# design 1

$ cat src/rtl/seq_detect_param.sv
// ---------------------------------------------------------------------------
// seq_detect_param
//
// Parametrised Mealy serial-pattern detector.
// It takes one qualified bit per clock and raises `pattern` in the same cycle
// that the last bit of PATTERN arrives. A saturating counter records how many
// matches have occurred since reset or since the last counter clear.
//
// Parameters
//   LEN      pattern length in bits (2..16)
//   PATTERN  the pattern itself; PATTERN[LEN-1] is the first bit received
//   CNT_W    width of the match counter (1..32)
//
// Ports
//   clk         in   rising-edge clock for all state
//   rst         in   synchronous reset, active-high
//   din         in   serial data bit
//   din_vld     in   din qualifier; a bit is consumed only when this is 1
//   overlap_en  in   1 = overlapping detection, 0 = non-overlapping
//   clr_cnt     in   synchronous clear of match_cnt / cnt_sat
//   pattern     out  Mealy match flag (combinational from state and din)
//   match_cnt   out  saturating count of matches
//   cnt_sat     out  sticky flag: match_cnt has reached all-ones
// ---------------------------------------------------------------------------
module seq_detect_param #(
  parameter int             LEN     = 5,
  parameter logic [LEN-1:0] PATTERN = 5'b11000,
  parameter int             CNT_W   = 8
) (
  input  logic             clk,
  input  logic             rst,
  input  logic             din,
  input  logic             din_vld,
  input  logic             overlap_en,
  input  logic             clr_cnt,
  output logic             pattern,
  output logic [CNT_W-1:0] match_cnt,
  output logic             cnt_sat
);

  // State k counts the pattern bits matched so far (0..LEN-1).
  localparam int             SW      = $clog2(LEN);
  localparam logic [SW-1:0]  LAST    = SW'(LEN - 1);
  localparam logic [CNT_W-1:0] CNT_MAX = {CNT_W{1'b1}};

  // Bit number i of the received stream order (i = 0 is the first bit).
  function automatic logic pat_bit(input int i);
    return PATTERN[LEN-1-i];
  endfunction

  // Length of the longest proper prefix of PATTERN that is a suffix of the
  // sequence "first k pattern bits, then b". When b is the expected bit and
  // k < LEN-1 this is simply k+1. With k = LEN-1 and b completing the
  // pattern it is the overlap restart point of the full pattern.
  function automatic int longest(input int k, input logic b);
    int   res;
    int   idx;
    logic ok;
    logic sb;
    res = 0;
    for (int l = 1; l <= LEN - 1; l++) begin
      if (l <= k + 1) begin
        ok = 1'b1;
        for (int j = 0; j < l; j++) begin
          idx = k + 1 - l + j;
          sb  = (idx == k) ? b : pat_bit(idx);
          if (pat_bit(j) != sb) ok = 1'b0;
        end
        if (ok) res = l;
      end
    end
    return res;
  endfunction

  // Flattened next-state table for one value of the incoming bit:
  // entry k occupies bits [k*SW +: SW].
  function automatic logic [LEN*SW-1:0] build_tbl(input logic b);
    logic [LEN*SW-1:0] t;
    t = '0;
    for (int k = 0; k < LEN; k++) begin
      t[k*SW +: SW] = SW'(longest(k, b));
    end
    return t;
  endfunction

  // Both tables are fixed at elaboration; there is no runtime pattern load.
  localparam logic [LEN*SW-1:0] NXT0 = build_tbl(1'b0);
  localparam logic [LEN*SW-1:0] NXT1 = build_tbl(1'b1);

  logic [SW-1:0] state;
  logic [SW-1:0] nxt;
  logic          hit;

  // Match detection and table lookup. The lookup for state LAST with the
  // completing bit already yields the overlap restart point, so the only
  // mode-dependent decision left for the register stage is "restart at 0".
  always_comb begin
    hit = !rst && din_vld && (state == LAST) && (din == PATTERN[0]);
    nxt = din ? NXT1[int'(state)*SW +: SW] : NXT0[int'(state)*SW +: SW];
  end

  assign pattern = hit;

  // State and counter registers. Reset wins over everything; the state only
  // moves on qualified bits so an undriven din between bits has no effect.
  // A clear coinciding with a match behaves as clear-then-count.
  always_ff @(posedge clk) begin
    if (rst) begin
      state     <= '0;
      match_cnt <= '0;
      cnt_sat   <= 1'b0;
    end else begin
      if (din_vld) begin
        if (hit && !overlap_en) state <= '0;
        else                    state <= nxt;
      end
      if (clr_cnt) begin
        match_cnt <= hit ? CNT_W'(1) : '0;
        cnt_sat   <= 1'b0;
      end else if (hit && (match_cnt != CNT_MAX)) begin
        match_cnt <= match_cnt + 1'b1;
        if (match_cnt == CNT_MAX - 1'b1) cnt_sat <= 1'b1;
      end
    end
  end

endmodule
$ cat config.mk
export PLATFORM = sky130hd
export DESIGN_NAME = seq_detect_param
export DESIGN_NICKNAME = d
export VERILOG_FILES = /design/src/rtl/seq_detect_param.sv
export SDC_FILE = /design/constraint.sdc
export NUM_CORES = 1
export LEC_CHECK = 0
export CORE_ASPECT_RATIO = 0.5
export CORE_MARGIN = 2
export CORE_UTILIZATION = 25
export CTS_BUF_LIST = sky130_fd_sc_hd__clkbuf_16
export DETAILED_ROUTE_END_ITERATION = 8
export GPL_ROUTABILITY_DRIVEN = 0
export PLACE_DENSITY = 0.45
export SLEW_MARGIN = 20
export SYNTH_ARGS = -nofsm -noshare
export SYNTH_HDL_FRONTEND = slang
export SYNTH_SLANG_ARGS = --single-unit
$ cat constraint.sdc
create_clock -name clk -period 1.5 [get_ports clk]
set_input_delay 0.375 -clock clk [delete_from_list [all_inputs] [get_ports clk]]
set_output_delay 0.375 -clock clk [all_outputs]
set_load 0.02 [all_outputs]
# design 2

**src/rtl/uart_rx_phy.sv**
```systemverilog
// UART serial receive front end: synchronizes rxd, samples mid-bit 8N1 frames,
// and presents bytes through a single-entry valid/ready holding register.
module uart_rx_phy #(
    parameter int DATA_BITS = 8,
    parameter int DIV_WIDTH = 16,
    parameter int MIN_DIV   = 4
) (
    input  logic                 clock,
    input  logic                 reset,
    input  logic                 rxd,
    input  logic [DIV_WIDTH-1:0] div,
    output logic [DATA_BITS-1:0] rx_data,
    output logic                 rx_valid,
    input  logic                 rx_ready,
    output logic                 frame_error,
    output logic                 overrun,
    output logic                 busy
);

    localparam int BW = $clog2(DATA_BITS + 1);

    typedef enum logic [2:0] {IDLE, START, DATA, STOP, WAIT_IDLE} state_t;

    state_t               state, state_n;
    logic                 rxd_m, rxd_s;
    logic [DIV_WIDTH-1:0] cnt, cnt_n, div_q, div_n, half;
    logic [BW-1:0]        bit_idx, bit_n;
    logic [DATA_BITS-1:0] shreg, shreg_n;
    logic                 stop_ok, stop_bad;

    assign half = div_q >> 1;
    assign busy = (state != IDLE);

    always_ff @(posedge clock or posedge reset) begin
        if (reset) begin
            rxd_m <= 1'b1;
            rxd_s <= 1'b1;
        end else begin
            rxd_m <= rxd;
            rxd_s <= rxd_m;
        end
    end

    always_ff @(posedge clock or posedge reset) begin
        if (reset) begin
            state   <= IDLE;
            cnt     <= '0;
            div_q   <= DIV_WIDTH'(MIN_DIV);
            bit_idx <= '0;
            shreg   <= '0;
        end else begin
            state   <= state_n;
            cnt     <= cnt_n;
            div_q   <= div_n;
            bit_idx <= bit_n;
            shreg   <= shreg_n;
        end
    end

    always_comb begin
        state_n  = state;
        cnt_n    = cnt + DIV_WIDTH'(1);
        div_n    = div_q;
        bit_n    = bit_idx;
        shreg_n  = shreg;
        stop_ok  = 1'b0;
        stop_bad = 1'b0;
        case (state)
            IDLE: begin
                cnt_n = '0;
                if (!rxd_s) begin
                    state_n = START;
                    div_n   = (div < DIV_WIDTH'(MIN_DIV)) ? DIV_WIDTH'(MIN_DIV) : div;
                end
            end
            START: begin
                // mid-start-bit check rejects glitches shorter than half a bit
                if (cnt == half - DIV_WIDTH'(1)) begin
                    cnt_n   = '0;
                    bit_n   = '0;
                    state_n = rxd_s ? IDLE : DATA;
                end
            end
            DATA: begin
                if (cnt == div_q - DIV_WIDTH'(1)) begin
                    cnt_n   = '0;
                    shreg_n = {rxd_s, shreg[DATA_BITS-1:1]};
                    bit_n   = bit_idx + BW'(1);
                    if (bit_idx == BW'(DATA_BITS - 1)) state_n = STOP;
                end
            end
            STOP: begin
                if (cnt == div_q - DIV_WIDTH'(1)) begin
                    cnt_n = '0;
                    if (rxd_s) begin
                        stop_ok = 1'b1;
                        state_n = IDLE;
                    end else begin
                        stop_bad = 1'b1;
                        state_n  = WAIT_IDLE;
                    end
                end
            end
            WAIT_IDLE: begin
                cnt_n = '0;
                if (rxd_s) state_n = IDLE;
            end
            default: state_n = IDLE;
        endcase
    end

    // a consumer handshake in the load cycle frees the slot for the new byte
    always_ff @(posedge clock or posedge reset) begin
        if (reset) begin
            rx_data     <= '0;
            rx_valid    <= 1'b0;
            frame_error <= 1'b0;
            overrun     <= 1'b0;
        end else begin
            frame_error <= stop_bad;
            overrun     <= stop_ok && rx_valid && !rx_ready;
            if (stop_ok && (!rx_valid || rx_ready)) begin
                rx_data  <= shreg;
                rx_valid <= 1'b1;
            end else if (rx_valid && rx_ready) begin
                rx_valid <= 1'b0;
            end
        end
    end

endmodule

```
**config.mk**
```make
export PLATFORM = sky130hd
export DESIGN_NAME = uart_rx_phy
export DESIGN_NICKNAME = d
export VERILOG_FILES = /design/src/rtl/uart_rx_phy.sv
export SDC_FILE = /design/constraint.sdc
export NUM_CORES = 1
export LEC_CHECK = 0
export CORE_MARGIN = 3
export CORE_UTILIZATION = 58
export DETAILED_ROUTE_END_ITERATION = 7
export HOLD_SLACK_MARGIN = 0.15
export PLACE_DENSITY_LB_ADDON = 0.1
export SLEW_MARGIN = 0
export SYNTH_ARGS = -nofsm -noshare
export SYNTH_HDL_FRONTEND = slang
export SYNTH_SLANG_ARGS = --single-unit
```
**constraint.sdc**
```tcl
create_clock -name clock -period 4 [get_ports clock]
set_clock_uncertainty 0.05 [all_clocks]
set_input_delay 0.6 -clock clock [delete_from_list [all_inputs] [get_ports clock]]
set_output_delay 0.6 -clock clock [all_outputs]
set_load 0.03 [all_outputs]
```
# design 3

### src/rtl/ram_initiator.sv
// Host-side initiator for an asynchronous-read RAM: sequences SETUP/ACCESS/HOLD
// strobe phases per beat and runs incrementing read bursts with address wrap.
module ram_initiator #(
    parameter int ADDR_W   = 10,
    parameter int DATA_W   = 8,
    parameter int WAIT_CYC = 1
) (
    input  logic              clk,
    input  logic              rst,
    input  logic              req_valid,
    output logic              req_ready,
    input  logic              req_we,
    input  logic [ADDR_W-1:0] req_addr,
    input  logic [DATA_W-1:0] req_wdata,
    input  logic [3:0]        req_len,
    output logic              resp_valid,
    output logic [DATA_W-1:0] resp_rdata,
    output logic              busy,
    output logic [ADDR_W-1:0] addr,
    output logic [DATA_W-1:0] data_in,
    output logic              we,
    output logic              re,
    input  logic [DATA_W-1:0] data_out,
    output logic [1:0]        dbg_state_o
);

    typedef enum logic [1:0] {
        IDLE   = 2'd0,
        SETUP  = 2'd1,
        ACCESS = 2'd2,
        HOLD   = 2'd3
    } state_t;

    localparam logic [3:0] WAIT_M1 = 4'(WAIT_CYC - 1);

    state_t            state_q, state_d;
    logic [ADDR_W-1:0] addr_q, addr_d;
    logic [DATA_W-1:0] wdata_q, wdata_d;
    logic              is_wr_q, is_wr_d;
    logic [3:0]        len_q, len_d;
    logic [3:0]        cnt_q, cnt_d;
    logic              resp_valid_q, resp_valid_d;
    logic [DATA_W-1:0] rdata_q, rdata_d;

    always_ff @(posedge clk) begin
        if (rst) begin
            state_q      <= IDLE;
            addr_q       <= '0;
            wdata_q      <= '0;
            is_wr_q      <= 1'b0;
            len_q        <= '0;
            cnt_q        <= '0;
            resp_valid_q <= 1'b0;
            rdata_q      <= '0;
        end else begin
            state_q      <= state_d;
            addr_q       <= addr_d;
            wdata_q      <= wdata_d;
            is_wr_q      <= is_wr_d;
            len_q        <= len_d;
            cnt_q        <= cnt_d;
            resp_valid_q <= resp_valid_d;
            rdata_q      <= rdata_d;
        end
    end

    always_comb begin
        state_d      = state_q;
        addr_d       = addr_q;
        wdata_d      = wdata_q;
        is_wr_d      = is_wr_q;
        len_d        = len_q;
        cnt_d        = cnt_q;
        resp_valid_d = 1'b0;
        rdata_d      = rdata_q;
        case (state_q)
            IDLE: begin
                if (req_valid && req_ready) begin
                    state_d = SETUP;
                    addr_d  = req_addr;
                    wdata_d = req_wdata;
                    is_wr_d = req_we;
                    // Writes are always a single beat regardless of req_len.
                    len_d   = req_we ? 4'd0 : req_len;
                end
            end
            SETUP: begin
                state_d = ACCESS;
                cnt_d   = WAIT_M1;
            end
            ACCESS: begin
                if (cnt_q == 4'd0) begin
                    state_d = HOLD;
                    if (!is_wr_q) begin
                        resp_valid_d = 1'b1;
                        rdata_d      = data_out;
                    end
                end else begin
                    cnt_d = cnt_q - 4'd1;
                end
            end
            HOLD: begin
                if (len_q != 4'd0) begin
                    state_d = SETUP;
                    len_d   = len_q - 4'd1;
                    addr_d  = addr_q + 1'b1;
                end else begin
                    state_d = IDLE;
                end
            end
            default: state_d = IDLE;
        endcase
    end

    assign req_ready   = (state_q == IDLE) && !rst;
    assign busy        = (state_q != IDLE);
    assign we          = (state_q == ACCESS) && is_wr_q;
    assign re          = (state_q == ACCESS) && !is_wr_q;
    assign addr        = addr_q;
    assign data_in     = wdata_q;
    assign resp_valid  = resp_valid_q;
    assign resp_rdata  = rdata_q;
    assign dbg_state_o = state_q;

endmodule

### config.mk
export PLATFORM = sky130hd
export DESIGN_NAME = ram_initiator
export DESIGN_NICKNAME = d
export VERILOG_FILES = /design/src/rtl/ram_initiator.sv
export SDC_FILE = /design/constraint.sdc
export NUM_CORES = 1
export LEC_CHECK = 0
export CORE_ASPECT_RATIO = 1.1
export CORE_MARGIN = 2
export CORE_UTILIZATION = 49
export CTS_CLUSTER_SIZE = 12
export DETAILED_ROUTE_END_ITERATION = 10
export HOLD_SLACK_MARGIN = 0.08
export MAX_ROUTING_LAYER = met4
export PLACE_DENSITY = 0.85
export SYNTH_ARGS = -nofsm -noshare
export SYNTH_HDL_FRONTEND = slang
export SYNTH_SLANG_ARGS = --single-unit
export TNS_END_PERCENT = 1
### constraint.sdc
create_clock -name clk -period 5.33 [get_ports clk]
set_clock_uncertainty 0.2 [all_clocks]
set_input_delay 1.066 -clock clk [delete_from_list [all_inputs] [get_ports clk]]
set_output_delay 1.066 -clock clk [all_outputs]
set_load 0.02 [all_outputs]
# design 4

## src/rtl/rvne_inst_encoder.sv

```systemverilog
// Instruction encoder: turns decoded command fields into 32-bit RISC-V-style words,
// buffers them in a small FIFO and streams them out with an auto-incrementing word address.
module rvne_inst_encoder #(
  parameter int FIFO_DEPTH = 4
) (
  input  logic        clk,
  input  logic        rst_n,
  input  logic        cmd_valid,
  output logic        cmd_ready,
  input  logic [2:0]  cmd_class,
  input  logic [2:0]  cmd_funct3,
  input  logic [4:0]  cmd_rd,
  input  logic [4:0]  cmd_rs1,
  input  logic [4:0]  cmd_rs2,
  input  logic [11:0] cmd_imm,
  output logic        out_valid,
  input  logic        out_ready,
  output logic [7:0]  out_addr,
  output logic [31:0] out_data,
  input  logic        addr_load,
  input  logic [7:0]  addr_base,
  output logic        err_illegal,
  output logic [7:0]  err_count,
  output logic [2:0]  fifo_count
);

  localparam int PW = (FIFO_DEPTH > 1) ? $clog2(FIFO_DEPTH) : 1;
  localparam int CW = $clog2(FIFO_DEPTH) + 1;

  localparam logic [2:0] CLS_LOAD   = 3'b000;
  localparam logic [2:0] CLS_STORE  = 3'b001;
  localparam logic [2:0] CLS_NEURON = 3'b010;
  localparam logic [2:0] CLS_RTYPE  = 3'b011;
  localparam logic [2:0] CLS_BRANCH = 3'b100;
  localparam logic [2:0] CLS_ITYPE  = 3'b101;
  localparam logic [2:0] CLS_VLOAD  = 3'b110;
  localparam logic [2:0] CLS_NSR    = 3'b111;

  logic [31:0]   mem_q [FIFO_DEPTH];
  logic [PW-1:0] wr_ptr_q, wr_ptr_d;
  logic [PW-1:0] rd_ptr_q, rd_ptr_d;
  logic [CW-1:0] count_q, count_d;
  logic [7:0]    addr_q, addr_d;
  logic [7:0]    err_count_q, err_count_d;
  logic          err_q, err_d;

  logic [6:0]    opcode;
  logic [31:0]   enc_word;
  logic          illegal;
  logic          accept, push, pop;
  logic [3:0]    count_ext;

  always_comb begin
    opcode   = 7'b0000000;
    enc_word = 32'h0;
    illegal  = 1'b0;
    case (cmd_class)
      CLS_LOAD:   opcode = 7'b0000011;
      CLS_STORE:  opcode = 7'b0100011;
      CLS_NEURON: opcode = 7'b0000001;
      CLS_RTYPE:  opcode = 7'b0110011;
      CLS_BRANCH: opcode = 7'b1100011;
      CLS_ITYPE:  opcode = 7'b0010011;
      CLS_VLOAD:  opcode = 7'b0000010;
      CLS_NSR:    opcode = 7'b0110010;
      default:    opcode = 7'b0000000;
    endcase
    case (cmd_class)
      CLS_LOAD, CLS_ITYPE, CLS_VLOAD:
        enc_word = {cmd_imm, cmd_rs1, cmd_funct3, cmd_rd, opcode};
      CLS_STORE:
        enc_word = {cmd_imm[11:5], cmd_rs2, cmd_rs1, cmd_funct3, cmd_imm[4:0], opcode};
      // cmd_imm carries offset[12:1], so imm[11] is the sign and imm[10] lands in bit 7
      CLS_BRANCH:
        enc_word = {cmd_imm[11], cmd_imm[9:4], cmd_rs2, cmd_rs1, cmd_funct3,
                    cmd_imm[3:0], cmd_imm[10], opcode};
      default:
        enc_word = {cmd_imm[11:5], cmd_rs2, cmd_rs1, cmd_funct3, cmd_rd, opcode};
    endcase
    if ((cmd_class == CLS_VLOAD) && (cmd_funct3[2:1] == 2'b11))
      illegal = 1'b1;
    if ((cmd_class == CLS_NEURON) && (cmd_funct3 > 3'b010))
      illegal = 1'b1;
  end

  assign cmd_ready = (count_q < CW'(FIFO_DEPTH));
  assign out_valid = (count_q != '0);
  assign accept    = cmd_valid & cmd_ready;
  assign push      = accept & ~illegal;
  assign pop       = out_valid & out_ready;

  always_comb begin
    wr_ptr_d    = wr_ptr_q;
    rd_ptr_d    = rd_ptr_q;
    count_d     = count_q;
    addr_d      = addr_q;
    err_count_d = err_count_q;
    err_d       = accept & illegal;
    if (push) wr_ptr_d = wr_ptr_q + PW'(1);
    if (pop)  rd_ptr_d = rd_ptr_q + PW'(1);
    case ({push, pop})
      2'b10:   count_d = count_q + CW'(1);
      2'b01:   count_d = count_q - CW'(1);
      default: count_d = count_q;
    endcase
    // a load wins over the pop increment; the pop itself still happens above
    if (addr_load)  addr_d = addr_base;
    else if (pop)   addr_d = addr_q + 8'd1;
    if (accept && illegal && (err_count_q != 8'hFF))
      err_count_d = err_count_q + 8'd1;
  end

  always_ff @(posedge clk or negedge rst_n) begin
    if (!rst_n) begin
      wr_ptr_q    <= '0;
      rd_ptr_q    <= '0;
      count_q     <= '0;
      addr_q      <= 8'h00;
      err_count_q <= 8'h00;
      err_q       <= 1'b0;
    end else begin
      wr_ptr_q    <= wr_ptr_d;
      rd_ptr_q    <= rd_ptr_d;
      count_q     <= count_d;
      addr_q      <= addr_d;
      err_count_q <= err_count_d;
      err_q       <= err_d;
    end
  end

  always_ff @(posedge clk) begin
    if (push) mem_q[wr_ptr_q] <= enc_word;
  end

  assign out_data    = mem_q[rd_ptr_q];
  assign out_addr    = addr_q;
  assign err_illegal = err_q;
  assign err_count   = err_count_q;
  assign count_ext   = 4'(count_q);
  assign fifo_count  = count_ext[3] ? 3'd7 : count_ext[2:0];

endmodule

```

## config.mk

```make
export PLATFORM = sky130hd
export DESIGN_NAME = rvne_inst_encoder
export DESIGN_NICKNAME = d
export VERILOG_FILES = /design/src/rtl/rvne_inst_encoder.sv
export SDC_FILE = /design/constraint.sdc
export NUM_CORES = 1
export LEC_CHECK = 0
export ABC_AREA = 0
export CAP_MARGIN = 20
export CELL_PAD_IN_SITES_DETAIL_PLACEMENT = 0
export CELL_PAD_IN_SITES_GLOBAL_PLACEMENT = 1
export CORE_MARGIN = 2
export CORE_UTILIZATION = 48
export DETAILED_ROUTE_END_ITERATION = 7
export GPL_TIMING_DRIVEN = 0
export PLACE_DENSITY = 0.95
export RECOVER_POWER = 50
export SETUP_SLACK_MARGIN = 0.02
export SLEW_MARGIN = 20
export SYNTH_ARGS = -nofsm -noshare
export SYNTH_HDL_FRONTEND = slang
export SYNTH_SLANG_ARGS = --single-unit
```

## constraint.sdc

```tcl
create_clock -name clk -period 6.25 [get_ports clk]
set_input_delay 1.25 -clock clk [delete_from_list [all_inputs] [get_ports clk]]
set_output_delay 1.25 -clock clk [all_outputs]
set_load 0.02 [all_outputs]
```

# design 5

File: src/rtl/pic_pkg.sv
// Shared 8259A definitions: acknowledge FSM states, level constants and the
// one-hot / index / rotated-priority helpers also used by the PriorityResolver.
package pic_pkg;

  localparam int NUM_IRQ   = 8;
  localparam int RESET_LOW = 7;

  typedef enum logic {IDLE, WAIT2} ack_state_t;

  typedef struct packed {
    logic       found;
    logic [2:0] level;
  } scan_t;

  function automatic logic [NUM_IRQ-1:0] index_to_onehot(input logic [2:0] idx);
    return 8'(1) << idx;
  endfunction

  function automatic logic [2:0] onehot_to_index(input logic [NUM_IRQ-1:0] oh);
    logic [2:0] idx;
    idx = '0;
    for (int i = 0; i < NUM_IRQ; i++)
      if (oh[i]) idx = idx | 3'(i);
    return idx;
  endfunction

  // Lowest set index wins; an empty vector yields level 7 (spurious vector).
  function automatic logic [2:0] lowest_set_index(input logic [NUM_IRQ-1:0] v);
    logic [2:0] idx;
    idx = 3'(RESET_LOW);
    for (int i = NUM_IRQ - 1; i >= 0; i--)
      if (v[i]) idx = 3'(i);
    return idx;
  endfunction

  // Highest priority is the level just above the pointer; scan upward with wrap.
  function automatic scan_t rotated_scan(input logic [NUM_IRQ-1:0] v,
                                         input logic [2:0]         ptr);
    scan_t      r;
    logic [2:0] idx;
    r = '0;
    for (int k = NUM_IRQ; k >= 1; k--) begin
      idx = ptr + 3'(k);
      if (v[idx]) begin
        r.found = 1'b1;
        r.level = idx;
      end
    end
    return r;
  endfunction

endpackage

File: src/rtl/isr_priority_scan.sv
// Combinational search of the In-Service Register for the highest-priority set
// level, given the one-hot lowest-priority pointer.
module isr_priority_scan
  import pic_pkg::*;
(
  input  logic [NUM_IRQ-1:0] isr_i,
  input  logic [NUM_IRQ-1:0] pointer_i,
  output logic               found_o,
  output logic [2:0]         level_o
);

  scan_t scan;

  assign scan    = rotated_scan(isr_i, onehot_to_index(pointer_i));
  assign found_o = scan.found;
  assign level_o = scan.level;

endmodule

File: src/rtl/interrupt_ack_sequencer.sv
// 8086 two-pulse INTA sequencer, ISR owner and rotation pointer for the 8259A.
// Define PIC_ROTATION_EN to enable priority rotation on EOI / AEOI.
module interrupt_ack_sequencer
  import pic_pkg::*;
(
  input  logic               clk,
  input  logic               reset,
  input  logic [NUM_IRQ-1:0] interrupt,
  input  logic               inta_strobe,
  input  logic               auto_eoi,
  input  logic               rotate_in_aeoi,
  input  logic               eoi_nonspecific,
  input  logic               eoi_specific,
  input  logic               eoi_rotate,
  input  logic [2:0]         eoi_level,
  input  logic [4:0]         vector_base,
  output logic               int_out,
  output logic [NUM_IRQ-1:0] in_service_register,
  output logic [NUM_IRQ-1:0] highest_level_in_service,
  output logic [NUM_IRQ-1:0] irr_clear,
  output logic [7:0]         data_out,
  output logic               data_out_valid,
  output logic               ack_busy
);

  localparam logic [NUM_IRQ-1:0] PTR_RESET = 8'(1) << RESET_LOW;

  ack_state_t         state_q, state_d;
  logic               int_out_q, int_out_d;
  logic [2:0]         lvl_q, lvl_d;
  logic               spurious_q, spurious_d;
  logic [NUM_IRQ-1:0] isr_q, isr_d;
  logic [NUM_IRQ-1:0] ptr_q, ptr_d;
  logic [NUM_IRQ-1:0] irr_clear_q, irr_clear_d;
  logic [7:0]         data_out_q, data_out_d;
  logic               data_out_valid_q, data_out_valid_d;
  logic               ack_busy_q, ack_busy_d;

  logic [NUM_IRQ-1:0] set_mask, aeoi_clr, eoi_clr;
  logic               scan_found;
  logic [2:0]         scan_level;

  isr_priority_scan u_scan (
    .isr_i     (isr_q),
    .pointer_i (ptr_q),
    .found_o   (scan_found),
    .level_o   (scan_level)
  );

`ifndef PIC_ROTATION_EN
  logic unused_rotation;
  assign unused_rotation = rotate_in_aeoi ^ eoi_rotate;
`endif

  // NOTE: every signal gets a default before any branch, so no path leaves one unassigned (no latches).
  always_comb begin
    state_d          = state_q;
    int_out_d        = int_out_q;
    lvl_d            = lvl_q;
    spurious_d       = spurious_q;
    ptr_d            = ptr_q;
    irr_clear_d      = '0;
    data_out_d       = data_out_q;
    data_out_valid_d = 1'b0;
    ack_busy_d       = ack_busy_q;
    set_mask         = '0;
    aeoi_clr         = '0;
    eoi_clr          = '0;

    unique case (state_q)
      IDLE: begin
        int_out_d = |interrupt;
        if (inta_strobe) begin
          lvl_d       = lowest_set_index(interrupt);
          spurious_d  = (interrupt == '0);
          int_out_d   = 1'b0;
          ack_busy_d  = 1'b1;
          state_d     = WAIT2;
          if (interrupt != '0) set_mask = index_to_onehot(lvl_d);
          irr_clear_d = set_mask;
        end
      end
      WAIT2: begin
        int_out_d = 1'b0;
        if (inta_strobe) begin
          data_out_d       = {vector_base, lvl_q};
          data_out_valid_d = 1'b1;
          ack_busy_d       = 1'b0;
          state_d          = IDLE;
          if (auto_eoi && !spurious_q) begin
            aeoi_clr = index_to_onehot(lvl_q);
`ifdef PIC_ROTATION_EN
            if (rotate_in_aeoi) ptr_d = index_to_onehot(lvl_q);
`endif
          end
        end
      end
      default: state_d = IDLE;
    endcase

    // Evaluated after AEOI so an EOI pointer update takes precedence.
    if (eoi_specific) begin
      eoi_clr = index_to_onehot(eoi_level);
`ifdef PIC_ROTATION_EN
      if (eoi_rotate) ptr_d = index_to_onehot(eoi_level);
`endif
    end else if (eoi_nonspecific && scan_found) begin
      eoi_clr = index_to_onehot(scan_level);
`ifdef PIC_ROTATION_EN
      if (eoi_rotate) ptr_d = index_to_onehot(scan_level);
`endif
    end

    isr_d = (isr_q & ~aeoi_clr & ~eoi_clr) | set_mask;
  end

  // NOTE: state registers use non-blocking assignments so all flops update from pre-edge values.
  always_ff @(posedge clk) begin
    if (reset) begin
      state_q          <= IDLE;
      int_out_q        <= 1'b0;
      lvl_q            <= 3'(RESET_LOW);
      spurious_q       <= 1'b0;
      isr_q            <= '0;
      ptr_q            <= PTR_RESET;
      irr_clear_q      <= '0;
      data_out_q       <= '0;
      data_out_valid_q <= 1'b0;
      ack_busy_q       <= 1'b0;
    end else begin
      state_q          <= state_d;
      int_out_q        <= int_out_d;
      lvl_q            <= lvl_d;
      spurious_q       <= spurious_d;
      isr_q            <= isr_d;
      ptr_q            <= ptr_d;
      irr_clear_q      <= irr_clear_d;
      data_out_q       <= data_out_d;
      data_out_valid_q <= data_out_valid_d;
      ack_busy_q       <= ack_busy_d;
    end
  end

  assign int_out                  = int_out_q;
  assign in_service_register      = isr_q;
  assign highest_level_in_service = ptr_q;
  assign irr_clear                = irr_clear_q;
  assign data_out                 = data_out_q;
  assign data_out_valid           = data_out_valid_q;
  assign ack_busy                 = ack_busy_q;

endmodule

File: config.mk
export PLATFORM = sky130hd
export DESIGN_NAME = interrupt_ack_sequencer
export DESIGN_NICKNAME = d
export VERILOG_FILES = /design/src/rtl/pic_pkg.sv /design/src/rtl/isr_priority_scan.sv /design/src/rtl/interrupt_ack_sequencer.sv
export SDC_FILE = /design/constraint.sdc
export NUM_CORES = 1
export LEC_CHECK = 0
export CORE_ASPECT_RATIO = 0.5
export CORE_UTILIZATION = 46
export DETAILED_ROUTE_END_ITERATION = 6
export GPL_ROUTABILITY_DRIVEN = 1
export GPL_TIMING_DRIVEN = 0
export PLACE_DENSITY = 0.91
export REMOVE_ABC_BUFFERS = 1
export SYNTH_ARGS = -nofsm -noshare
export SYNTH_HDL_FRONTEND = slang
export SYNTH_SLANG_ARGS = --single-unit
File: constraint.sdc
create_clock -name clk -period 3.32 [get_ports clk]
set_input_delay 0.332 -clock clk [delete_from_list [all_inputs] [get_ports clk]]
set_output_delay 0.332 -clock clk [all_outputs]
set_load 0.01 [all_outputs]

==> notes/layouts.md <==
Pictures saved along the way, in no particular order.

Signal wires on met3.
The bar under the picture is 20 µm long.
picture 1
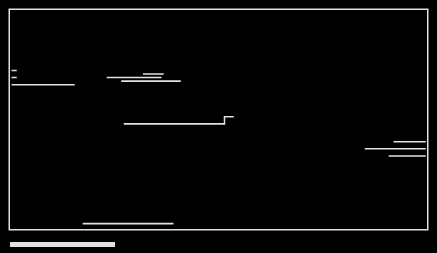
picture 2
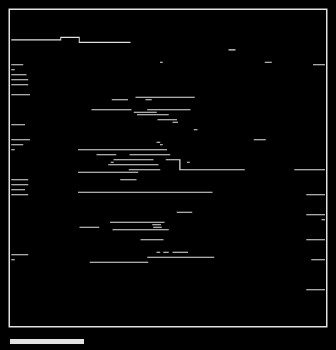
picture 3
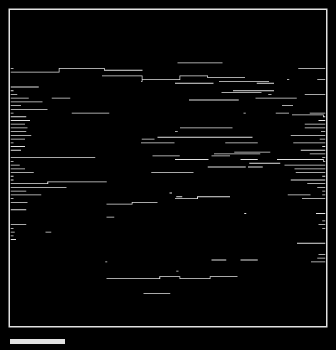
picture 4
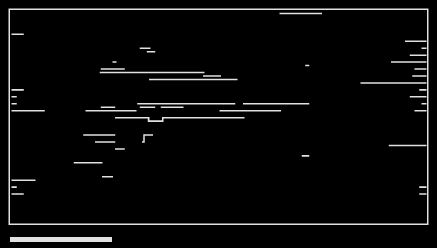
picture 5
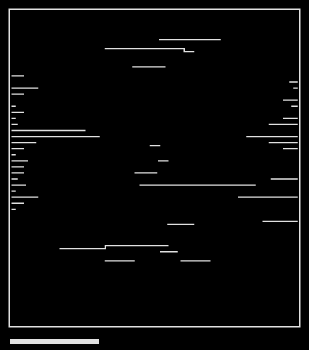
Picture 4 comes from design 5.
Picture 2 comes from design 2.
Picture 5 comes from design 3.
Picture 3 comes from design 4.
Picture 1 comes from design 1.
Of these, largest die: picture 3

Figure 1. Routing congestion (design 2).
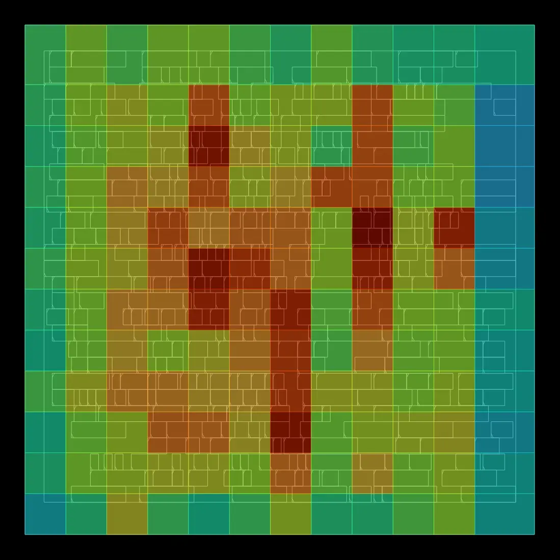
drt wl/cell: 16.6 µm
Final Util: 69.8%
GR peak layer: met2

==> flow_summary.yaml, design 2 <==
# flow metrics
outcome:
  status: "complete, no violations"
sta:
  period_minus_slack_ns: 3.65
  drv_slew: 0
  fin_crit_sh_pct: 91.2
  fmaxAchievable_ghz: 0.274
  relSlewSlack_pct: 34.9
  setup_tns_ns: 0
  worst_pin_slew_ns: 0.963
hold_path:
  min_path_cells: 0
  hold_start: "rxd_m"
  hold_path_class: "reg2reg"
synth:
  syn_avg_cell_area_um2: 9.84
  synth_flops: 60
  muxShareOfSynthArea_pct: 9.61
  synth_seq_share_pct: 40.6
  async_reset_ff_share_pct: 100
route:
  wl_met1_um: 3600
  drt_pass1_iterations: 4
  drc_errors: 0
  ant_nets: 0
  drt_iter0_drc: 166
power:
  power_combinational_w: 0.000276
  seq_power_share_pct: 47.2
  internal_power_w: 0.00108
layout:
  area_delta_synth_final_pct: 14.1
  fill_cells: 469
  buffers_excl_clock: 36
  antenna_cells: 0
  finalInstanceArea_mm2: 0.00423
  comb_area_share_pct: 48.1
  flop_area_mm2: 0.00151
  instances_no_fill: 477
global_route:
  grt_usage_pct: 23.1
  overflow: 0
worst_setup_path:
  worstPathArrival_ns: 3.82
  path_max_fanout: 12
  crit_type: "reg2reg"
  crit_chain: "inv_1, ha_1, or4b_1, or3_4, a2111oi_4, o211ai_2, nor4_4, nand4_2, o221ai_1, o31ai_1"
  worst-path-buf-inv: 1
  slowest_stage: "or4b_1"
  path_delay_family: "simple AND/OR/NAND/NOR gates"
  max_stage_delay_ns: 0.50
clock_tree:
  numCtsBuffers: 9
  cts-resized-gates: 0
  cts_setup_buffers: 0
placement:
  placed_cells: 461
floorplan:
  die_y_um: 86.0
  rows: 28
  ios: 32
flow_run:
  log.warning_count: 26
==> design 2: Yosys cell counts, drive strengths merged (2+ instances only) <==
library cell / n / area share (%)
nor4b: 2 / 0.47
nand4: 9 / 1.7
dfrtp: 57 / 38
a211oi: 6 / 1.3
and2: 2 / 0.34
nor4: 13 / 3.0
o211ai: 2 / 0.54
o31ai: 3 / 0.61
a21oi: 7 / 0.94
xor2: 24 / 5.7
o221ai: 2 / 0.47
clkbuf: 23 / 2.3
nand3: 17 / 2.4
or4: 4 / 0.81
buf: 4 / 0.94
dfstp: 3 / 2.1
xnor2: 30 / 7.1
nor2b: 5 / 0.84
or2: 3 / 0.51
o21ai: 6 / 0.81
mux2i: 3 / 0.81
and3: 6 / 1.0
and4: 2 / 0.47
nor2: 38 / 4.0
a21o: 2 / 0.44
inv: 13 / 1.3
mux2: 28 / 8.8
nand2: 18 / 1.8
nor3: 11 / 1.5
nand2b: 5 / 0.84
ha: 4 / 1.3
a31oi: 5 / 0.84
nor3b: 2 / 0.40
or3: 5 / 0.98
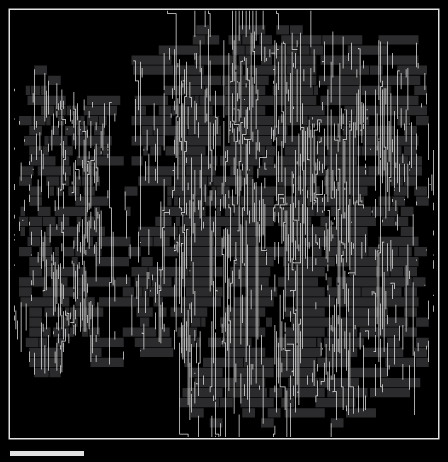
Figure 2: design 4, M2 wires.
The bar under the picture is 20 µm long.
wire length on this layer	6,260 µm
main direction	vertical
nets with wire on the layer	451
share of all routed wire	49%

==> flow_summary.yaml, design 4 <==
# flow metrics
route:
  drc_errors: 0
  wl_per_cell_um: 20.2
  ant_nets: 0
  drt_iter0_drc: 243
  wl_met1_um: 5280
layout:
  instances_no_fill: 632
  drive_gt1_share_pct: 16.0
  num-multi-input-gates: 161
  fill_cells: 850
  area_delta_synth_final_pct: 30.1
synth:
  xor_share_pct: 2.64
  ff_type: "edfxtp_1"
  yosysWarningCount: 0
  yosys-top-cells-area: "edfxtp_1 60%, mux4_2 11%, dfrtp_1 10%"
  async_reset_ff_share_pct: 16.7
  synth-edff-count: 120
sta:
  hold_viol: 0
  period_minus_slack_ns: 3.90
  relSlewSlack_pct: 11.4
  setup_viol_count_final: 0
  drv_slew: 0
  whs_ns: 0.511
  fin_crit_sh_pct: 62.5
clock_tree:
  cts_tree: "built"
  cts_buffer_depth: 2
  cts_setup_buffers: 0
placement:
  placed_cells: 599
  place_hpwl_um: 8450
  io_buffer_count: 97
  dp_worst_setup_slack_ns: 2.43
worst_setup_path:
  r2r-end: "fifo_count[1]"
  crit_path_start_kind: "primary input"
  cp-startpoint: "cmd_class[2]"
global_route:
  use_met3_pct: 6.80
  antenna_found_initial: 1
  grt_pass1_wl_um: 19900
  grt_pass1_vias: 3609
  grt_use_met2_pct: 33.1
  top_usage_layer: "met2"
  use_met1_pct: 26.7
power:
  p_total_w: 0.00339
  leakagePower_nw: 2.79
  irDropWorstVdd_mv: 0.220
floorplan:
  coreArea_mm2: 0.0121
flow_run:
  cap_violations: 0
outcome:
  status: "complete, no violations"
design 4: registers in the layout (all words and copies together) (netlist names):
signal and flops:
mem_q 120, err_count 8, out_addr 8, fifo_count 3, rd_ptr_q 2, wr_ptr_q 2, err_illegal 1
design 4: critical path, stage by stage:
cell           delay [ns]
dlygate4sd3_1        0.56
clkbuf_1             0.36
nand3b_1             0.20
a31oi_1              0.10
nor3b_1              0.59
and2_0               0.68
buf_12               0.28
design 4: layout by cell type (no fill, tap or decap), types with 10 or more instances in the layout:
cell and instances:
edfxtp_1 120, clkdlybuf4s50_1 62, dlygate4sd3_1 34, mux4_2 30
dfrtp_1 24, nand2_1 17, clkbuf_16 17, a22o_1 16
inv_1 11, ha_1 11, clkbuf_1 10, xnor2_1 10
o21ai_0 10
design 4: power breakdown:
| part | leakage [nW] | total, W | internal [W] | switching [W] |
|---|---|---|---|---|
| logic | 1.13 | 0.00115 | 0.000556 | 0.000597 |
| registers | 1.39 | 0.00126 | 0.00120 | 0.0000685 |
| clock network | 0.271 | 0.000970 | 0.000587 | 0.000383 |
| total | 2.79 | 0.00339 | 0.00234 | 0.00105 |
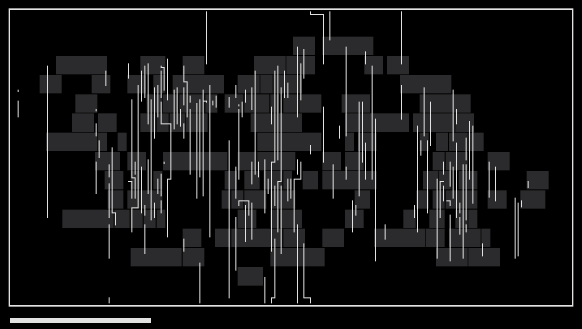
Figure 3: design 1, M2 wires.
The bar under the picture is 20 µm long.
longest straight run	22.3 µm
nets with wire on the layer	107
share of all routed wire	47%
wire length on this layer	870 µm
main direction	vertical

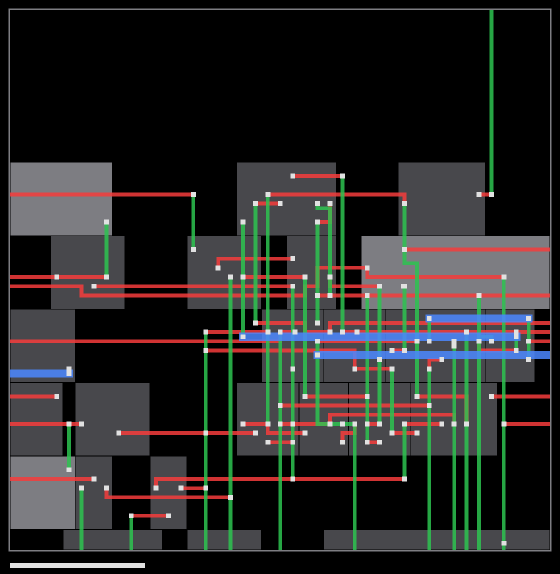
Figure 4: design 1, a small window of the routed layout.
The bar under the picture is 5 µm long. Window x 10 to 30, y 21 to 41 µm. Cells in gray, sequential cells in the stronger gray; small squares are vias.
color	layer
green	met2
red	met1
blue	met3
most frequent	dlygate4sd2_1 (3)
netlist names of flops here include	match_cnt (2)
cells with their middle in the window	20
sequential cells in the window	2

==> flow_summary.yaml, design 1 <==
# flow metrics
sta:
  hold_viol: 0
  grt_setup_unrepaired: "true"
power:
  leakagePower_nw: 0.500
  p_comb_share_pct: 6.4
  powerDensity_mw_per_mm2: 793
layout:
  final_layout_top_logic_cell: "buf_4"
  top_register: "match_cnt"
  largest_register_ffs: 8
route:
  via_per_inst: 4.64
  ant_nets: 0
  wl_met3_um: 100
synth:
  simple_gate_share_pct: 29.8
  ff_type: "dfxtp_1"
  muxShareOfSynthArea_pct: 1.40
  synth-edff-count: 0
outcome:
  status: "complete, no violations"
worst_setup_path:
  worst_setup_path_end_kind: "primary output"
  crit_path_start_kind: "flop"
global_route:
  grt_pass1_wl_um: 3110
floorplan:
  rows: 13
  die_y_um: 41.8
  coreArea_mm2: 0.00265
hold_path:
  hold_path_class: "reg2reg"
==> design 1: stage by stage <==
| step | utilization [%] | setup TNS, ns | instance area (µm²) | power [W] | setup slack [ns] |
|---|---|---|---|---|---|
| 5_1_grt | 41.7 | -0.0245 | 1110 | 0.000917 | -0.0245 |
| 3_3_place_gp | 38.7 | -3.88 | 1020 | 0.000385 | -0.732 |
| 3_5_place_dp | 38.7 | -4.22 | 1020 | 0.000387 | -0.747 |
| 2_1_floorplan | - | 0 | 716 | 0.000349 | 0.0150 |
| 4_1_cts | 41.5 | 0 | 1100 | 0.000895 | 0.00598 |
| 6_report | 41.7 | 0 | 1110 | 0.000877 | 0.0196 |
==> design 1: worst min path at each step <==
stage / startpoint / endpoint / slack (ns) / cells past startpoint
after floorplan: rst / state[0] / 0.44 / 1
after global placement: cnt_sat / cnt_sat / 0.45 / 2
after detailed placement: cnt_sat / cnt_sat / 0.47 / 2
after CTS: cnt_sat / cnt_sat / 0.48 / 2
after global routing: cnt_sat / cnt_sat / 0.52 / 2
final: cnt_sat / cnt_sat / 0.47 / 2
==> design 1: layer usage <==
layer	up-vias	GRT usage [%]
met5	-	0
met4	0	4.14
met1	317	15.0
met2	16	19.5
met3	0	4.35
li1	367	-
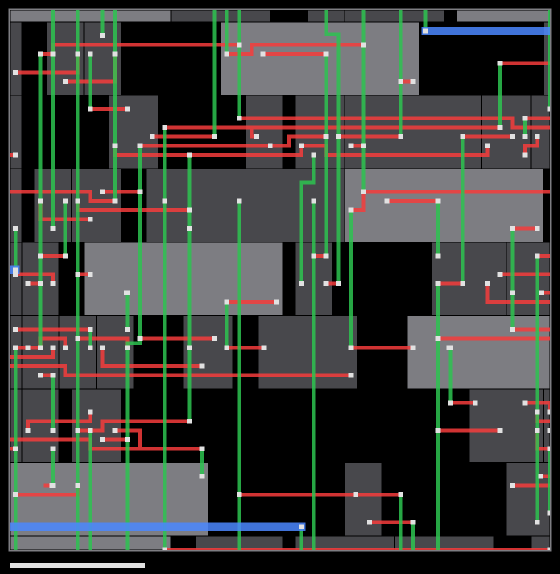
Figure 5: design 3, a small window of the routed layout.
The bar under the picture is 5 µm long. Window x 6 to 26, y 43 to 63 µm. Cells in gray, sequential cells in the stronger gray; small squares are vias.
color	layer
blue	met3
green	met2
red	met1
netlist names of flops here include	data_in (3), cnt_q (2)
cells with their middle in the window	30
sequential cells in the window	5
most frequent	nand2_1 (10), nand3_1 (6), dfxtp_1 (5)

==> flow_summary.yaml, design 3 <==
# flow metrics
floorplan:
  die_w_um: 64.8
  rows: 24
clock_tree:
  cts-resized-gates: 0
  numCtsBuffers: 5
  cts_tree: "built"
  cts.clk_slew.worst_paths_ns: 0.08
  cts_root_buffer: "clkbuf_8"
sta:
  worst_pin_slew_ns: 0.850
  fin_crit_sh_pct: 70.0
  fmaxAchievable_ghz: 0.268
power:
  seq_power_share_pct: 35.0
  leakagePower_nw: 1.17
  powerDensity_mw_per_mm2: 394
  p_total_w: 0.00109
  power_combinational_w: 0.000501
  internal_power_w: 0.000676
layout:
  fill_cells: 317
  lay_top_cells: "66 x clkdlybuf4s50_1, 38 x dfxtp_1, 31 x nand2_1"
outcome:
  status: "complete, no violations"
worst_setup_path:
  crit_path_end: "req_ready"
  reg2reg_slack_ns: 2.67
  cp-startpoint: "rst"
  crit_chain: "clkdlybuf4s50_1, buf_4, nor2_1, clkdlybuf4s50_1"
synth:
  ys_area_mm2: 0.00199
  synth.distinct_cells: 48
  xor_share_pct: 0.439
  ff_type: "dfxtp_1"
  synth_top_cell_by_area: "dfxtp_1"
  netlist_instances: 235
  syn_area_mm2: 0.00199
  top_area_share_pct: 38.2
  synth_seq_share_pct: 38.2
  simple_gate_share_pct: 27.5
  yosysWarningCount: 0
  synth_adder_area_share_pct: 5.65
route:
  vias: 1864
  wl_per_cell_um: 13.0
  drc_errors: 0
flow_run:
  log.warning_count: 31
global_route:
  top_usage_layer: "met2"
  grt_start_max_net_pins: 36
  overflow: 0
  antenna_found_initial: 0
  use_met1_pct: 26.2
placement:
  io_buffer_count: 66
  place_hpwl_um: 3170
design 3: area by class of cell:
cell class              count  area share, %
well taps                  52           2.36
flip-flops and latches     38           27.6
clock buffers               6           2.99
multi-input cells         171           40.4
inverters                  13           1.77
repair buffers             68           24.5
clock inverters             2          0.453
design 3: registers in the layout, summed over array words and instances (netlist names):
signal	count
data_in	8
resp_rdata	8
cnt_q	4
addr	10
dbg_state_o	2
resp_valid	1
is_wr_q	1
len_q	4
design 3: cells in the mapped netlist, types with 2 or more instances:
| cell | instances |
|---|---|
| inv_1 | 13 |
| buf_2 | 4 |
| ha_1 | 9 |
| dfxtp_1 | 38 |
| o22ai_1 | 2 |
| a221oi_1 | 3 |
| a211oi_1 | 2 |
| clkbuf_1 | 5 |
| nor2b_1 | 8 |
| nor3_1 | 5 |
| nor3b_1 | 2 |
| nand3_1 | 14 |
| a31oi_1 | 2 |
| a22o_1 | 2 |
| o21ai_0 | 11 |
| and2_1 | 3 |
| nor2_1 | 22 |
| a32o_1 | 3 |
| a21oi_1 | 10 |
| and3_1 | 3 |
| or4b_1 | 2 |
| buf_4 | 2 |
| o21a_1 | 2 |
| nand2_1 | 31 |
| a22oi_1 | 2 |
| mux2i_1 | 13 |
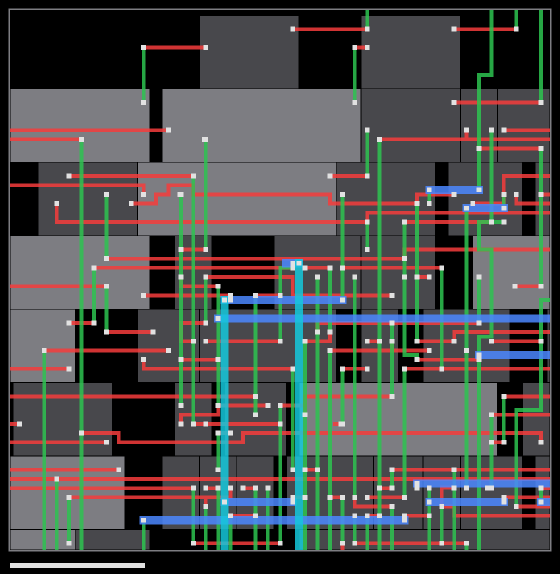
Figure 6: design 5, a small window of the routed layout.
The bar under the picture is 5 µm long. Window x 10 to 30, y 21 to 41 µm. Cells in gray, sequential cells in the stronger gray; small squares are vias.
color	layer
green	met2
cyan	met4
blue	met3
red	met1
sequential cells in the window	6
cells with their middle in the window	31
netlist names of flops here include	irr_clear (5), in_service_register (1)
most frequent	nor2_1 (6), dfxtp_1 (6), clkdlybuf4s50_1 (6)

==> flow_summary.yaml, design 5 <==
# flow metrics
layout:
  n_clock_buffer: 6
  lay_top_cells: "48 x clkdlybuf4s50_1, 32 x dfxtp_1, 27 x nor2_1"
  finalInstanceArea_mm2: 0.00204
  num-multi-input-gates: 112
  fin_util_pct: 67.6
synth:
  ff_type: "dfxtp_1"
  synth_flops: 32
  simple_gate_share_pct: 24.4
  synthAoiAreaFrac_pct: 14.2
  syn_area_mm2: 0.00146
  ys_cells: 159
  synth.distinct_cells: 39
  ys_area_mm2: 0.00146
  synth_adder_area_share_pct: 3.43
  yosysWarningCount: 0
  async_reset_ff_share_pct: 0
floorplan:
  die_y_um: 41.8
  tapCellCount: 40
  ios: 59
  coreArea_mm2: 0.00301
  die_w_um: 81.6
flow_run:
  cap_violations: 0
worst_setup_path:
  critPathRequiredTime_ns: 3.53
  reg2reg_slack_ns: 1.50
  r2r-end: "in_service_register[7]"
  worst-path-buf-inv: 1
  r2r-start: "in_service_register[1]"
  cp.depth: 5
  worst_setup_path_end_kind: "flop"
route:
  drc_errors: 0
  drt_pass1_iterations: 4
  wl_per_cell_um: 14.9
power:
  leakagePower_nw: 0.766
  clkPwrFrac_pct: 40.0
  p_comb_share_pct: 14.7
  power.switching_w: 0.000227
  internal_power_w: 0.000692
  switching_share_pct: 24.7
sta:
  grt_setup_unrepaired: "false"
  worst_pin_slew_ns: 0.610
  relSlewSlack_pct: 59.2
hold_path:
  holdPathEnd: "data_out[1]"
outcome:
  status: "complete, no violations"
clock_tree:
  cts_setup_buffers: 0
  cts_sinks: 32
  cts_root_buffer: "clkbuf_8"
global_route:
  grt_usage_pct: 23.4
  antenna_found_initial: 0
design 5: routing by layer:
layer  track usage (%)  vias to the layer above  part of all wire, %
li1                  -                      647                    -
met1              28.9                      668                   44
met2              38.2                       63                   48
met3              6.59                       11                  6.4
met4              9.82                        0                  2.0
met5                 0                        -                    0
design 5: power by group through the flow:
| stage | clock network [W] | registers [W] | logic (W) |
|---|---|---|---|
| floorplan | 0 | 0.000426 | 0.0000570 |
| global placement | 0 | 0.000423 | 0.000128 |
| detailed placement | 0 | 0.000425 | 0.000133 |
| CTS | 0.000367 | 0.000416 | 0.000134 |
| global route | 0.000385 | 0.000419 | 0.000147 |
| finish | 0.000368 | 0.000416 | 0.000135 |
design 5: state kept, by name, indices dropped and copies added, names as in the netlist, 3 cells and up:
name,cells
data_out,8
in_service_register,8
irr_clear,8
lvl_q,3
design 5: worst max-delay path by stage:
stage | slack (ns) | end | from
floorplan | 1.61 | in_service_register[7] | in_service_register[1]
global placement | 0.92 | in_service_register[5] | reset
detailed placement | 0.89 | in_service_register[5] | reset
CTS | 1.16 | in_service_register[5] | reset
global route | 1.02 | in_service_register[5] | reset
finish | 1.17 | in_service_register[5] | reset

# design 6

Figure 7. Signal wires on met3 (design 6).
The bar under the picture is 50 µm long.
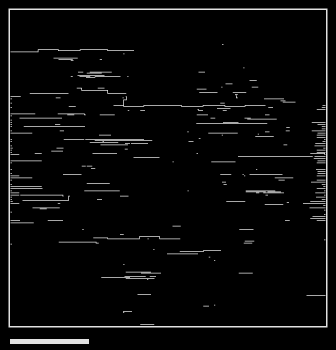

$ cat src/rtl/parallel_send.sv
// Framed pseudo-random pattern transmitter: INIT marker, then WORDS lfsr32x2 words,
// with one-shot bit-flip injection and pushed-word / flipped-bit counters.
module parallel_send #(
    parameter int WORDS = 1024,
    parameter int CW    = 11
) (
    input  logic        CLK,
    input  logic        RSTX,
    input  logic        CLR,
    input  logic        START,
    input  logic        DORDY,
    input  logic        ERR_INJ,
    input  logic [15:0] ERR_MASK,
    output logic        INIT,
    output logic        DOPUSH,
    output logic [15:0] DOUT,
    output logic        BUSY,
    output logic [57:0] SEND_CNT,
    output logic [63:0] INJ_CNT
);

    typedef enum logic [1:0] {
        ST_IDLE = 2'd0,
        ST_INIT = 2'd1,
        ST_SEND = 2'd2
    } state_t;

    state_t        state;
    state_t        state_nx;
    logic [CW-1:0] remain;
    logic [15:0]   lfsr;
    logic [15:0]   inj_mask;
    logic          inj_pend;
    logic [57:0]   send_cnt;
    logic [63:0]   inj_cnt;
    logic [4:0]    inj_bits;
    logic [64:0]   inj_sum;

    // lfsr32x2: two shifts of x^16+x^14+x^13+x^11+1, feedback into bit 0.
    function automatic logic [15:0] lfsr32x2(input logic [15:0] v);
        logic [15:0] r;
        r = v;
        for (int i = 0; i < 2; i++) begin
            r = {r[14:0], r[15] ^ r[13] ^ r[12] ^ r[10]};
        end
        return r;
    endfunction

    function automatic logic [4:0] popcount16(input logic [15:0] v);
        logic [4:0] c;
        c = 5'd0;
        for (int i = 0; i < 16; i++) begin
            c = c + {4'd0, v[i]};
        end
        return c;
    endfunction

    // State register
    always_ff @(posedge CLK or negedge RSTX) begin
        if (!RSTX) begin
            state <= ST_IDLE;
        end else if (CLR) begin
            state <= ST_IDLE;
        end else begin
            state <= state_nx;
        end
    end

    // Next-state logic
    always_comb begin
        state_nx = state;
        case (state)
            ST_IDLE: if (START) state_nx = ST_INIT;
            ST_INIT: state_nx = ST_SEND;
            ST_SEND: if (DORDY && remain == CW'(1)) state_nx = ST_IDLE;
            default: state_nx = ST_IDLE;
        endcase
    end

    // Output decode
    always_comb begin
        INIT   = 1'b0;
        BUSY   = 1'b0;
        DOPUSH = 1'b0;
        DOUT   = 16'h0000;
        case (state)
            ST_INIT: begin
                INIT = 1'b1;
                BUSY = 1'b1;
            end
            ST_SEND: begin
                BUSY   = 1'b1;
                DOPUSH = DORDY;
                if (DORDY) DOUT = lfsr ^ (inj_pend ? inj_mask : 16'h0000);
            end
            default: ;
        endcase
    end

    assign inj_bits = popcount16(inj_mask);
    assign inj_sum  = {1'b0, inj_cnt} + {60'd0, inj_bits};

    always_ff @(posedge CLK or negedge RSTX) begin
        if (!RSTX) begin
            remain <= '0;
            lfsr   <= 16'h0001;
        end else if (CLR) begin
            remain <= '0;
            lfsr   <= 16'h0001;
        end else begin
            if (state == ST_IDLE && START) begin
                remain <= CW'(WORDS);
            end else if (DOPUSH && remain != '0) begin
                remain <= remain - CW'(1);
            end
            if (DOPUSH) lfsr <= lfsr32x2(lfsr);
        end
    end

    // A new request in the same cycle as a consuming push arms the following word.
    always_ff @(posedge CLK or negedge RSTX) begin
        if (!RSTX) begin
            inj_pend <= 1'b0;
            inj_mask <= 16'h0000;
        end else if (CLR) begin
            inj_pend <= 1'b0;
            inj_mask <= 16'h0000;
        end else if (ERR_INJ) begin
            inj_pend <= 1'b1;
            inj_mask <= ERR_MASK;
        end else if (DOPUSH) begin
            inj_pend <= 1'b0;
        end
    end

    always_ff @(posedge CLK or negedge RSTX) begin
        if (!RSTX) begin
            send_cnt <= '0;
            inj_cnt  <= '0;
        end else if (CLR) begin
            send_cnt <= '0;
            inj_cnt  <= '0;
        end else begin
            if (DOPUSH) send_cnt <= send_cnt + 58'd1;
            // Carry out of the 65-bit sum pins the count at all ones.
            if (DOPUSH && inj_pend) begin
                inj_cnt <= inj_sum[64] ? {64{1'b1}} : inj_sum[63:0];
            end
        end
    end

    assign SEND_CNT = send_cnt;
    assign INJ_CNT  = inj_cnt;

endmodule

$ cat config.mk
export PLATFORM = sky130hd
export DESIGN_NAME = parallel_send
export DESIGN_NICKNAME = d
export VERILOG_FILES = /design/src/rtl/parallel_send.sv
export SDC_FILE = /design/constraint.sdc
export NUM_CORES = 1
export LEC_CHECK = 0
export ABC_AREA = 1
export CORE_MARGIN = 2
export CORE_UTILIZATION = 30
export DETAILED_ROUTE_END_ITERATION = 12
export PLACE_DENSITY = 0.55
export SLEW_MARGIN = 10
export SYNTH_ARGS = -nofsm -noshare
export SYNTH_HDL_FRONTEND = slang
export SYNTH_SLANG_ARGS = --single-unit
$ cat constraint.sdc
create_clock -name CLK -period 7.06 [get_ports CLK]
set_input_delay 1.412 -clock CLK [delete_from_list [all_inputs] [get_ports CLK]]
set_output_delay 1.412 -clock CLK [all_outputs]
set_load 0.01 [all_outputs]
# design 7

--- src/rtl/spi_burst_fsm.sv ---
// SPI slave burst controller: sequences header capture, address load,
// memory read/write strobes and MISO drive for one SPI chip-select frame.
// Optional macro SPI_BURST_EN: when defined, a frame may carry any number
// of consecutive data words with an address increment between words.
// When undefined, one word per frame; INC_R/INC_W are unreachable and
// addr_inc is tied low.
module spi_burst_fsm #(
  parameter int unsigned ADDR_W = 7,
  parameter int unsigned DATA_W = 8
) (
  input  logic       clk,
  input  logic       reset_n,
  input  logic       sclk_rise,
  input  logic       cs,
  input  logic       rw_bit,
  output logic       ad_we,
  output logic       sr_we,
  output logic       miso_buff,
  output logic       dm_we,
  output logic       addr_inc,
  output logic       busy,
  output logic [3:0] state
);

  localparam int unsigned HDR_W   = ADDR_W + 1;
  localparam int unsigned CNT_MAX = (HDR_W > DATA_W) ? HDR_W : DATA_W;
  localparam int unsigned CNT_W   = $clog2(CNT_MAX + 1);

  typedef enum logic [3:0] {
    IDLE   = 4'd0,
    GET    = 4'd1,
    GOT    = 4'd2,
    READ   = 4'd3,
    READ2  = 4'd4,
    READ3  = 4'd5,
    WRITE  = 4'd6,
    WRITE2 = 4'd7,
    DONE   = 4'd8,
    INC_R  = 4'd9,
    INC_W  = 4'd10
  } state_e;

  state_e           state_q, state_d;
  logic [CNT_W-1:0] cnt_q, cnt_d;
  logic             counting;
  logic             hdr_full, word_full;

  logic ad_we_q,     ad_we_d;
  logic sr_we_q,     sr_we_d;
  logic miso_buff_q, miso_buff_d;
  logic dm_we_q,     dm_we_d;
  logic busy_q,      busy_d;

  assign counting  = (state_q == GET) || (state_q == READ3) || (state_q == WRITE);
  assign hdr_full  = (cnt_q == CNT_W'(HDR_W));
  assign word_full = (cnt_q == CNT_W'(DATA_W));

  // Next-state and bit-counter logic; cs=1 overrides every other transition
  always_comb begin
    state_d = state_q;
    cnt_d   = cnt_q;

    // Saturating count so the counter can never wrap back into a threshold
    if (counting && sclk_rise && (cnt_q != CNT_W'(CNT_MAX))) begin
      cnt_d = cnt_q + CNT_W'(1);
    end

    unique case (state_q)
      IDLE:   if (!cs) state_d = GET;
      GET:    if (hdr_full) state_d = GOT;
      GOT:    state_d = rw_bit ? READ : WRITE;
      READ:   state_d = READ2;
      READ2:  state_d = READ3;
`ifdef SPI_BURST_EN
      READ3:  if (word_full) state_d = INC_R;
      WRITE2: state_d = INC_W;
      INC_R:  state_d = READ;
      INC_W:  state_d = WRITE;
`else
      READ3:  if (word_full) state_d = DONE;
      WRITE2: state_d = DONE;
      INC_R:  state_d = IDLE;
      INC_W:  state_d = IDLE;
`endif
      WRITE:  if (word_full) state_d = WRITE2;
      DONE:   state_d = DONE;
      default: state_d = IDLE;
    endcase

    if (cs) begin
      state_d = IDLE;
    end

    // Every state change starts a fresh bit count
    if (state_d != state_q) begin
      cnt_d = '0;
    end
  end

  // Moore output decode of the upcoming state, registered alongside it
  always_comb begin
    ad_we_d     = 1'b0;
    sr_we_d     = 1'b0;
    miso_buff_d = 1'b0;
    dm_we_d     = 1'b0;
    busy_d      = 1'b0;
    ad_we_d     = (state_d == GOT);
    sr_we_d     = (state_d == READ2);
    miso_buff_d = (state_d == READ3);
    dm_we_d     = (state_d == WRITE2);
    busy_d      = (state_d != IDLE);
  end

  // State, counter and output registers
  always_ff @(posedge clk or negedge reset_n) begin
    if (!reset_n) begin
      state_q     <= IDLE;
      cnt_q       <= '0;
      ad_we_q     <= 1'b0;
      sr_we_q     <= 1'b0;
      miso_buff_q <= 1'b0;
      dm_we_q     <= 1'b0;
      busy_q      <= 1'b0;
    end else begin
      state_q     <= state_d;
      cnt_q       <= cnt_d;
      ad_we_q     <= ad_we_d;
      sr_we_q     <= sr_we_d;
      miso_buff_q <= miso_buff_d;
      dm_we_q     <= dm_we_d;
      busy_q      <= busy_d;
    end
  end

`ifdef SPI_BURST_EN
  logic addr_inc_q, addr_inc_d;

  // Address increment strobe between burst words
  always_comb begin
    addr_inc_d = 1'b0;
    addr_inc_d = (state_d == INC_R) || (state_d == INC_W);
  end

  // Registered address increment
  always_ff @(posedge clk or negedge reset_n) begin
    if (!reset_n) begin
      addr_inc_q <= 1'b0;
    end else begin
      addr_inc_q <= addr_inc_d;
    end
  end

  assign addr_inc = addr_inc_q;
`else
  assign addr_inc = 1'b0;
`endif

  assign ad_we     = ad_we_q;
  assign sr_we     = sr_we_q;
  assign miso_buff = miso_buff_q;
  assign dm_we     = dm_we_q;
  assign busy      = busy_q;
  assign state     = state_q;

endmodule

--- config.mk ---
export PLATFORM = sky130hd
export DESIGN_NAME = spi_burst_fsm
export DESIGN_NICKNAME = d
export VERILOG_FILES = /design/src/rtl/spi_burst_fsm.sv
export SDC_FILE = /design/constraint.sdc
export NUM_CORES = 1
export LEC_CHECK = 0
export ABC_AREA = 1
export CORE_MARGIN = 2
export CORE_UTILIZATION = 45
export CTS_CLUSTER_DIAMETER = 30
export CTS_CLUSTER_SIZE = 40
export DETAILED_ROUTE_END_ITERATION = 8
export GPL_TIMING_DRIVEN = 0
export PLACE_DENSITY = 0.71
export SETUP_SLACK_MARGIN = 0.3
export SLEW_MARGIN = 20
export SYNTH_ARGS = -nofsm -noshare
export SYNTH_HDL_FRONTEND = slang
export SYNTH_SLANG_ARGS = --single-unit
--- constraint.sdc ---
create_clock -name clk -period 2.8 [get_ports clk]
set_input_delay 0.56 -clock clk [delete_from_list [all_inputs] [get_ports clk]]
set_output_delay 0.56 -clock clk [all_outputs]
set_load 0.02 [all_outputs]
# design 8

<file path="config.mk">
export PLATFORM = sky130hd
export DESIGN_NAME = writeback_fifo_mp
export DESIGN_NICKNAME = d
export VERILOG_FILES = /design/src/rtl/writeback_fifo_mp.sv
export SDC_FILE = /design/constraint.sdc
export NUM_CORES = 1
export LEC_CHECK = 0
export CAP_MARGIN = 20
export CORE_UTILIZATION = 50
export DETAILED_ROUTE_END_ITERATION = 6
export PLACE_DENSITY = 0.65
export SKIP_LAST_GASP = 1
export SLEW_MARGIN = 25
export SYNTH_ARGS = -nofsm -noshare
export SYNTH_HDL_FRONTEND = slang
export SYNTH_SLANG_ARGS = --single-unit
</file>
<file path="constraint.sdc">
create_clock -name clock_i -period 15.55 [get_ports clock_i]
set_clock_uncertainty 0.2 [all_clocks]
set_input_delay 3.11 -clock clock_i [delete_from_list [all_inputs] [get_ports clock_i]]
set_output_delay 3.11 -clock clock_i [all_outputs]
set_load 0.02 [all_outputs]
</file>
<file path="src/rtl/writeback_fifo_mp.sv">
// writeback_fifo_mp: NUM_IN-wide compacting writeback queue draining NUM_OUT oldest entries per cycle to RF lanes.
// Latency: 2 edges input to output; 1 edge into an empty queue when WB_FIFO_BYPASS_EN is defined.
// Backpressure: in_ready_o low when fewer than NUM_IN slots remain; writes then are dropped and set sticky overflow_o.
module writeback_fifo_mp #(
  parameter int NUM_IN   = 4,
  parameter int NUM_OUT  = 2,
  parameter int DEPTH    = 16,
  parameter int ADDR_W   = 5,
  parameter int DATA_W   = 16,
  parameter int STATUS_W = 2
) (
  input  logic                        clock_i,
  input  logic                        reset_i,
  input  logic [NUM_IN-1:0]           in_valid_i,
  input  logic [NUM_IN*ADDR_W-1:0]    in_addr_i,
  input  logic [NUM_IN*DATA_W-1:0]    in_data_i,
  input  logic [NUM_IN*STATUS_W-1:0]  in_status_i,
  output logic                        in_ready_o,
  output logic [NUM_OUT-1:0]          out_enable_o,
  output logic [NUM_OUT*ADDR_W-1:0]   out_addr_o,
  output logic [NUM_OUT*DATA_W-1:0]   out_data_o,
  output logic [NUM_OUT*STATUS_W-1:0] out_status_o,
  output logic [$clog2(DEPTH):0]      count_o,
  output logic                        overflow_o
);

  localparam int PTR_W = $clog2(DEPTH);
  localparam int CNT_W = PTR_W + 1;
  localparam logic [CNT_W-1:0] LANES     = CNT_W'(NUM_OUT);
  localparam logic [CNT_W-1:0] READY_MAX = CNT_W'(DEPTH - NUM_IN);

  // Storage payload is never reset; head/tail/count define what is live.
  logic [ADDR_W-1:0]   memAddr   [DEPTH];
  logic [DATA_W-1:0]   memData   [DEPTH];
  logic [STATUS_W-1:0] memStatus [DEPTH];

  logic [PTR_W-1:0] head;
  logic [PTR_W-1:0] tail;
  logic [CNT_W-1:0] count;
  logic             overflow;

  logic              inReady;
  logic [NUM_IN-1:0] accept;
  logic [CNT_W-1:0]  slot [NUM_IN];
  logic [CNT_W-1:0]  pushCnt;
  logic [CNT_W-1:0]  bypassCnt;
  logic [CNT_W-1:0]  storeCnt;
  logic [CNT_W-1:0]  popCnt;

  logic [ADDR_W-1:0]   cmpAddr   [NUM_IN];
  logic [DATA_W-1:0]   cmpData   [NUM_IN];
  logic [STATUS_W-1:0] cmpStatus [NUM_IN];

  logic [NUM_OUT-1:0]          nextEnable;
  logic [NUM_OUT*ADDR_W-1:0]   nextAddr;
  logic [NUM_OUT*DATA_W-1:0]   nextData;
  logic [NUM_OUT*STATUS_W-1:0] nextStatus;

  // Ready looks only at registered occupancy, so no path from in_valid_i.
  assign inReady = (count <= READY_MAX);
  assign accept  = in_valid_i & {NUM_IN{inReady}};

  // Position of each accepted channel in this cycle's gap-free group (ascending channel index)
  always_comb begin
    pushCnt = '0;
    for (int k = 0; k < NUM_IN; k++) begin
      slot[k] = pushCnt;
      pushCnt = pushCnt + CNT_W'(accept[k]);
    end
  end

  // Gather accepted channels into compacted slots 0..pushCnt-1
  always_comb begin
    for (int j = 0; j < NUM_IN; j++) begin
      cmpAddr[j]   = '0;
      cmpData[j]   = '0;
      cmpStatus[j] = '0;
      for (int k = 0; k < NUM_IN; k++) begin
        if (accept[k] && slot[k] == CNT_W'(j)) begin
          cmpAddr[j]   = in_addr_i[k*ADDR_W +: ADDR_W];
          cmpData[j]   = in_data_i[k*DATA_W +: DATA_W];
          cmpStatus[j] = in_status_i[k*STATUS_W +: STATUS_W];
        end
      end
    end
  end

  // Split this cycle's traffic into drained, bypassed and stored entry counts
  always_comb begin
    popCnt = (count > LANES) ? LANES : count;
`ifdef WB_FIFO_BYPASS_EN
    // Only an empty queue may bypass; otherwise older entries would be overtaken.
    bypassCnt = (count == '0) ? ((pushCnt > LANES) ? LANES : pushCnt) : '0;
`else
    bypassCnt = '0;
`endif
    storeCnt = pushCnt - bypassCnt;
  end

  // Select next lane contents: bypassed entries first, else oldest stored entries
  always_comb begin
    nextEnable = '0;
    nextAddr   = '0;
    nextData   = '0;
    nextStatus = '0;
    for (int j = 0; j < NUM_OUT; j++) begin
      if (CNT_W'(j) < bypassCnt) begin
        nextEnable[j]                        = 1'b1;
        nextAddr[j*ADDR_W +: ADDR_W]         = cmpAddr[j];
        nextData[j*DATA_W +: DATA_W]         = cmpData[j];
        nextStatus[j*STATUS_W +: STATUS_W]   = cmpStatus[j];
      end else if (CNT_W'(j) < popCnt) begin
        nextEnable[j]                        = 1'b1;
        nextAddr[j*ADDR_W +: ADDR_W]         = memAddr[head + PTR_W'(j)];
        nextData[j*DATA_W +: DATA_W]         = memData[head + PTR_W'(j)];
        nextStatus[j*STATUS_W +: STATUS_W]   = memStatus[head + PTR_W'(j)];
      end
    end
  end

  // Write non-bypassed compacted entries at tail onward, wrapping modulo DEPTH
  always_ff @(posedge clock_i) begin
    for (int j = 0; j < NUM_IN; j++) begin
      if (CNT_W'(j) >= bypassCnt && CNT_W'(j) < pushCnt) begin
        memAddr[tail + PTR_W'(j) - bypassCnt[PTR_W-1:0]]   <= cmpAddr[j];
        memData[tail + PTR_W'(j) - bypassCnt[PTR_W-1:0]]   <= cmpData[j];
        memStatus[tail + PTR_W'(j) - bypassCnt[PTR_W-1:0]] <= cmpStatus[j];
      end
    end
  end

  // Pointers, occupancy, sticky overflow and registered output lanes
  always_ff @(posedge clock_i or negedge reset_i) begin
    if (!reset_i) begin
      head         <= '0;
      tail         <= '0;
      count        <= '0;
      overflow     <= 1'b0;
      out_enable_o <= '0;
      out_addr_o   <= '0;
      out_data_o   <= '0;
      out_status_o <= '0;
    end else begin
      head         <= head + popCnt[PTR_W-1:0];
      tail         <= tail + storeCnt[PTR_W-1:0];
      count        <= count + storeCnt - popCnt;
      if (|in_valid_i && !inReady) begin
        overflow <= 1'b1;
      end
      out_enable_o <= nextEnable;
      out_addr_o   <= nextAddr;
      out_data_o   <= nextData;
      out_status_o <= nextStatus;
    end
  end

  assign in_ready_o = inReady;
  assign count_o    = count;
  assign overflow_o = overflow;

endmodule
</file>
# design 9

`config.mk`:
```
export PLATFORM = sky130hd
export DESIGN_NAME = wma_rr_scheduler_flat
export DESIGN_NICKNAME = d
export VERILOG_FILES = /design/src/rtl/wma_rr_scheduler_if.sv /design/src/rtl/wma_rr_scheduler.sv /design/src/flat_wrapper.sv
export SDC_FILE = /design/constraint.sdc
export NUM_CORES = 1
export LEC_CHECK = 0
export CAP_MARGIN = 0
export CELL_PAD_IN_SITES_DETAIL_PLACEMENT = 1
export CELL_PAD_IN_SITES_GLOBAL_PLACEMENT = 2
export CORE_ASPECT_RATIO = 1.1
export CORE_UTILIZATION = 33
export DETAILED_ROUTE_END_ITERATION = 8
export GPL_ROUTABILITY_DRIVEN = 1
export PLACE_DENSITY = 0.74
export SLEW_MARGIN = 25
export SYNTH_ARGS = -nofsm -noshare
export SYNTH_HDL_FRONTEND = slang
export SYNTH_SLANG_ARGS = --single-unit
```
`constraint.sdc`:
```
create_clock -name clk -period 3.4 [get_ports clk]
set_input_delay 0.68 -clock clk [delete_from_list [all_inputs] [get_ports clk]]
set_output_delay 0.68 -clock clk [all_outputs]
set_load 0.02 [all_outputs]
```
`src/rtl/wma_rr_scheduler_if.sv`:
```
// Request/result bundle for the round-robin weighted-moving-average scheduler.
// The master side drives requests and downstream ready; the slave side is the scheduler.
interface wma_rr_scheduler_if #(
    parameter int N = 8
);
    logic [3:0]     req_valid;
    logic [4*N-1:0] req_data;
    logic [3:0]     req_ready;
    logic           flush;
    logic           out_valid;
    logic [N-1:0]   out_data;
    logic [1:0]     out_ch;
    logic           out_ready;
    logic           busy;

    modport master (
        output req_valid, req_data, flush, out_ready,
        input  req_ready, out_valid, out_data, out_ch, busy
    );

    modport slave (
        input  req_valid, req_data, flush, out_ready,
        output req_ready, out_valid, out_data, out_ch, busy
    );
endinterface

```
`src/rtl/wma_rr_scheduler.sv`:
```
// Four-channel round-robin scheduler sharing one weighted-moving-average datapath.
// Define WMA_SAT_EN to saturate the result at 2^N-1 instead of wrapping modulo 2^N.
module wma_rr_scheduler #(
    parameter int N = 8
) (
    input  logic               clk,
    input  logic               reset,
    wma_rr_scheduler_if.slave  bus
);
    typedef enum logic [1:0] {
        IDLE,
        CALC,
        OUT
    } state_t;

    state_t       stateQ;
    state_t       stateD;
    logic [1:0]   lastGrantQ;
    logic [N-1:0] xQ;
    logic [1:0]   chQ;
    logic [N-1:0] outDataQ;
    logic [1:0]   outChQ;
    logic [N-1:0] histQ [4][3];

    logic [N-1:0] chData [4];
    logic         grantFound;
    logic [1:0]   grantIdx;
    logic [1:0]   cand;
    logic [3:0]   grantVec;
    logic         handshake;
    logic [N+1:0] sumW;
    logic [N-1:0] result;

    // Search starts one past the last winner, so the previous winner has lowest priority.
    always_comb begin
        grantFound = 1'b0;
        grantIdx   = '0;
        cand       = '0;
        for (int k = 1; k <= 4; k++) begin
            cand = lastGrantQ + 2'(k);
            if (!grantFound && bus.req_valid[cand]) begin
                grantFound = 1'b1;
                grantIdx   = cand;
            end
        end
    end

    always_comb begin
        for (int i = 0; i < 4; i++) begin
            chData[i] = bus.req_data[i*N +: N];
        end
    end

    // Grants are only offered from IDLE with no flush pending and reset released.
    always_comb begin
        grantVec = '0;
        if (!reset && stateQ == IDLE && !bus.flush && grantFound) begin
            grantVec = 4'b0001 << grantIdx;
        end
        handshake = |grantVec;
    end

    always_comb begin
        stateD = stateQ;
        case (stateQ)
            IDLE:    if (handshake) stateD = CALC;
            CALC:    stateD = OUT;
            OUT:     if (bus.out_ready) stateD = IDLE;
            default: stateD = IDLE;
        endcase
    end

    always_ff @(posedge clk or posedge reset) begin
        if (reset) begin
            stateQ <= IDLE;
        end else begin
            stateQ <= stateD;
        end
    end

    always_comb begin
        sumW = (N+2)'(xQ)
             + (N+2)'(histQ[chQ][0] >> 1)
             + (N+2)'(histQ[chQ][1] >> 2)
             + (N+2)'(histQ[chQ][2] >> 3);
`ifdef WMA_SAT_EN
        result = (sumW > {2'b00, {N{1'b1}}}) ? {N{1'b1}} : N'(sumW);
`else
        result = N'(sumW);
`endif
    end

    // History of the served channel shifts in CALC, together with capturing the result.
    always_ff @(posedge clk or posedge reset) begin
        if (reset) begin
            lastGrantQ <= 2'd3;
            xQ         <= '0;
            chQ        <= '0;
            outDataQ   <= '0;
            outChQ     <= '0;
            for (int c = 0; c < 4; c++) begin
                for (int t = 0; t < 3; t++) begin
                    histQ[c][t] <= '0;
                end
            end
        end else begin
            if (handshake) begin
                xQ         <= chData[grantIdx];
                chQ        <= grantIdx;
                lastGrantQ <= grantIdx;
            end
            if (stateQ == IDLE && bus.flush) begin
                for (int c = 0; c < 4; c++) begin
                    for (int t = 0; t < 3; t++) begin
                        histQ[c][t] <= '0;
                    end
                end
            end
            if (stateQ == CALC) begin
                histQ[chQ][2] <= histQ[chQ][1];
                histQ[chQ][1] <= histQ[chQ][0];
                histQ[chQ][0] <= xQ;
                outDataQ      <= result;
                outChQ        <= chQ;
            end
        end
    end

    assign bus.req_ready = grantVec;
    assign bus.out_valid = (stateQ == OUT);
    assign bus.busy      = (stateQ != IDLE);
    assign bus.out_data  = outDataQ;
    assign bus.out_ch    = outChQ;
endmodule

```
`src/flat_wrapper.sv`:
```
// flat-port wrapper written by rule: the top's interface ports become plain ports
module wma_rr_scheduler_flat 
#(
    parameter int N = 8
)
  (clk, reset, bus_req_valid, bus_req_data, bus_flush, bus_out_ready, bus_req_ready, bus_out_valid, bus_out_data, bus_out_ch, bus_busy);
  wma_rr_scheduler_if #(.N(N)) bus_i ();
  input  logic clk;
  input  logic reset;
  input wire logic [$bits(bus_i.req_valid)-1:0] bus_req_valid;
  input wire logic [$bits(bus_i.req_data)-1:0] bus_req_data;
  input wire logic [$bits(bus_i.flush)-1:0] bus_flush;
  input wire logic [$bits(bus_i.out_ready)-1:0] bus_out_ready;
  output wire logic [$bits(bus_i.req_ready)-1:0] bus_req_ready;
  output wire logic [$bits(bus_i.out_valid)-1:0] bus_out_valid;
  output wire logic [$bits(bus_i.out_data)-1:0] bus_out_data;
  output wire logic [$bits(bus_i.out_ch)-1:0] bus_out_ch;
  output wire logic [$bits(bus_i.busy)-1:0] bus_busy;
  assign bus_i.req_valid = bus_req_valid;
  assign bus_i.req_data = bus_req_data;
  assign bus_i.flush = bus_flush;
  assign bus_i.out_ready = bus_out_ready;
  assign bus_req_ready = bus_i.req_ready;
  assign bus_out_valid = bus_i.out_valid;
  assign bus_out_data = bus_i.out_data;
  assign bus_out_ch = bus_i.out_ch;
  assign bus_busy = bus_i.busy;
  wma_rr_scheduler #(.N(N)) u_core (.clk(clk), .reset(reset), .bus(bus_i));
endmodule
```
Figure 8. Signal wires on met3 (design 7).
The bar under the picture is 10 µm long.
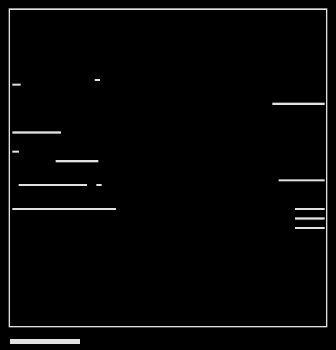
wire length on this layer	63.5 µm
nets with wire on the layer	10
share of all routed wire	4.6%
longest straight run	14.5 µm
main direction	horizontal
via count: 649
drt total wl: 1390 µm

==> flow_summary.yaml, design 7 <==
# flow metrics
outcome:
  status: "complete, no violations"
power:
  p_total_w: 0.000338
  top_power_group: "registers"
  p_comb_share_pct: 10.6
  power.switching_w: 0.0000769
  clk-power_w: 0.000108
  irDropWorstVdd_mv: 0.349
synth:
  syn_avg_cell_area_um2: 7.41
  async_reset_ff_share_pct: 100
  common_cells: "25 x nand2_1, 15 x nor2_1, 14 x inv_1"
  xor_share_pct: 3.48
floorplan:
  die_y_um: 45.0
  rows: 14
  ios: 15
worst_setup_path:
  slowest_stage: "clkdlybuf4s50_1"
  r2r-start: "cnt_q[0]"
  crit_type: "reg2out"
  crit_path_start_kind: "flop"
layout:
  nets: 127
  lay_top_cells: "25 x nand2_1, 15 x nor2_1, 14 x inv_1"
  area_delta_synth_final_pct: 23.3
placement:
  dpl_cell_area_um2: 906
  io_buffer_count: 13
  globalplace.congestion: 0.821
clock_tree:
  cts_tree: "built"
  clock_latency_ns: 0.26
  hold_buffers: 0
  h-tree-depth: 1
route:
  via_per_inst: 4.81
  drc_errors: 0
  drt_iter0_drc: 9
global_route:
  grt_start_max_net_pins: 14
sta:
  fmaxAchievable_ghz: 0.502
  setup_viol_count_final: 0
  setup_tns_ns: 0
==> design 7: final timing paths <==
| kind | end | slack, ns | cells after the start |
|---|---|---|---|
| worst max-delay path | state[0] | 0.81 | 1 |
| worst min-delay path | cnt_q[0] | 0.60 | 2 |
| worst max register to register | cnt_q[3] | 1.13 | 12 |
| worst min register to register | cnt_q[0] | 0.60 | 2 |
| max in group asynchronous | state[0] | 1.80 | 1 |
| min in group asynchronous | cnt_q[2] | 0.64 | 1 |
==> design 7: sequential cells by signal, indices dropped and copies added, names as in the netlist <==
| name | flops |
|---|---|
| ad_we | 1 |
| busy | 1 |
| cnt_q | 4 |
| dm_we | 1 |
| miso_buff | 1 |
| sr_we | 1 |
| state | 4 |
==> design 7: area by class of cell <==
class	instances	area [µm²]
inverters	16	60.1
fillers	151	609
multi-input cells	72	363
repair buffers	13	130
plain buffers	1	7.51
clock buffers	4	26.3
flip-flops and latches	13	325
well taps	16	20.0
==> design 7: layer usage <==
metal | track usage [%] | up-vias | share of wire, %
met3 | 3.60 | 5 | 4.5
li1 | - | 343 | -
met4 | 8.82 | 0 | 2.1
met5 | 0 | - | 0
met1 | 21.2 | 289 | 51
met2 | 26.9 | 12 | 43
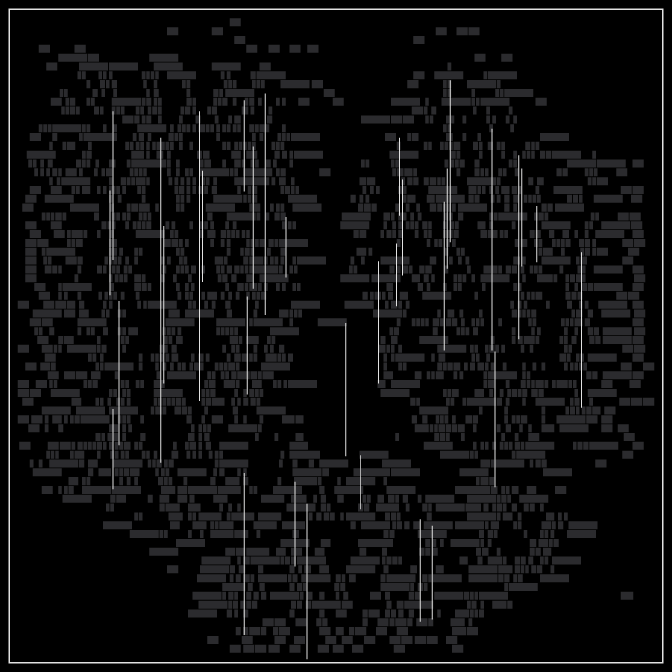
Figure 9: design 6, metal 4.
longest straight run	100 µm
share of all routed wire	3.2%
via count: 12,100
drt total wl: 42,000 µm

Notes on Figure 7 above:
main direction	horizontal
longest straight run	47.4 µm
wire length on this layer	1,920 µm

==> flow_summary.yaml, design 6 <==
# flow metrics
power:
  top_power_group: "the clock network"
  clkPwrFrac_pct: 43.4
worst_setup_path:
  reg2reg_slack_ns: 2.05
  cp.depth: 18
  worst_setup_path_end_kind: "flop"
  crit_path_end: "INJ_CNT[58]"
  crit_path_start_kind: "flop"
  max_stage_delay_ns: 0.57
sta:
  worst_pin_slew_ns: 1.07
  period_minus_slack_ns: 5.01
  fin_crit_sh_pct: 71.0
  setup_tns_ns: 0
  setup_viol_count_final: 0
  whs_ns: 0.527
  fmaxAchievable_ghz: 0.200
  finalWorstSetupSlack_ns: 2.05
synth:
  yosysWarningCount: 0
  synth_adder_area_share_pct: 3.68
  synth.distinct_cells: 45
  synthTopLogicFamily: "simple AND/OR/NAND/NOR gates"
  ys_cells: 1774
  synth_seq_share_pct: 36.1
  netlist_instances: 1774
  top_area_share_pct: 35.9
  xor_share_pct: 2.18
layout:
  lay_top_cells: "566 x nand2_1, 248 x nor2_1, 214 x inv_1"
  n_clock_buffer: 19
  area_delta_synth_final_pct: 23.8
  seq-cell-share_pct: 29.2
floorplan:
  coreArea_mm2: 0.0385
  ios: 163
  die_area_mm2: 0.0404
  tapCellCount: 518
route:
  drc_errors: 0
  via_per_inst: 4.96
  wl_met3_um: 1920
flow_run:
  log.warning_count: 30
outcome:
  status: "complete, no violations"
[design 6: through the flow]
step	cell area (µm²)	std cells	total power [W]
after floorplan	11600	1774	0.00126
after global placement	13800	2418	0.00139
after detailed placement	13800	2418	0.00139
after CTS	14400	2450	0.00245
after global routing	14400	2450	0.00254
final	14400	2450	0.00242
[design 6: flip-flops by register name (all words and copies together) (netlist names)]
register,cells
inj_mask,16
lfsr,16
INJ_CNT,64
state,2
inj_pend,1
remain,11
SEND_CNT,58
[design 6: how the worst min path moves through the flow]
stage / cells after the start / slack [ns] / startpoint / end
2_1_floorplan: 2 / 0.48 / state[1] / state[1]
3_3_place_gp: 2 / 0.51 / state[1] / state[1]
3_5_place_dp: 1 / 0.52 / SEND_CNT[18] / SEND_CNT[18]
4_1_cts: 1 / 0.53 / SEND_CNT[18] / SEND_CNT[18]
5_1_grt: 1 / 0.55 / SEND_CNT[18] / SEND_CNT[18]
6_report: 2 / 0.53 / INJ_CNT[3] / INJ_CNT[3]
[design 6: routing by layer]
layer	vias to the layer above	global-route usage, %
li1	5974	-
met1	5750	28.2
met2	347	35.1
met3	74	3.33
met4	0	7.75
met5	-	0
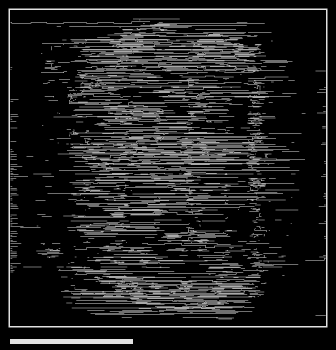
Figure 10: design 8, signal wires on met3.
The bar under the picture is 100 µm long.
longest straight run	122 µm
share of all routed wire	17%
nets with wire on the layer	537
met3 Resource Use GR: 17.7%
drt total wl: 135,000 µm
via count: 28,700

==> flow_summary.yaml, design 8 <==
# flow metrics
outcome:
  status: "finished with violations"
  violations: "design-rule violations"
sta:
  setup_viol_count_final: 0
  drv_slew: 0
  fmaxAchievable_ghz: 0.123
  period_minus_slack_ns: 8.10
  grt_setup_unrepaired: "false"
  setup_tns_ns: 0
  worst_pin_slew_ns: 1.20
layout:
  lay_top_cells: "370 x a221oi_1, 368 x edfxtp_1, 266 x mux2i_1"
  buffers_excl_clock: 252
  largest_class: "multi-input combinational cells"
  comb_area_share_pct: 51.1
  drive_gt1_share_pct: 18.9
  num-multi-input-gates: 1999
  instances_no_fill: 3672
synth:
  ys_cells: 2853
  synth.distinct_cells: 70
  common_cells: "370 x a221oi_1, 368 x edfxtp_1, 274 x mux2i_1"
  synth-edff-count: 368
  fp_nets: 2979
  netlist_instances: 2853
  top_cell: "a221oi_1"
clock_tree:
  cts_root_buffer: "clkbuf_16"
  cts-resized-gates: 0
  cts_tree: "built"
  cts_setup_buffers: 0
  cts_buffer_depth: 3
route:
  ant_nets: 0
  wl_met1_um: 47900
  wl_per_cell_um: 36.7
  dr.max_layer_used: "met5"
  drc_errors: 1
  via_per_inst: 7.81
floorplan:
  rows: 92
  ios: 153
  fp_util_pct: 51.0
global_route:
  grt_use_met2_pct: 55.8
  use_met1_pct: 52.0
  grt_pass1_wl_um: 192000
  overflow: 0
power:
  irDropWorstVdd_mv: 0.226
  top_power_group: "combinational cells"
  clk-power_w: 0.00119
  internal_power_w: 0.00487
  powerSeq_w: 0.00216
  clkPwrFrac_pct: 13.4
placement:
  io_buffer_count: 152
hold_path:
  hold_path_class: "reg2reg"
  min_path_cells: 1
flow_run:
  log.warning_count: 32
worst_setup_path:
  crit_path_end: "memStatus[15][1]"
  path_max_fanout: 51
  crit_path_start_kind: "primary input"
## design 8: cell families after synthesis
group | after synthesis | synth area share, %
simple gates | 579 | 8.49
xor+xnor | 15 | 0.405
buf+inv | 424 | 6.06
compound gates | 880 | 21.2
fa+ha+maj | 28 | 1.17
flops | 430 | 38.9
mux | 496 | 23.7
other cells | 1 | 0.0116
## design 8: worst min-delay path by stage
stage | from | end | slack [ns]
3_3_place_gp | overflow_o | overflow_o | 0.26
4_1_cts | overflow_o | overflow_o | 0.29
3_5_place_dp | overflow_o | overflow_o | 0.27
5_1_grt | overflow_o | overflow_o | 0.30
6_report | overflow_o | overflow_o | 0.29
2_1_floorplan | head[0] | head[0] | 0.30
## design 8: critical path, cell delays in order
cell,delay [ns]
clkdlybuf4s50_1,0.45
buf_4,0.36
nand2_1,0.17
fa_1,0.68
inv_1,0.12
ha_1,0.41
nor2b_1,0.19
o21bai_1,0.38
a21oi_1,0.39
a21oi_4,1.02
o221ai_4,0.59
buf_16,0.34
## design 8: registers in the layout, indices dropped and copies added, names as in the netlist
name,cells
out_addr_o,10
tail,4
out_data_o,32
count_o,5
memData,256
head,4
overflow_o,1
out_enable_o,2
out_status_o,4
memStatus,32
memAddr,80
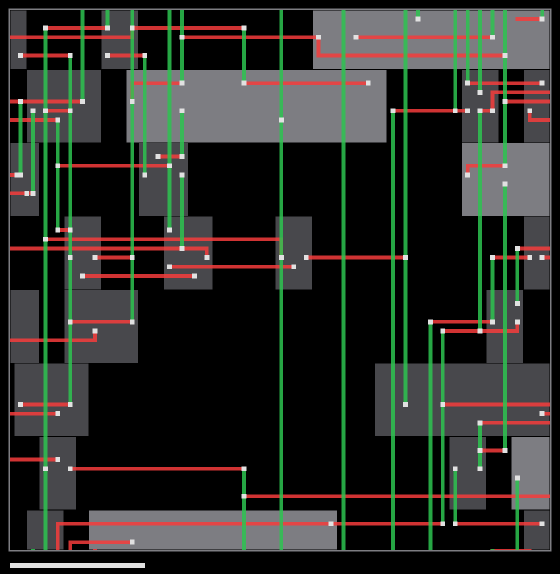
Figure 11: design 9, a small window of the routed layout.
The bar under the picture is 5 µm long. Window x 21 to 41, y 91 to 111 µm. Cells in gray, sequential cells in the stronger gray; small squares are vias.
color	layer
red	met1
green	met2
most frequent	nor2_1 (5), nand2_1 (4), buf_4 (3)
sequential cells in the window	3
cells with their middle in the window	21

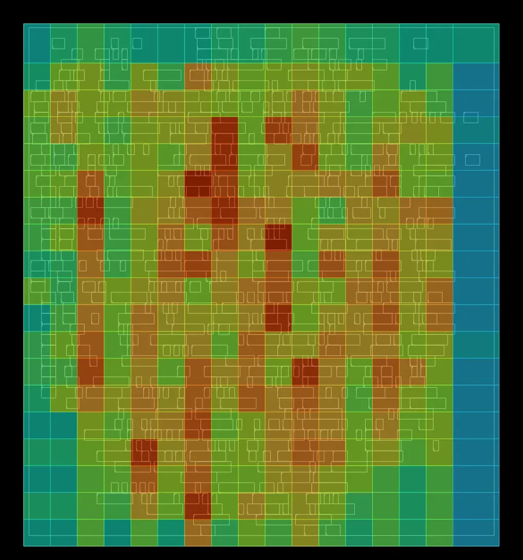
Figure 12: design 9, routing congestion.
met1 usage: 23.3%
total track usage: 18.5%
met3 Resource Use GR: 3.06%
grt met2 use: 32.5%
Final Util: 42.1%

==> flow_summary.yaml, design 9 <==
# flow metrics
sta:
  finalWorstSetupSlack_ns: -0.0326
  fin_crit_sh_pct: 101
  setup_viol_count_final: 3
synth:
  synth_flops: 96
layout:
  num-multi-input-gates: 341
clock_tree:
  cts_root_buffer: "clkbuf_16"
  h-tree-depth: 3
  hold_buffers: 0
  cts_sinks: 96
floorplan:
  die_area_mm2: 0.0164
  die_y_um: 134
worst_setup_path:
  crit_type: "reg2reg"
hold_path:
  holdPathEnd: "u_core.bus.out_ch[1]"
outcome:
  status: "finished with violations"
  violations: "negative setup slack"
route:
  via_per_inst: 5.04
[design 9: worst max-delay path, stage by stage (launching register included)]
cell	delay, ns
dfrtp_2	0.43
buf_12	0.16
buf_6	0.10
mux4_2	0.50
inv_2	0.07
fa_1	0.42
fa_1	0.56
inv_2	0.06
ha_4	0.22
a21o_1	0.18
a31o_2	0.24
a2111oi_4	0.29
nand3b_1	0.14
[design 9: routing by layer]
metal  vias up  GRT usage, %  share of wire (%)
met4         0          5.01               0.98
met3        11          3.06                3.1
met1      2002          23.3                 44
met5         -             0                  0
li1       1914             -                  -
met2        73          32.5                 52
[design 9: state kept, by name, indices dropped and copies added, names as in the netlist]
signal and flops:
u_core.chQ 2, u_core.lastGrantQ 2, u_core.bus.out_ch 2, u_core.xQ 8
u_core.bus.out_data 8, u_core.histQ 72, u_core.stateQ 2
[design 9: report_power, final]
part	switching (W)	internal [W]	leakage (nW)
Sequential	0.000184	0.00134	1.28
Clock	0.000457	0.000519	0.139
Combinational	0.000893	0.000827	1.40
[design 9: timing repair]
action / 4_1_cts / 5_1_grt
gates resized: 14 / 7
endpoints found under the setup margin: 3 / 5
setup buffers: 4 / 1
gates cloned: 1 / 0
pin swaps: 12 / 4

==> gallery <==
M2 wires.
(a)
The bar under the picture is 20 µm long.
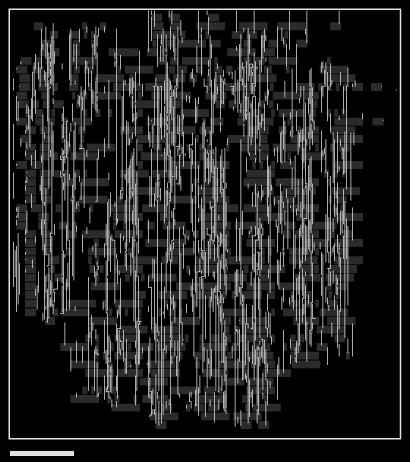
(b)
The bar under the picture is 100 µm long.
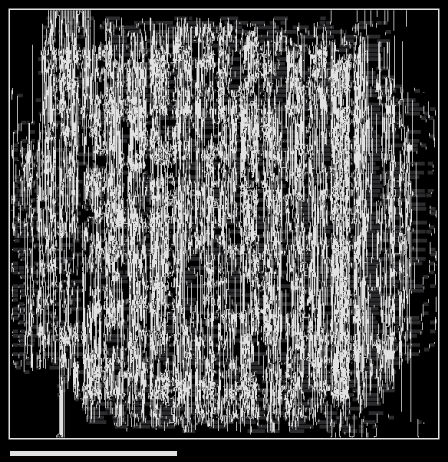
(c)
The bar under the picture is 10 µm long.
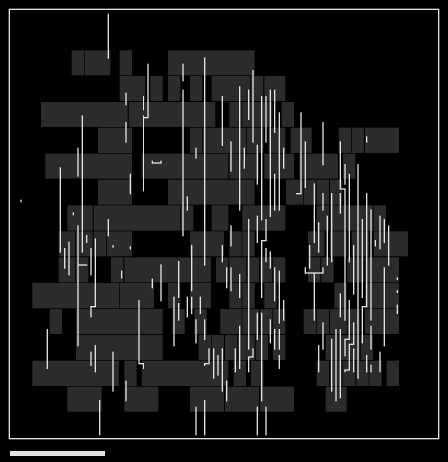
(d)
The bar under the picture is 50 µm long.
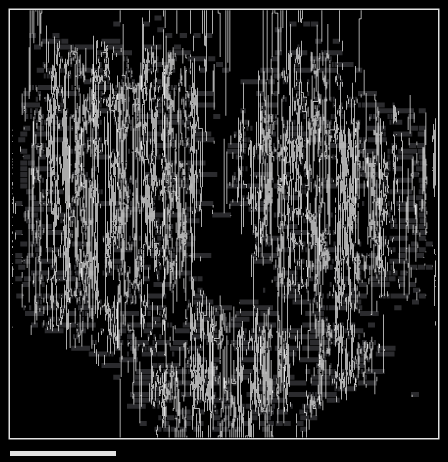
For design 6, see (d).
For design 7, see (c).
For design 9, see (a).
For design 8, see (b).



==> screenshots <==
Signal wires on met1.
image #1
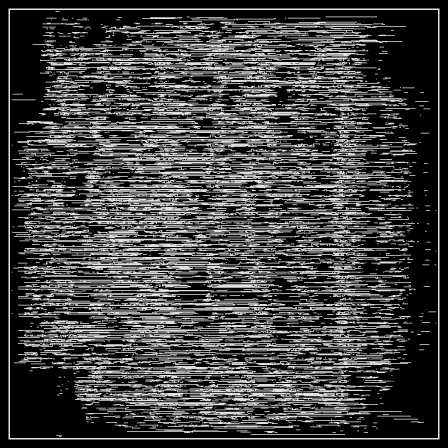
image #2
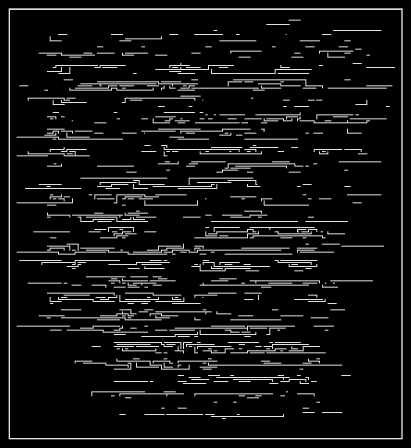
image #3
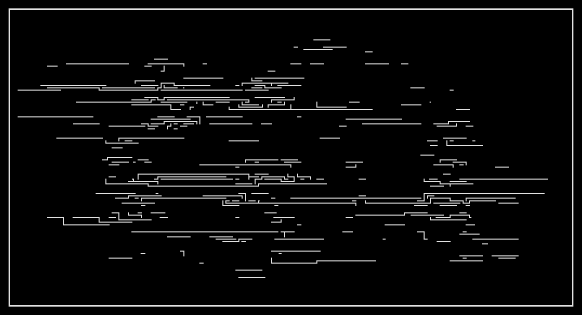
image #4
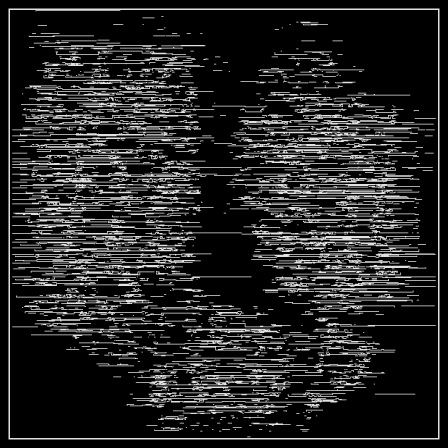
image #5
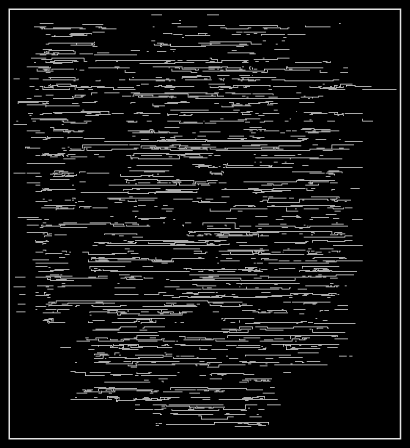
image #6
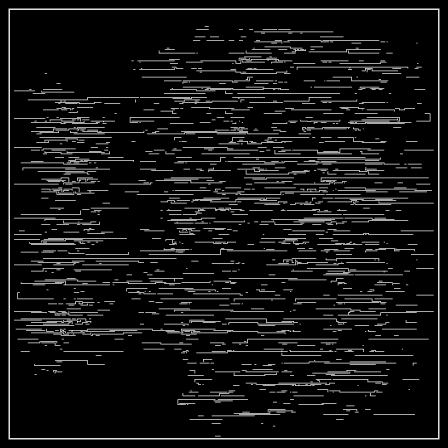
For design 9, see image #5.
For design 6, see image #4.
For design 3, see image #2.
For design 4, see image #6.
For design 1, see image #3.
For design 8, see image #1.


## Gallery

M2 wires.
The bar under the picture is 20 µm long.
Plate I
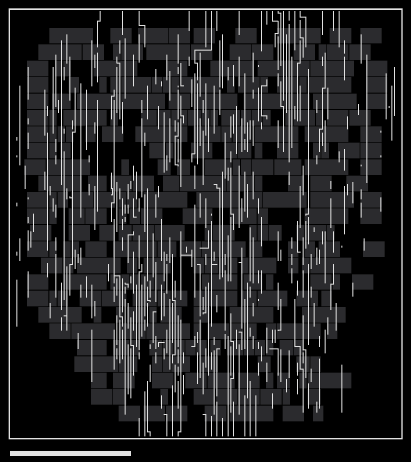
Plate II
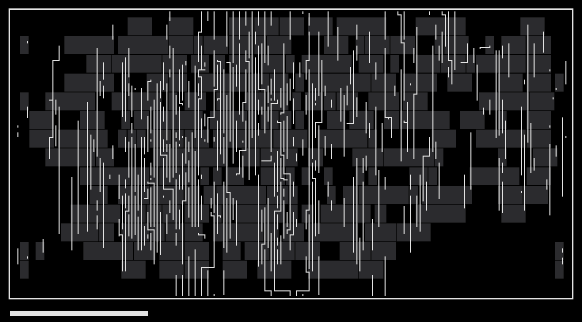
Plate III
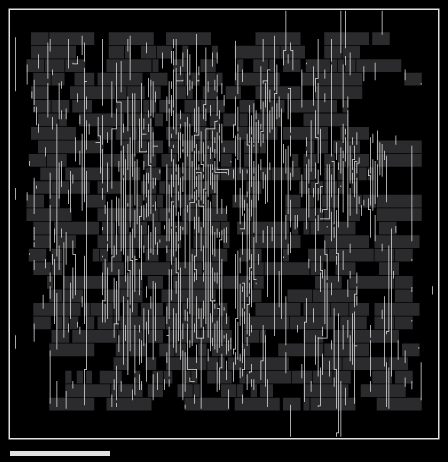
The one with the largest die is Plate III.
The one with the smallest die is Plate II.
Plate II comes from design 5.
Plate III comes from design 2.
Plate I comes from design 3.

Key to Plate III:
nets with wire on the layer	368
share of all routed wire	46%

No activity file was given, so power comes from the tool's default toggle rates.
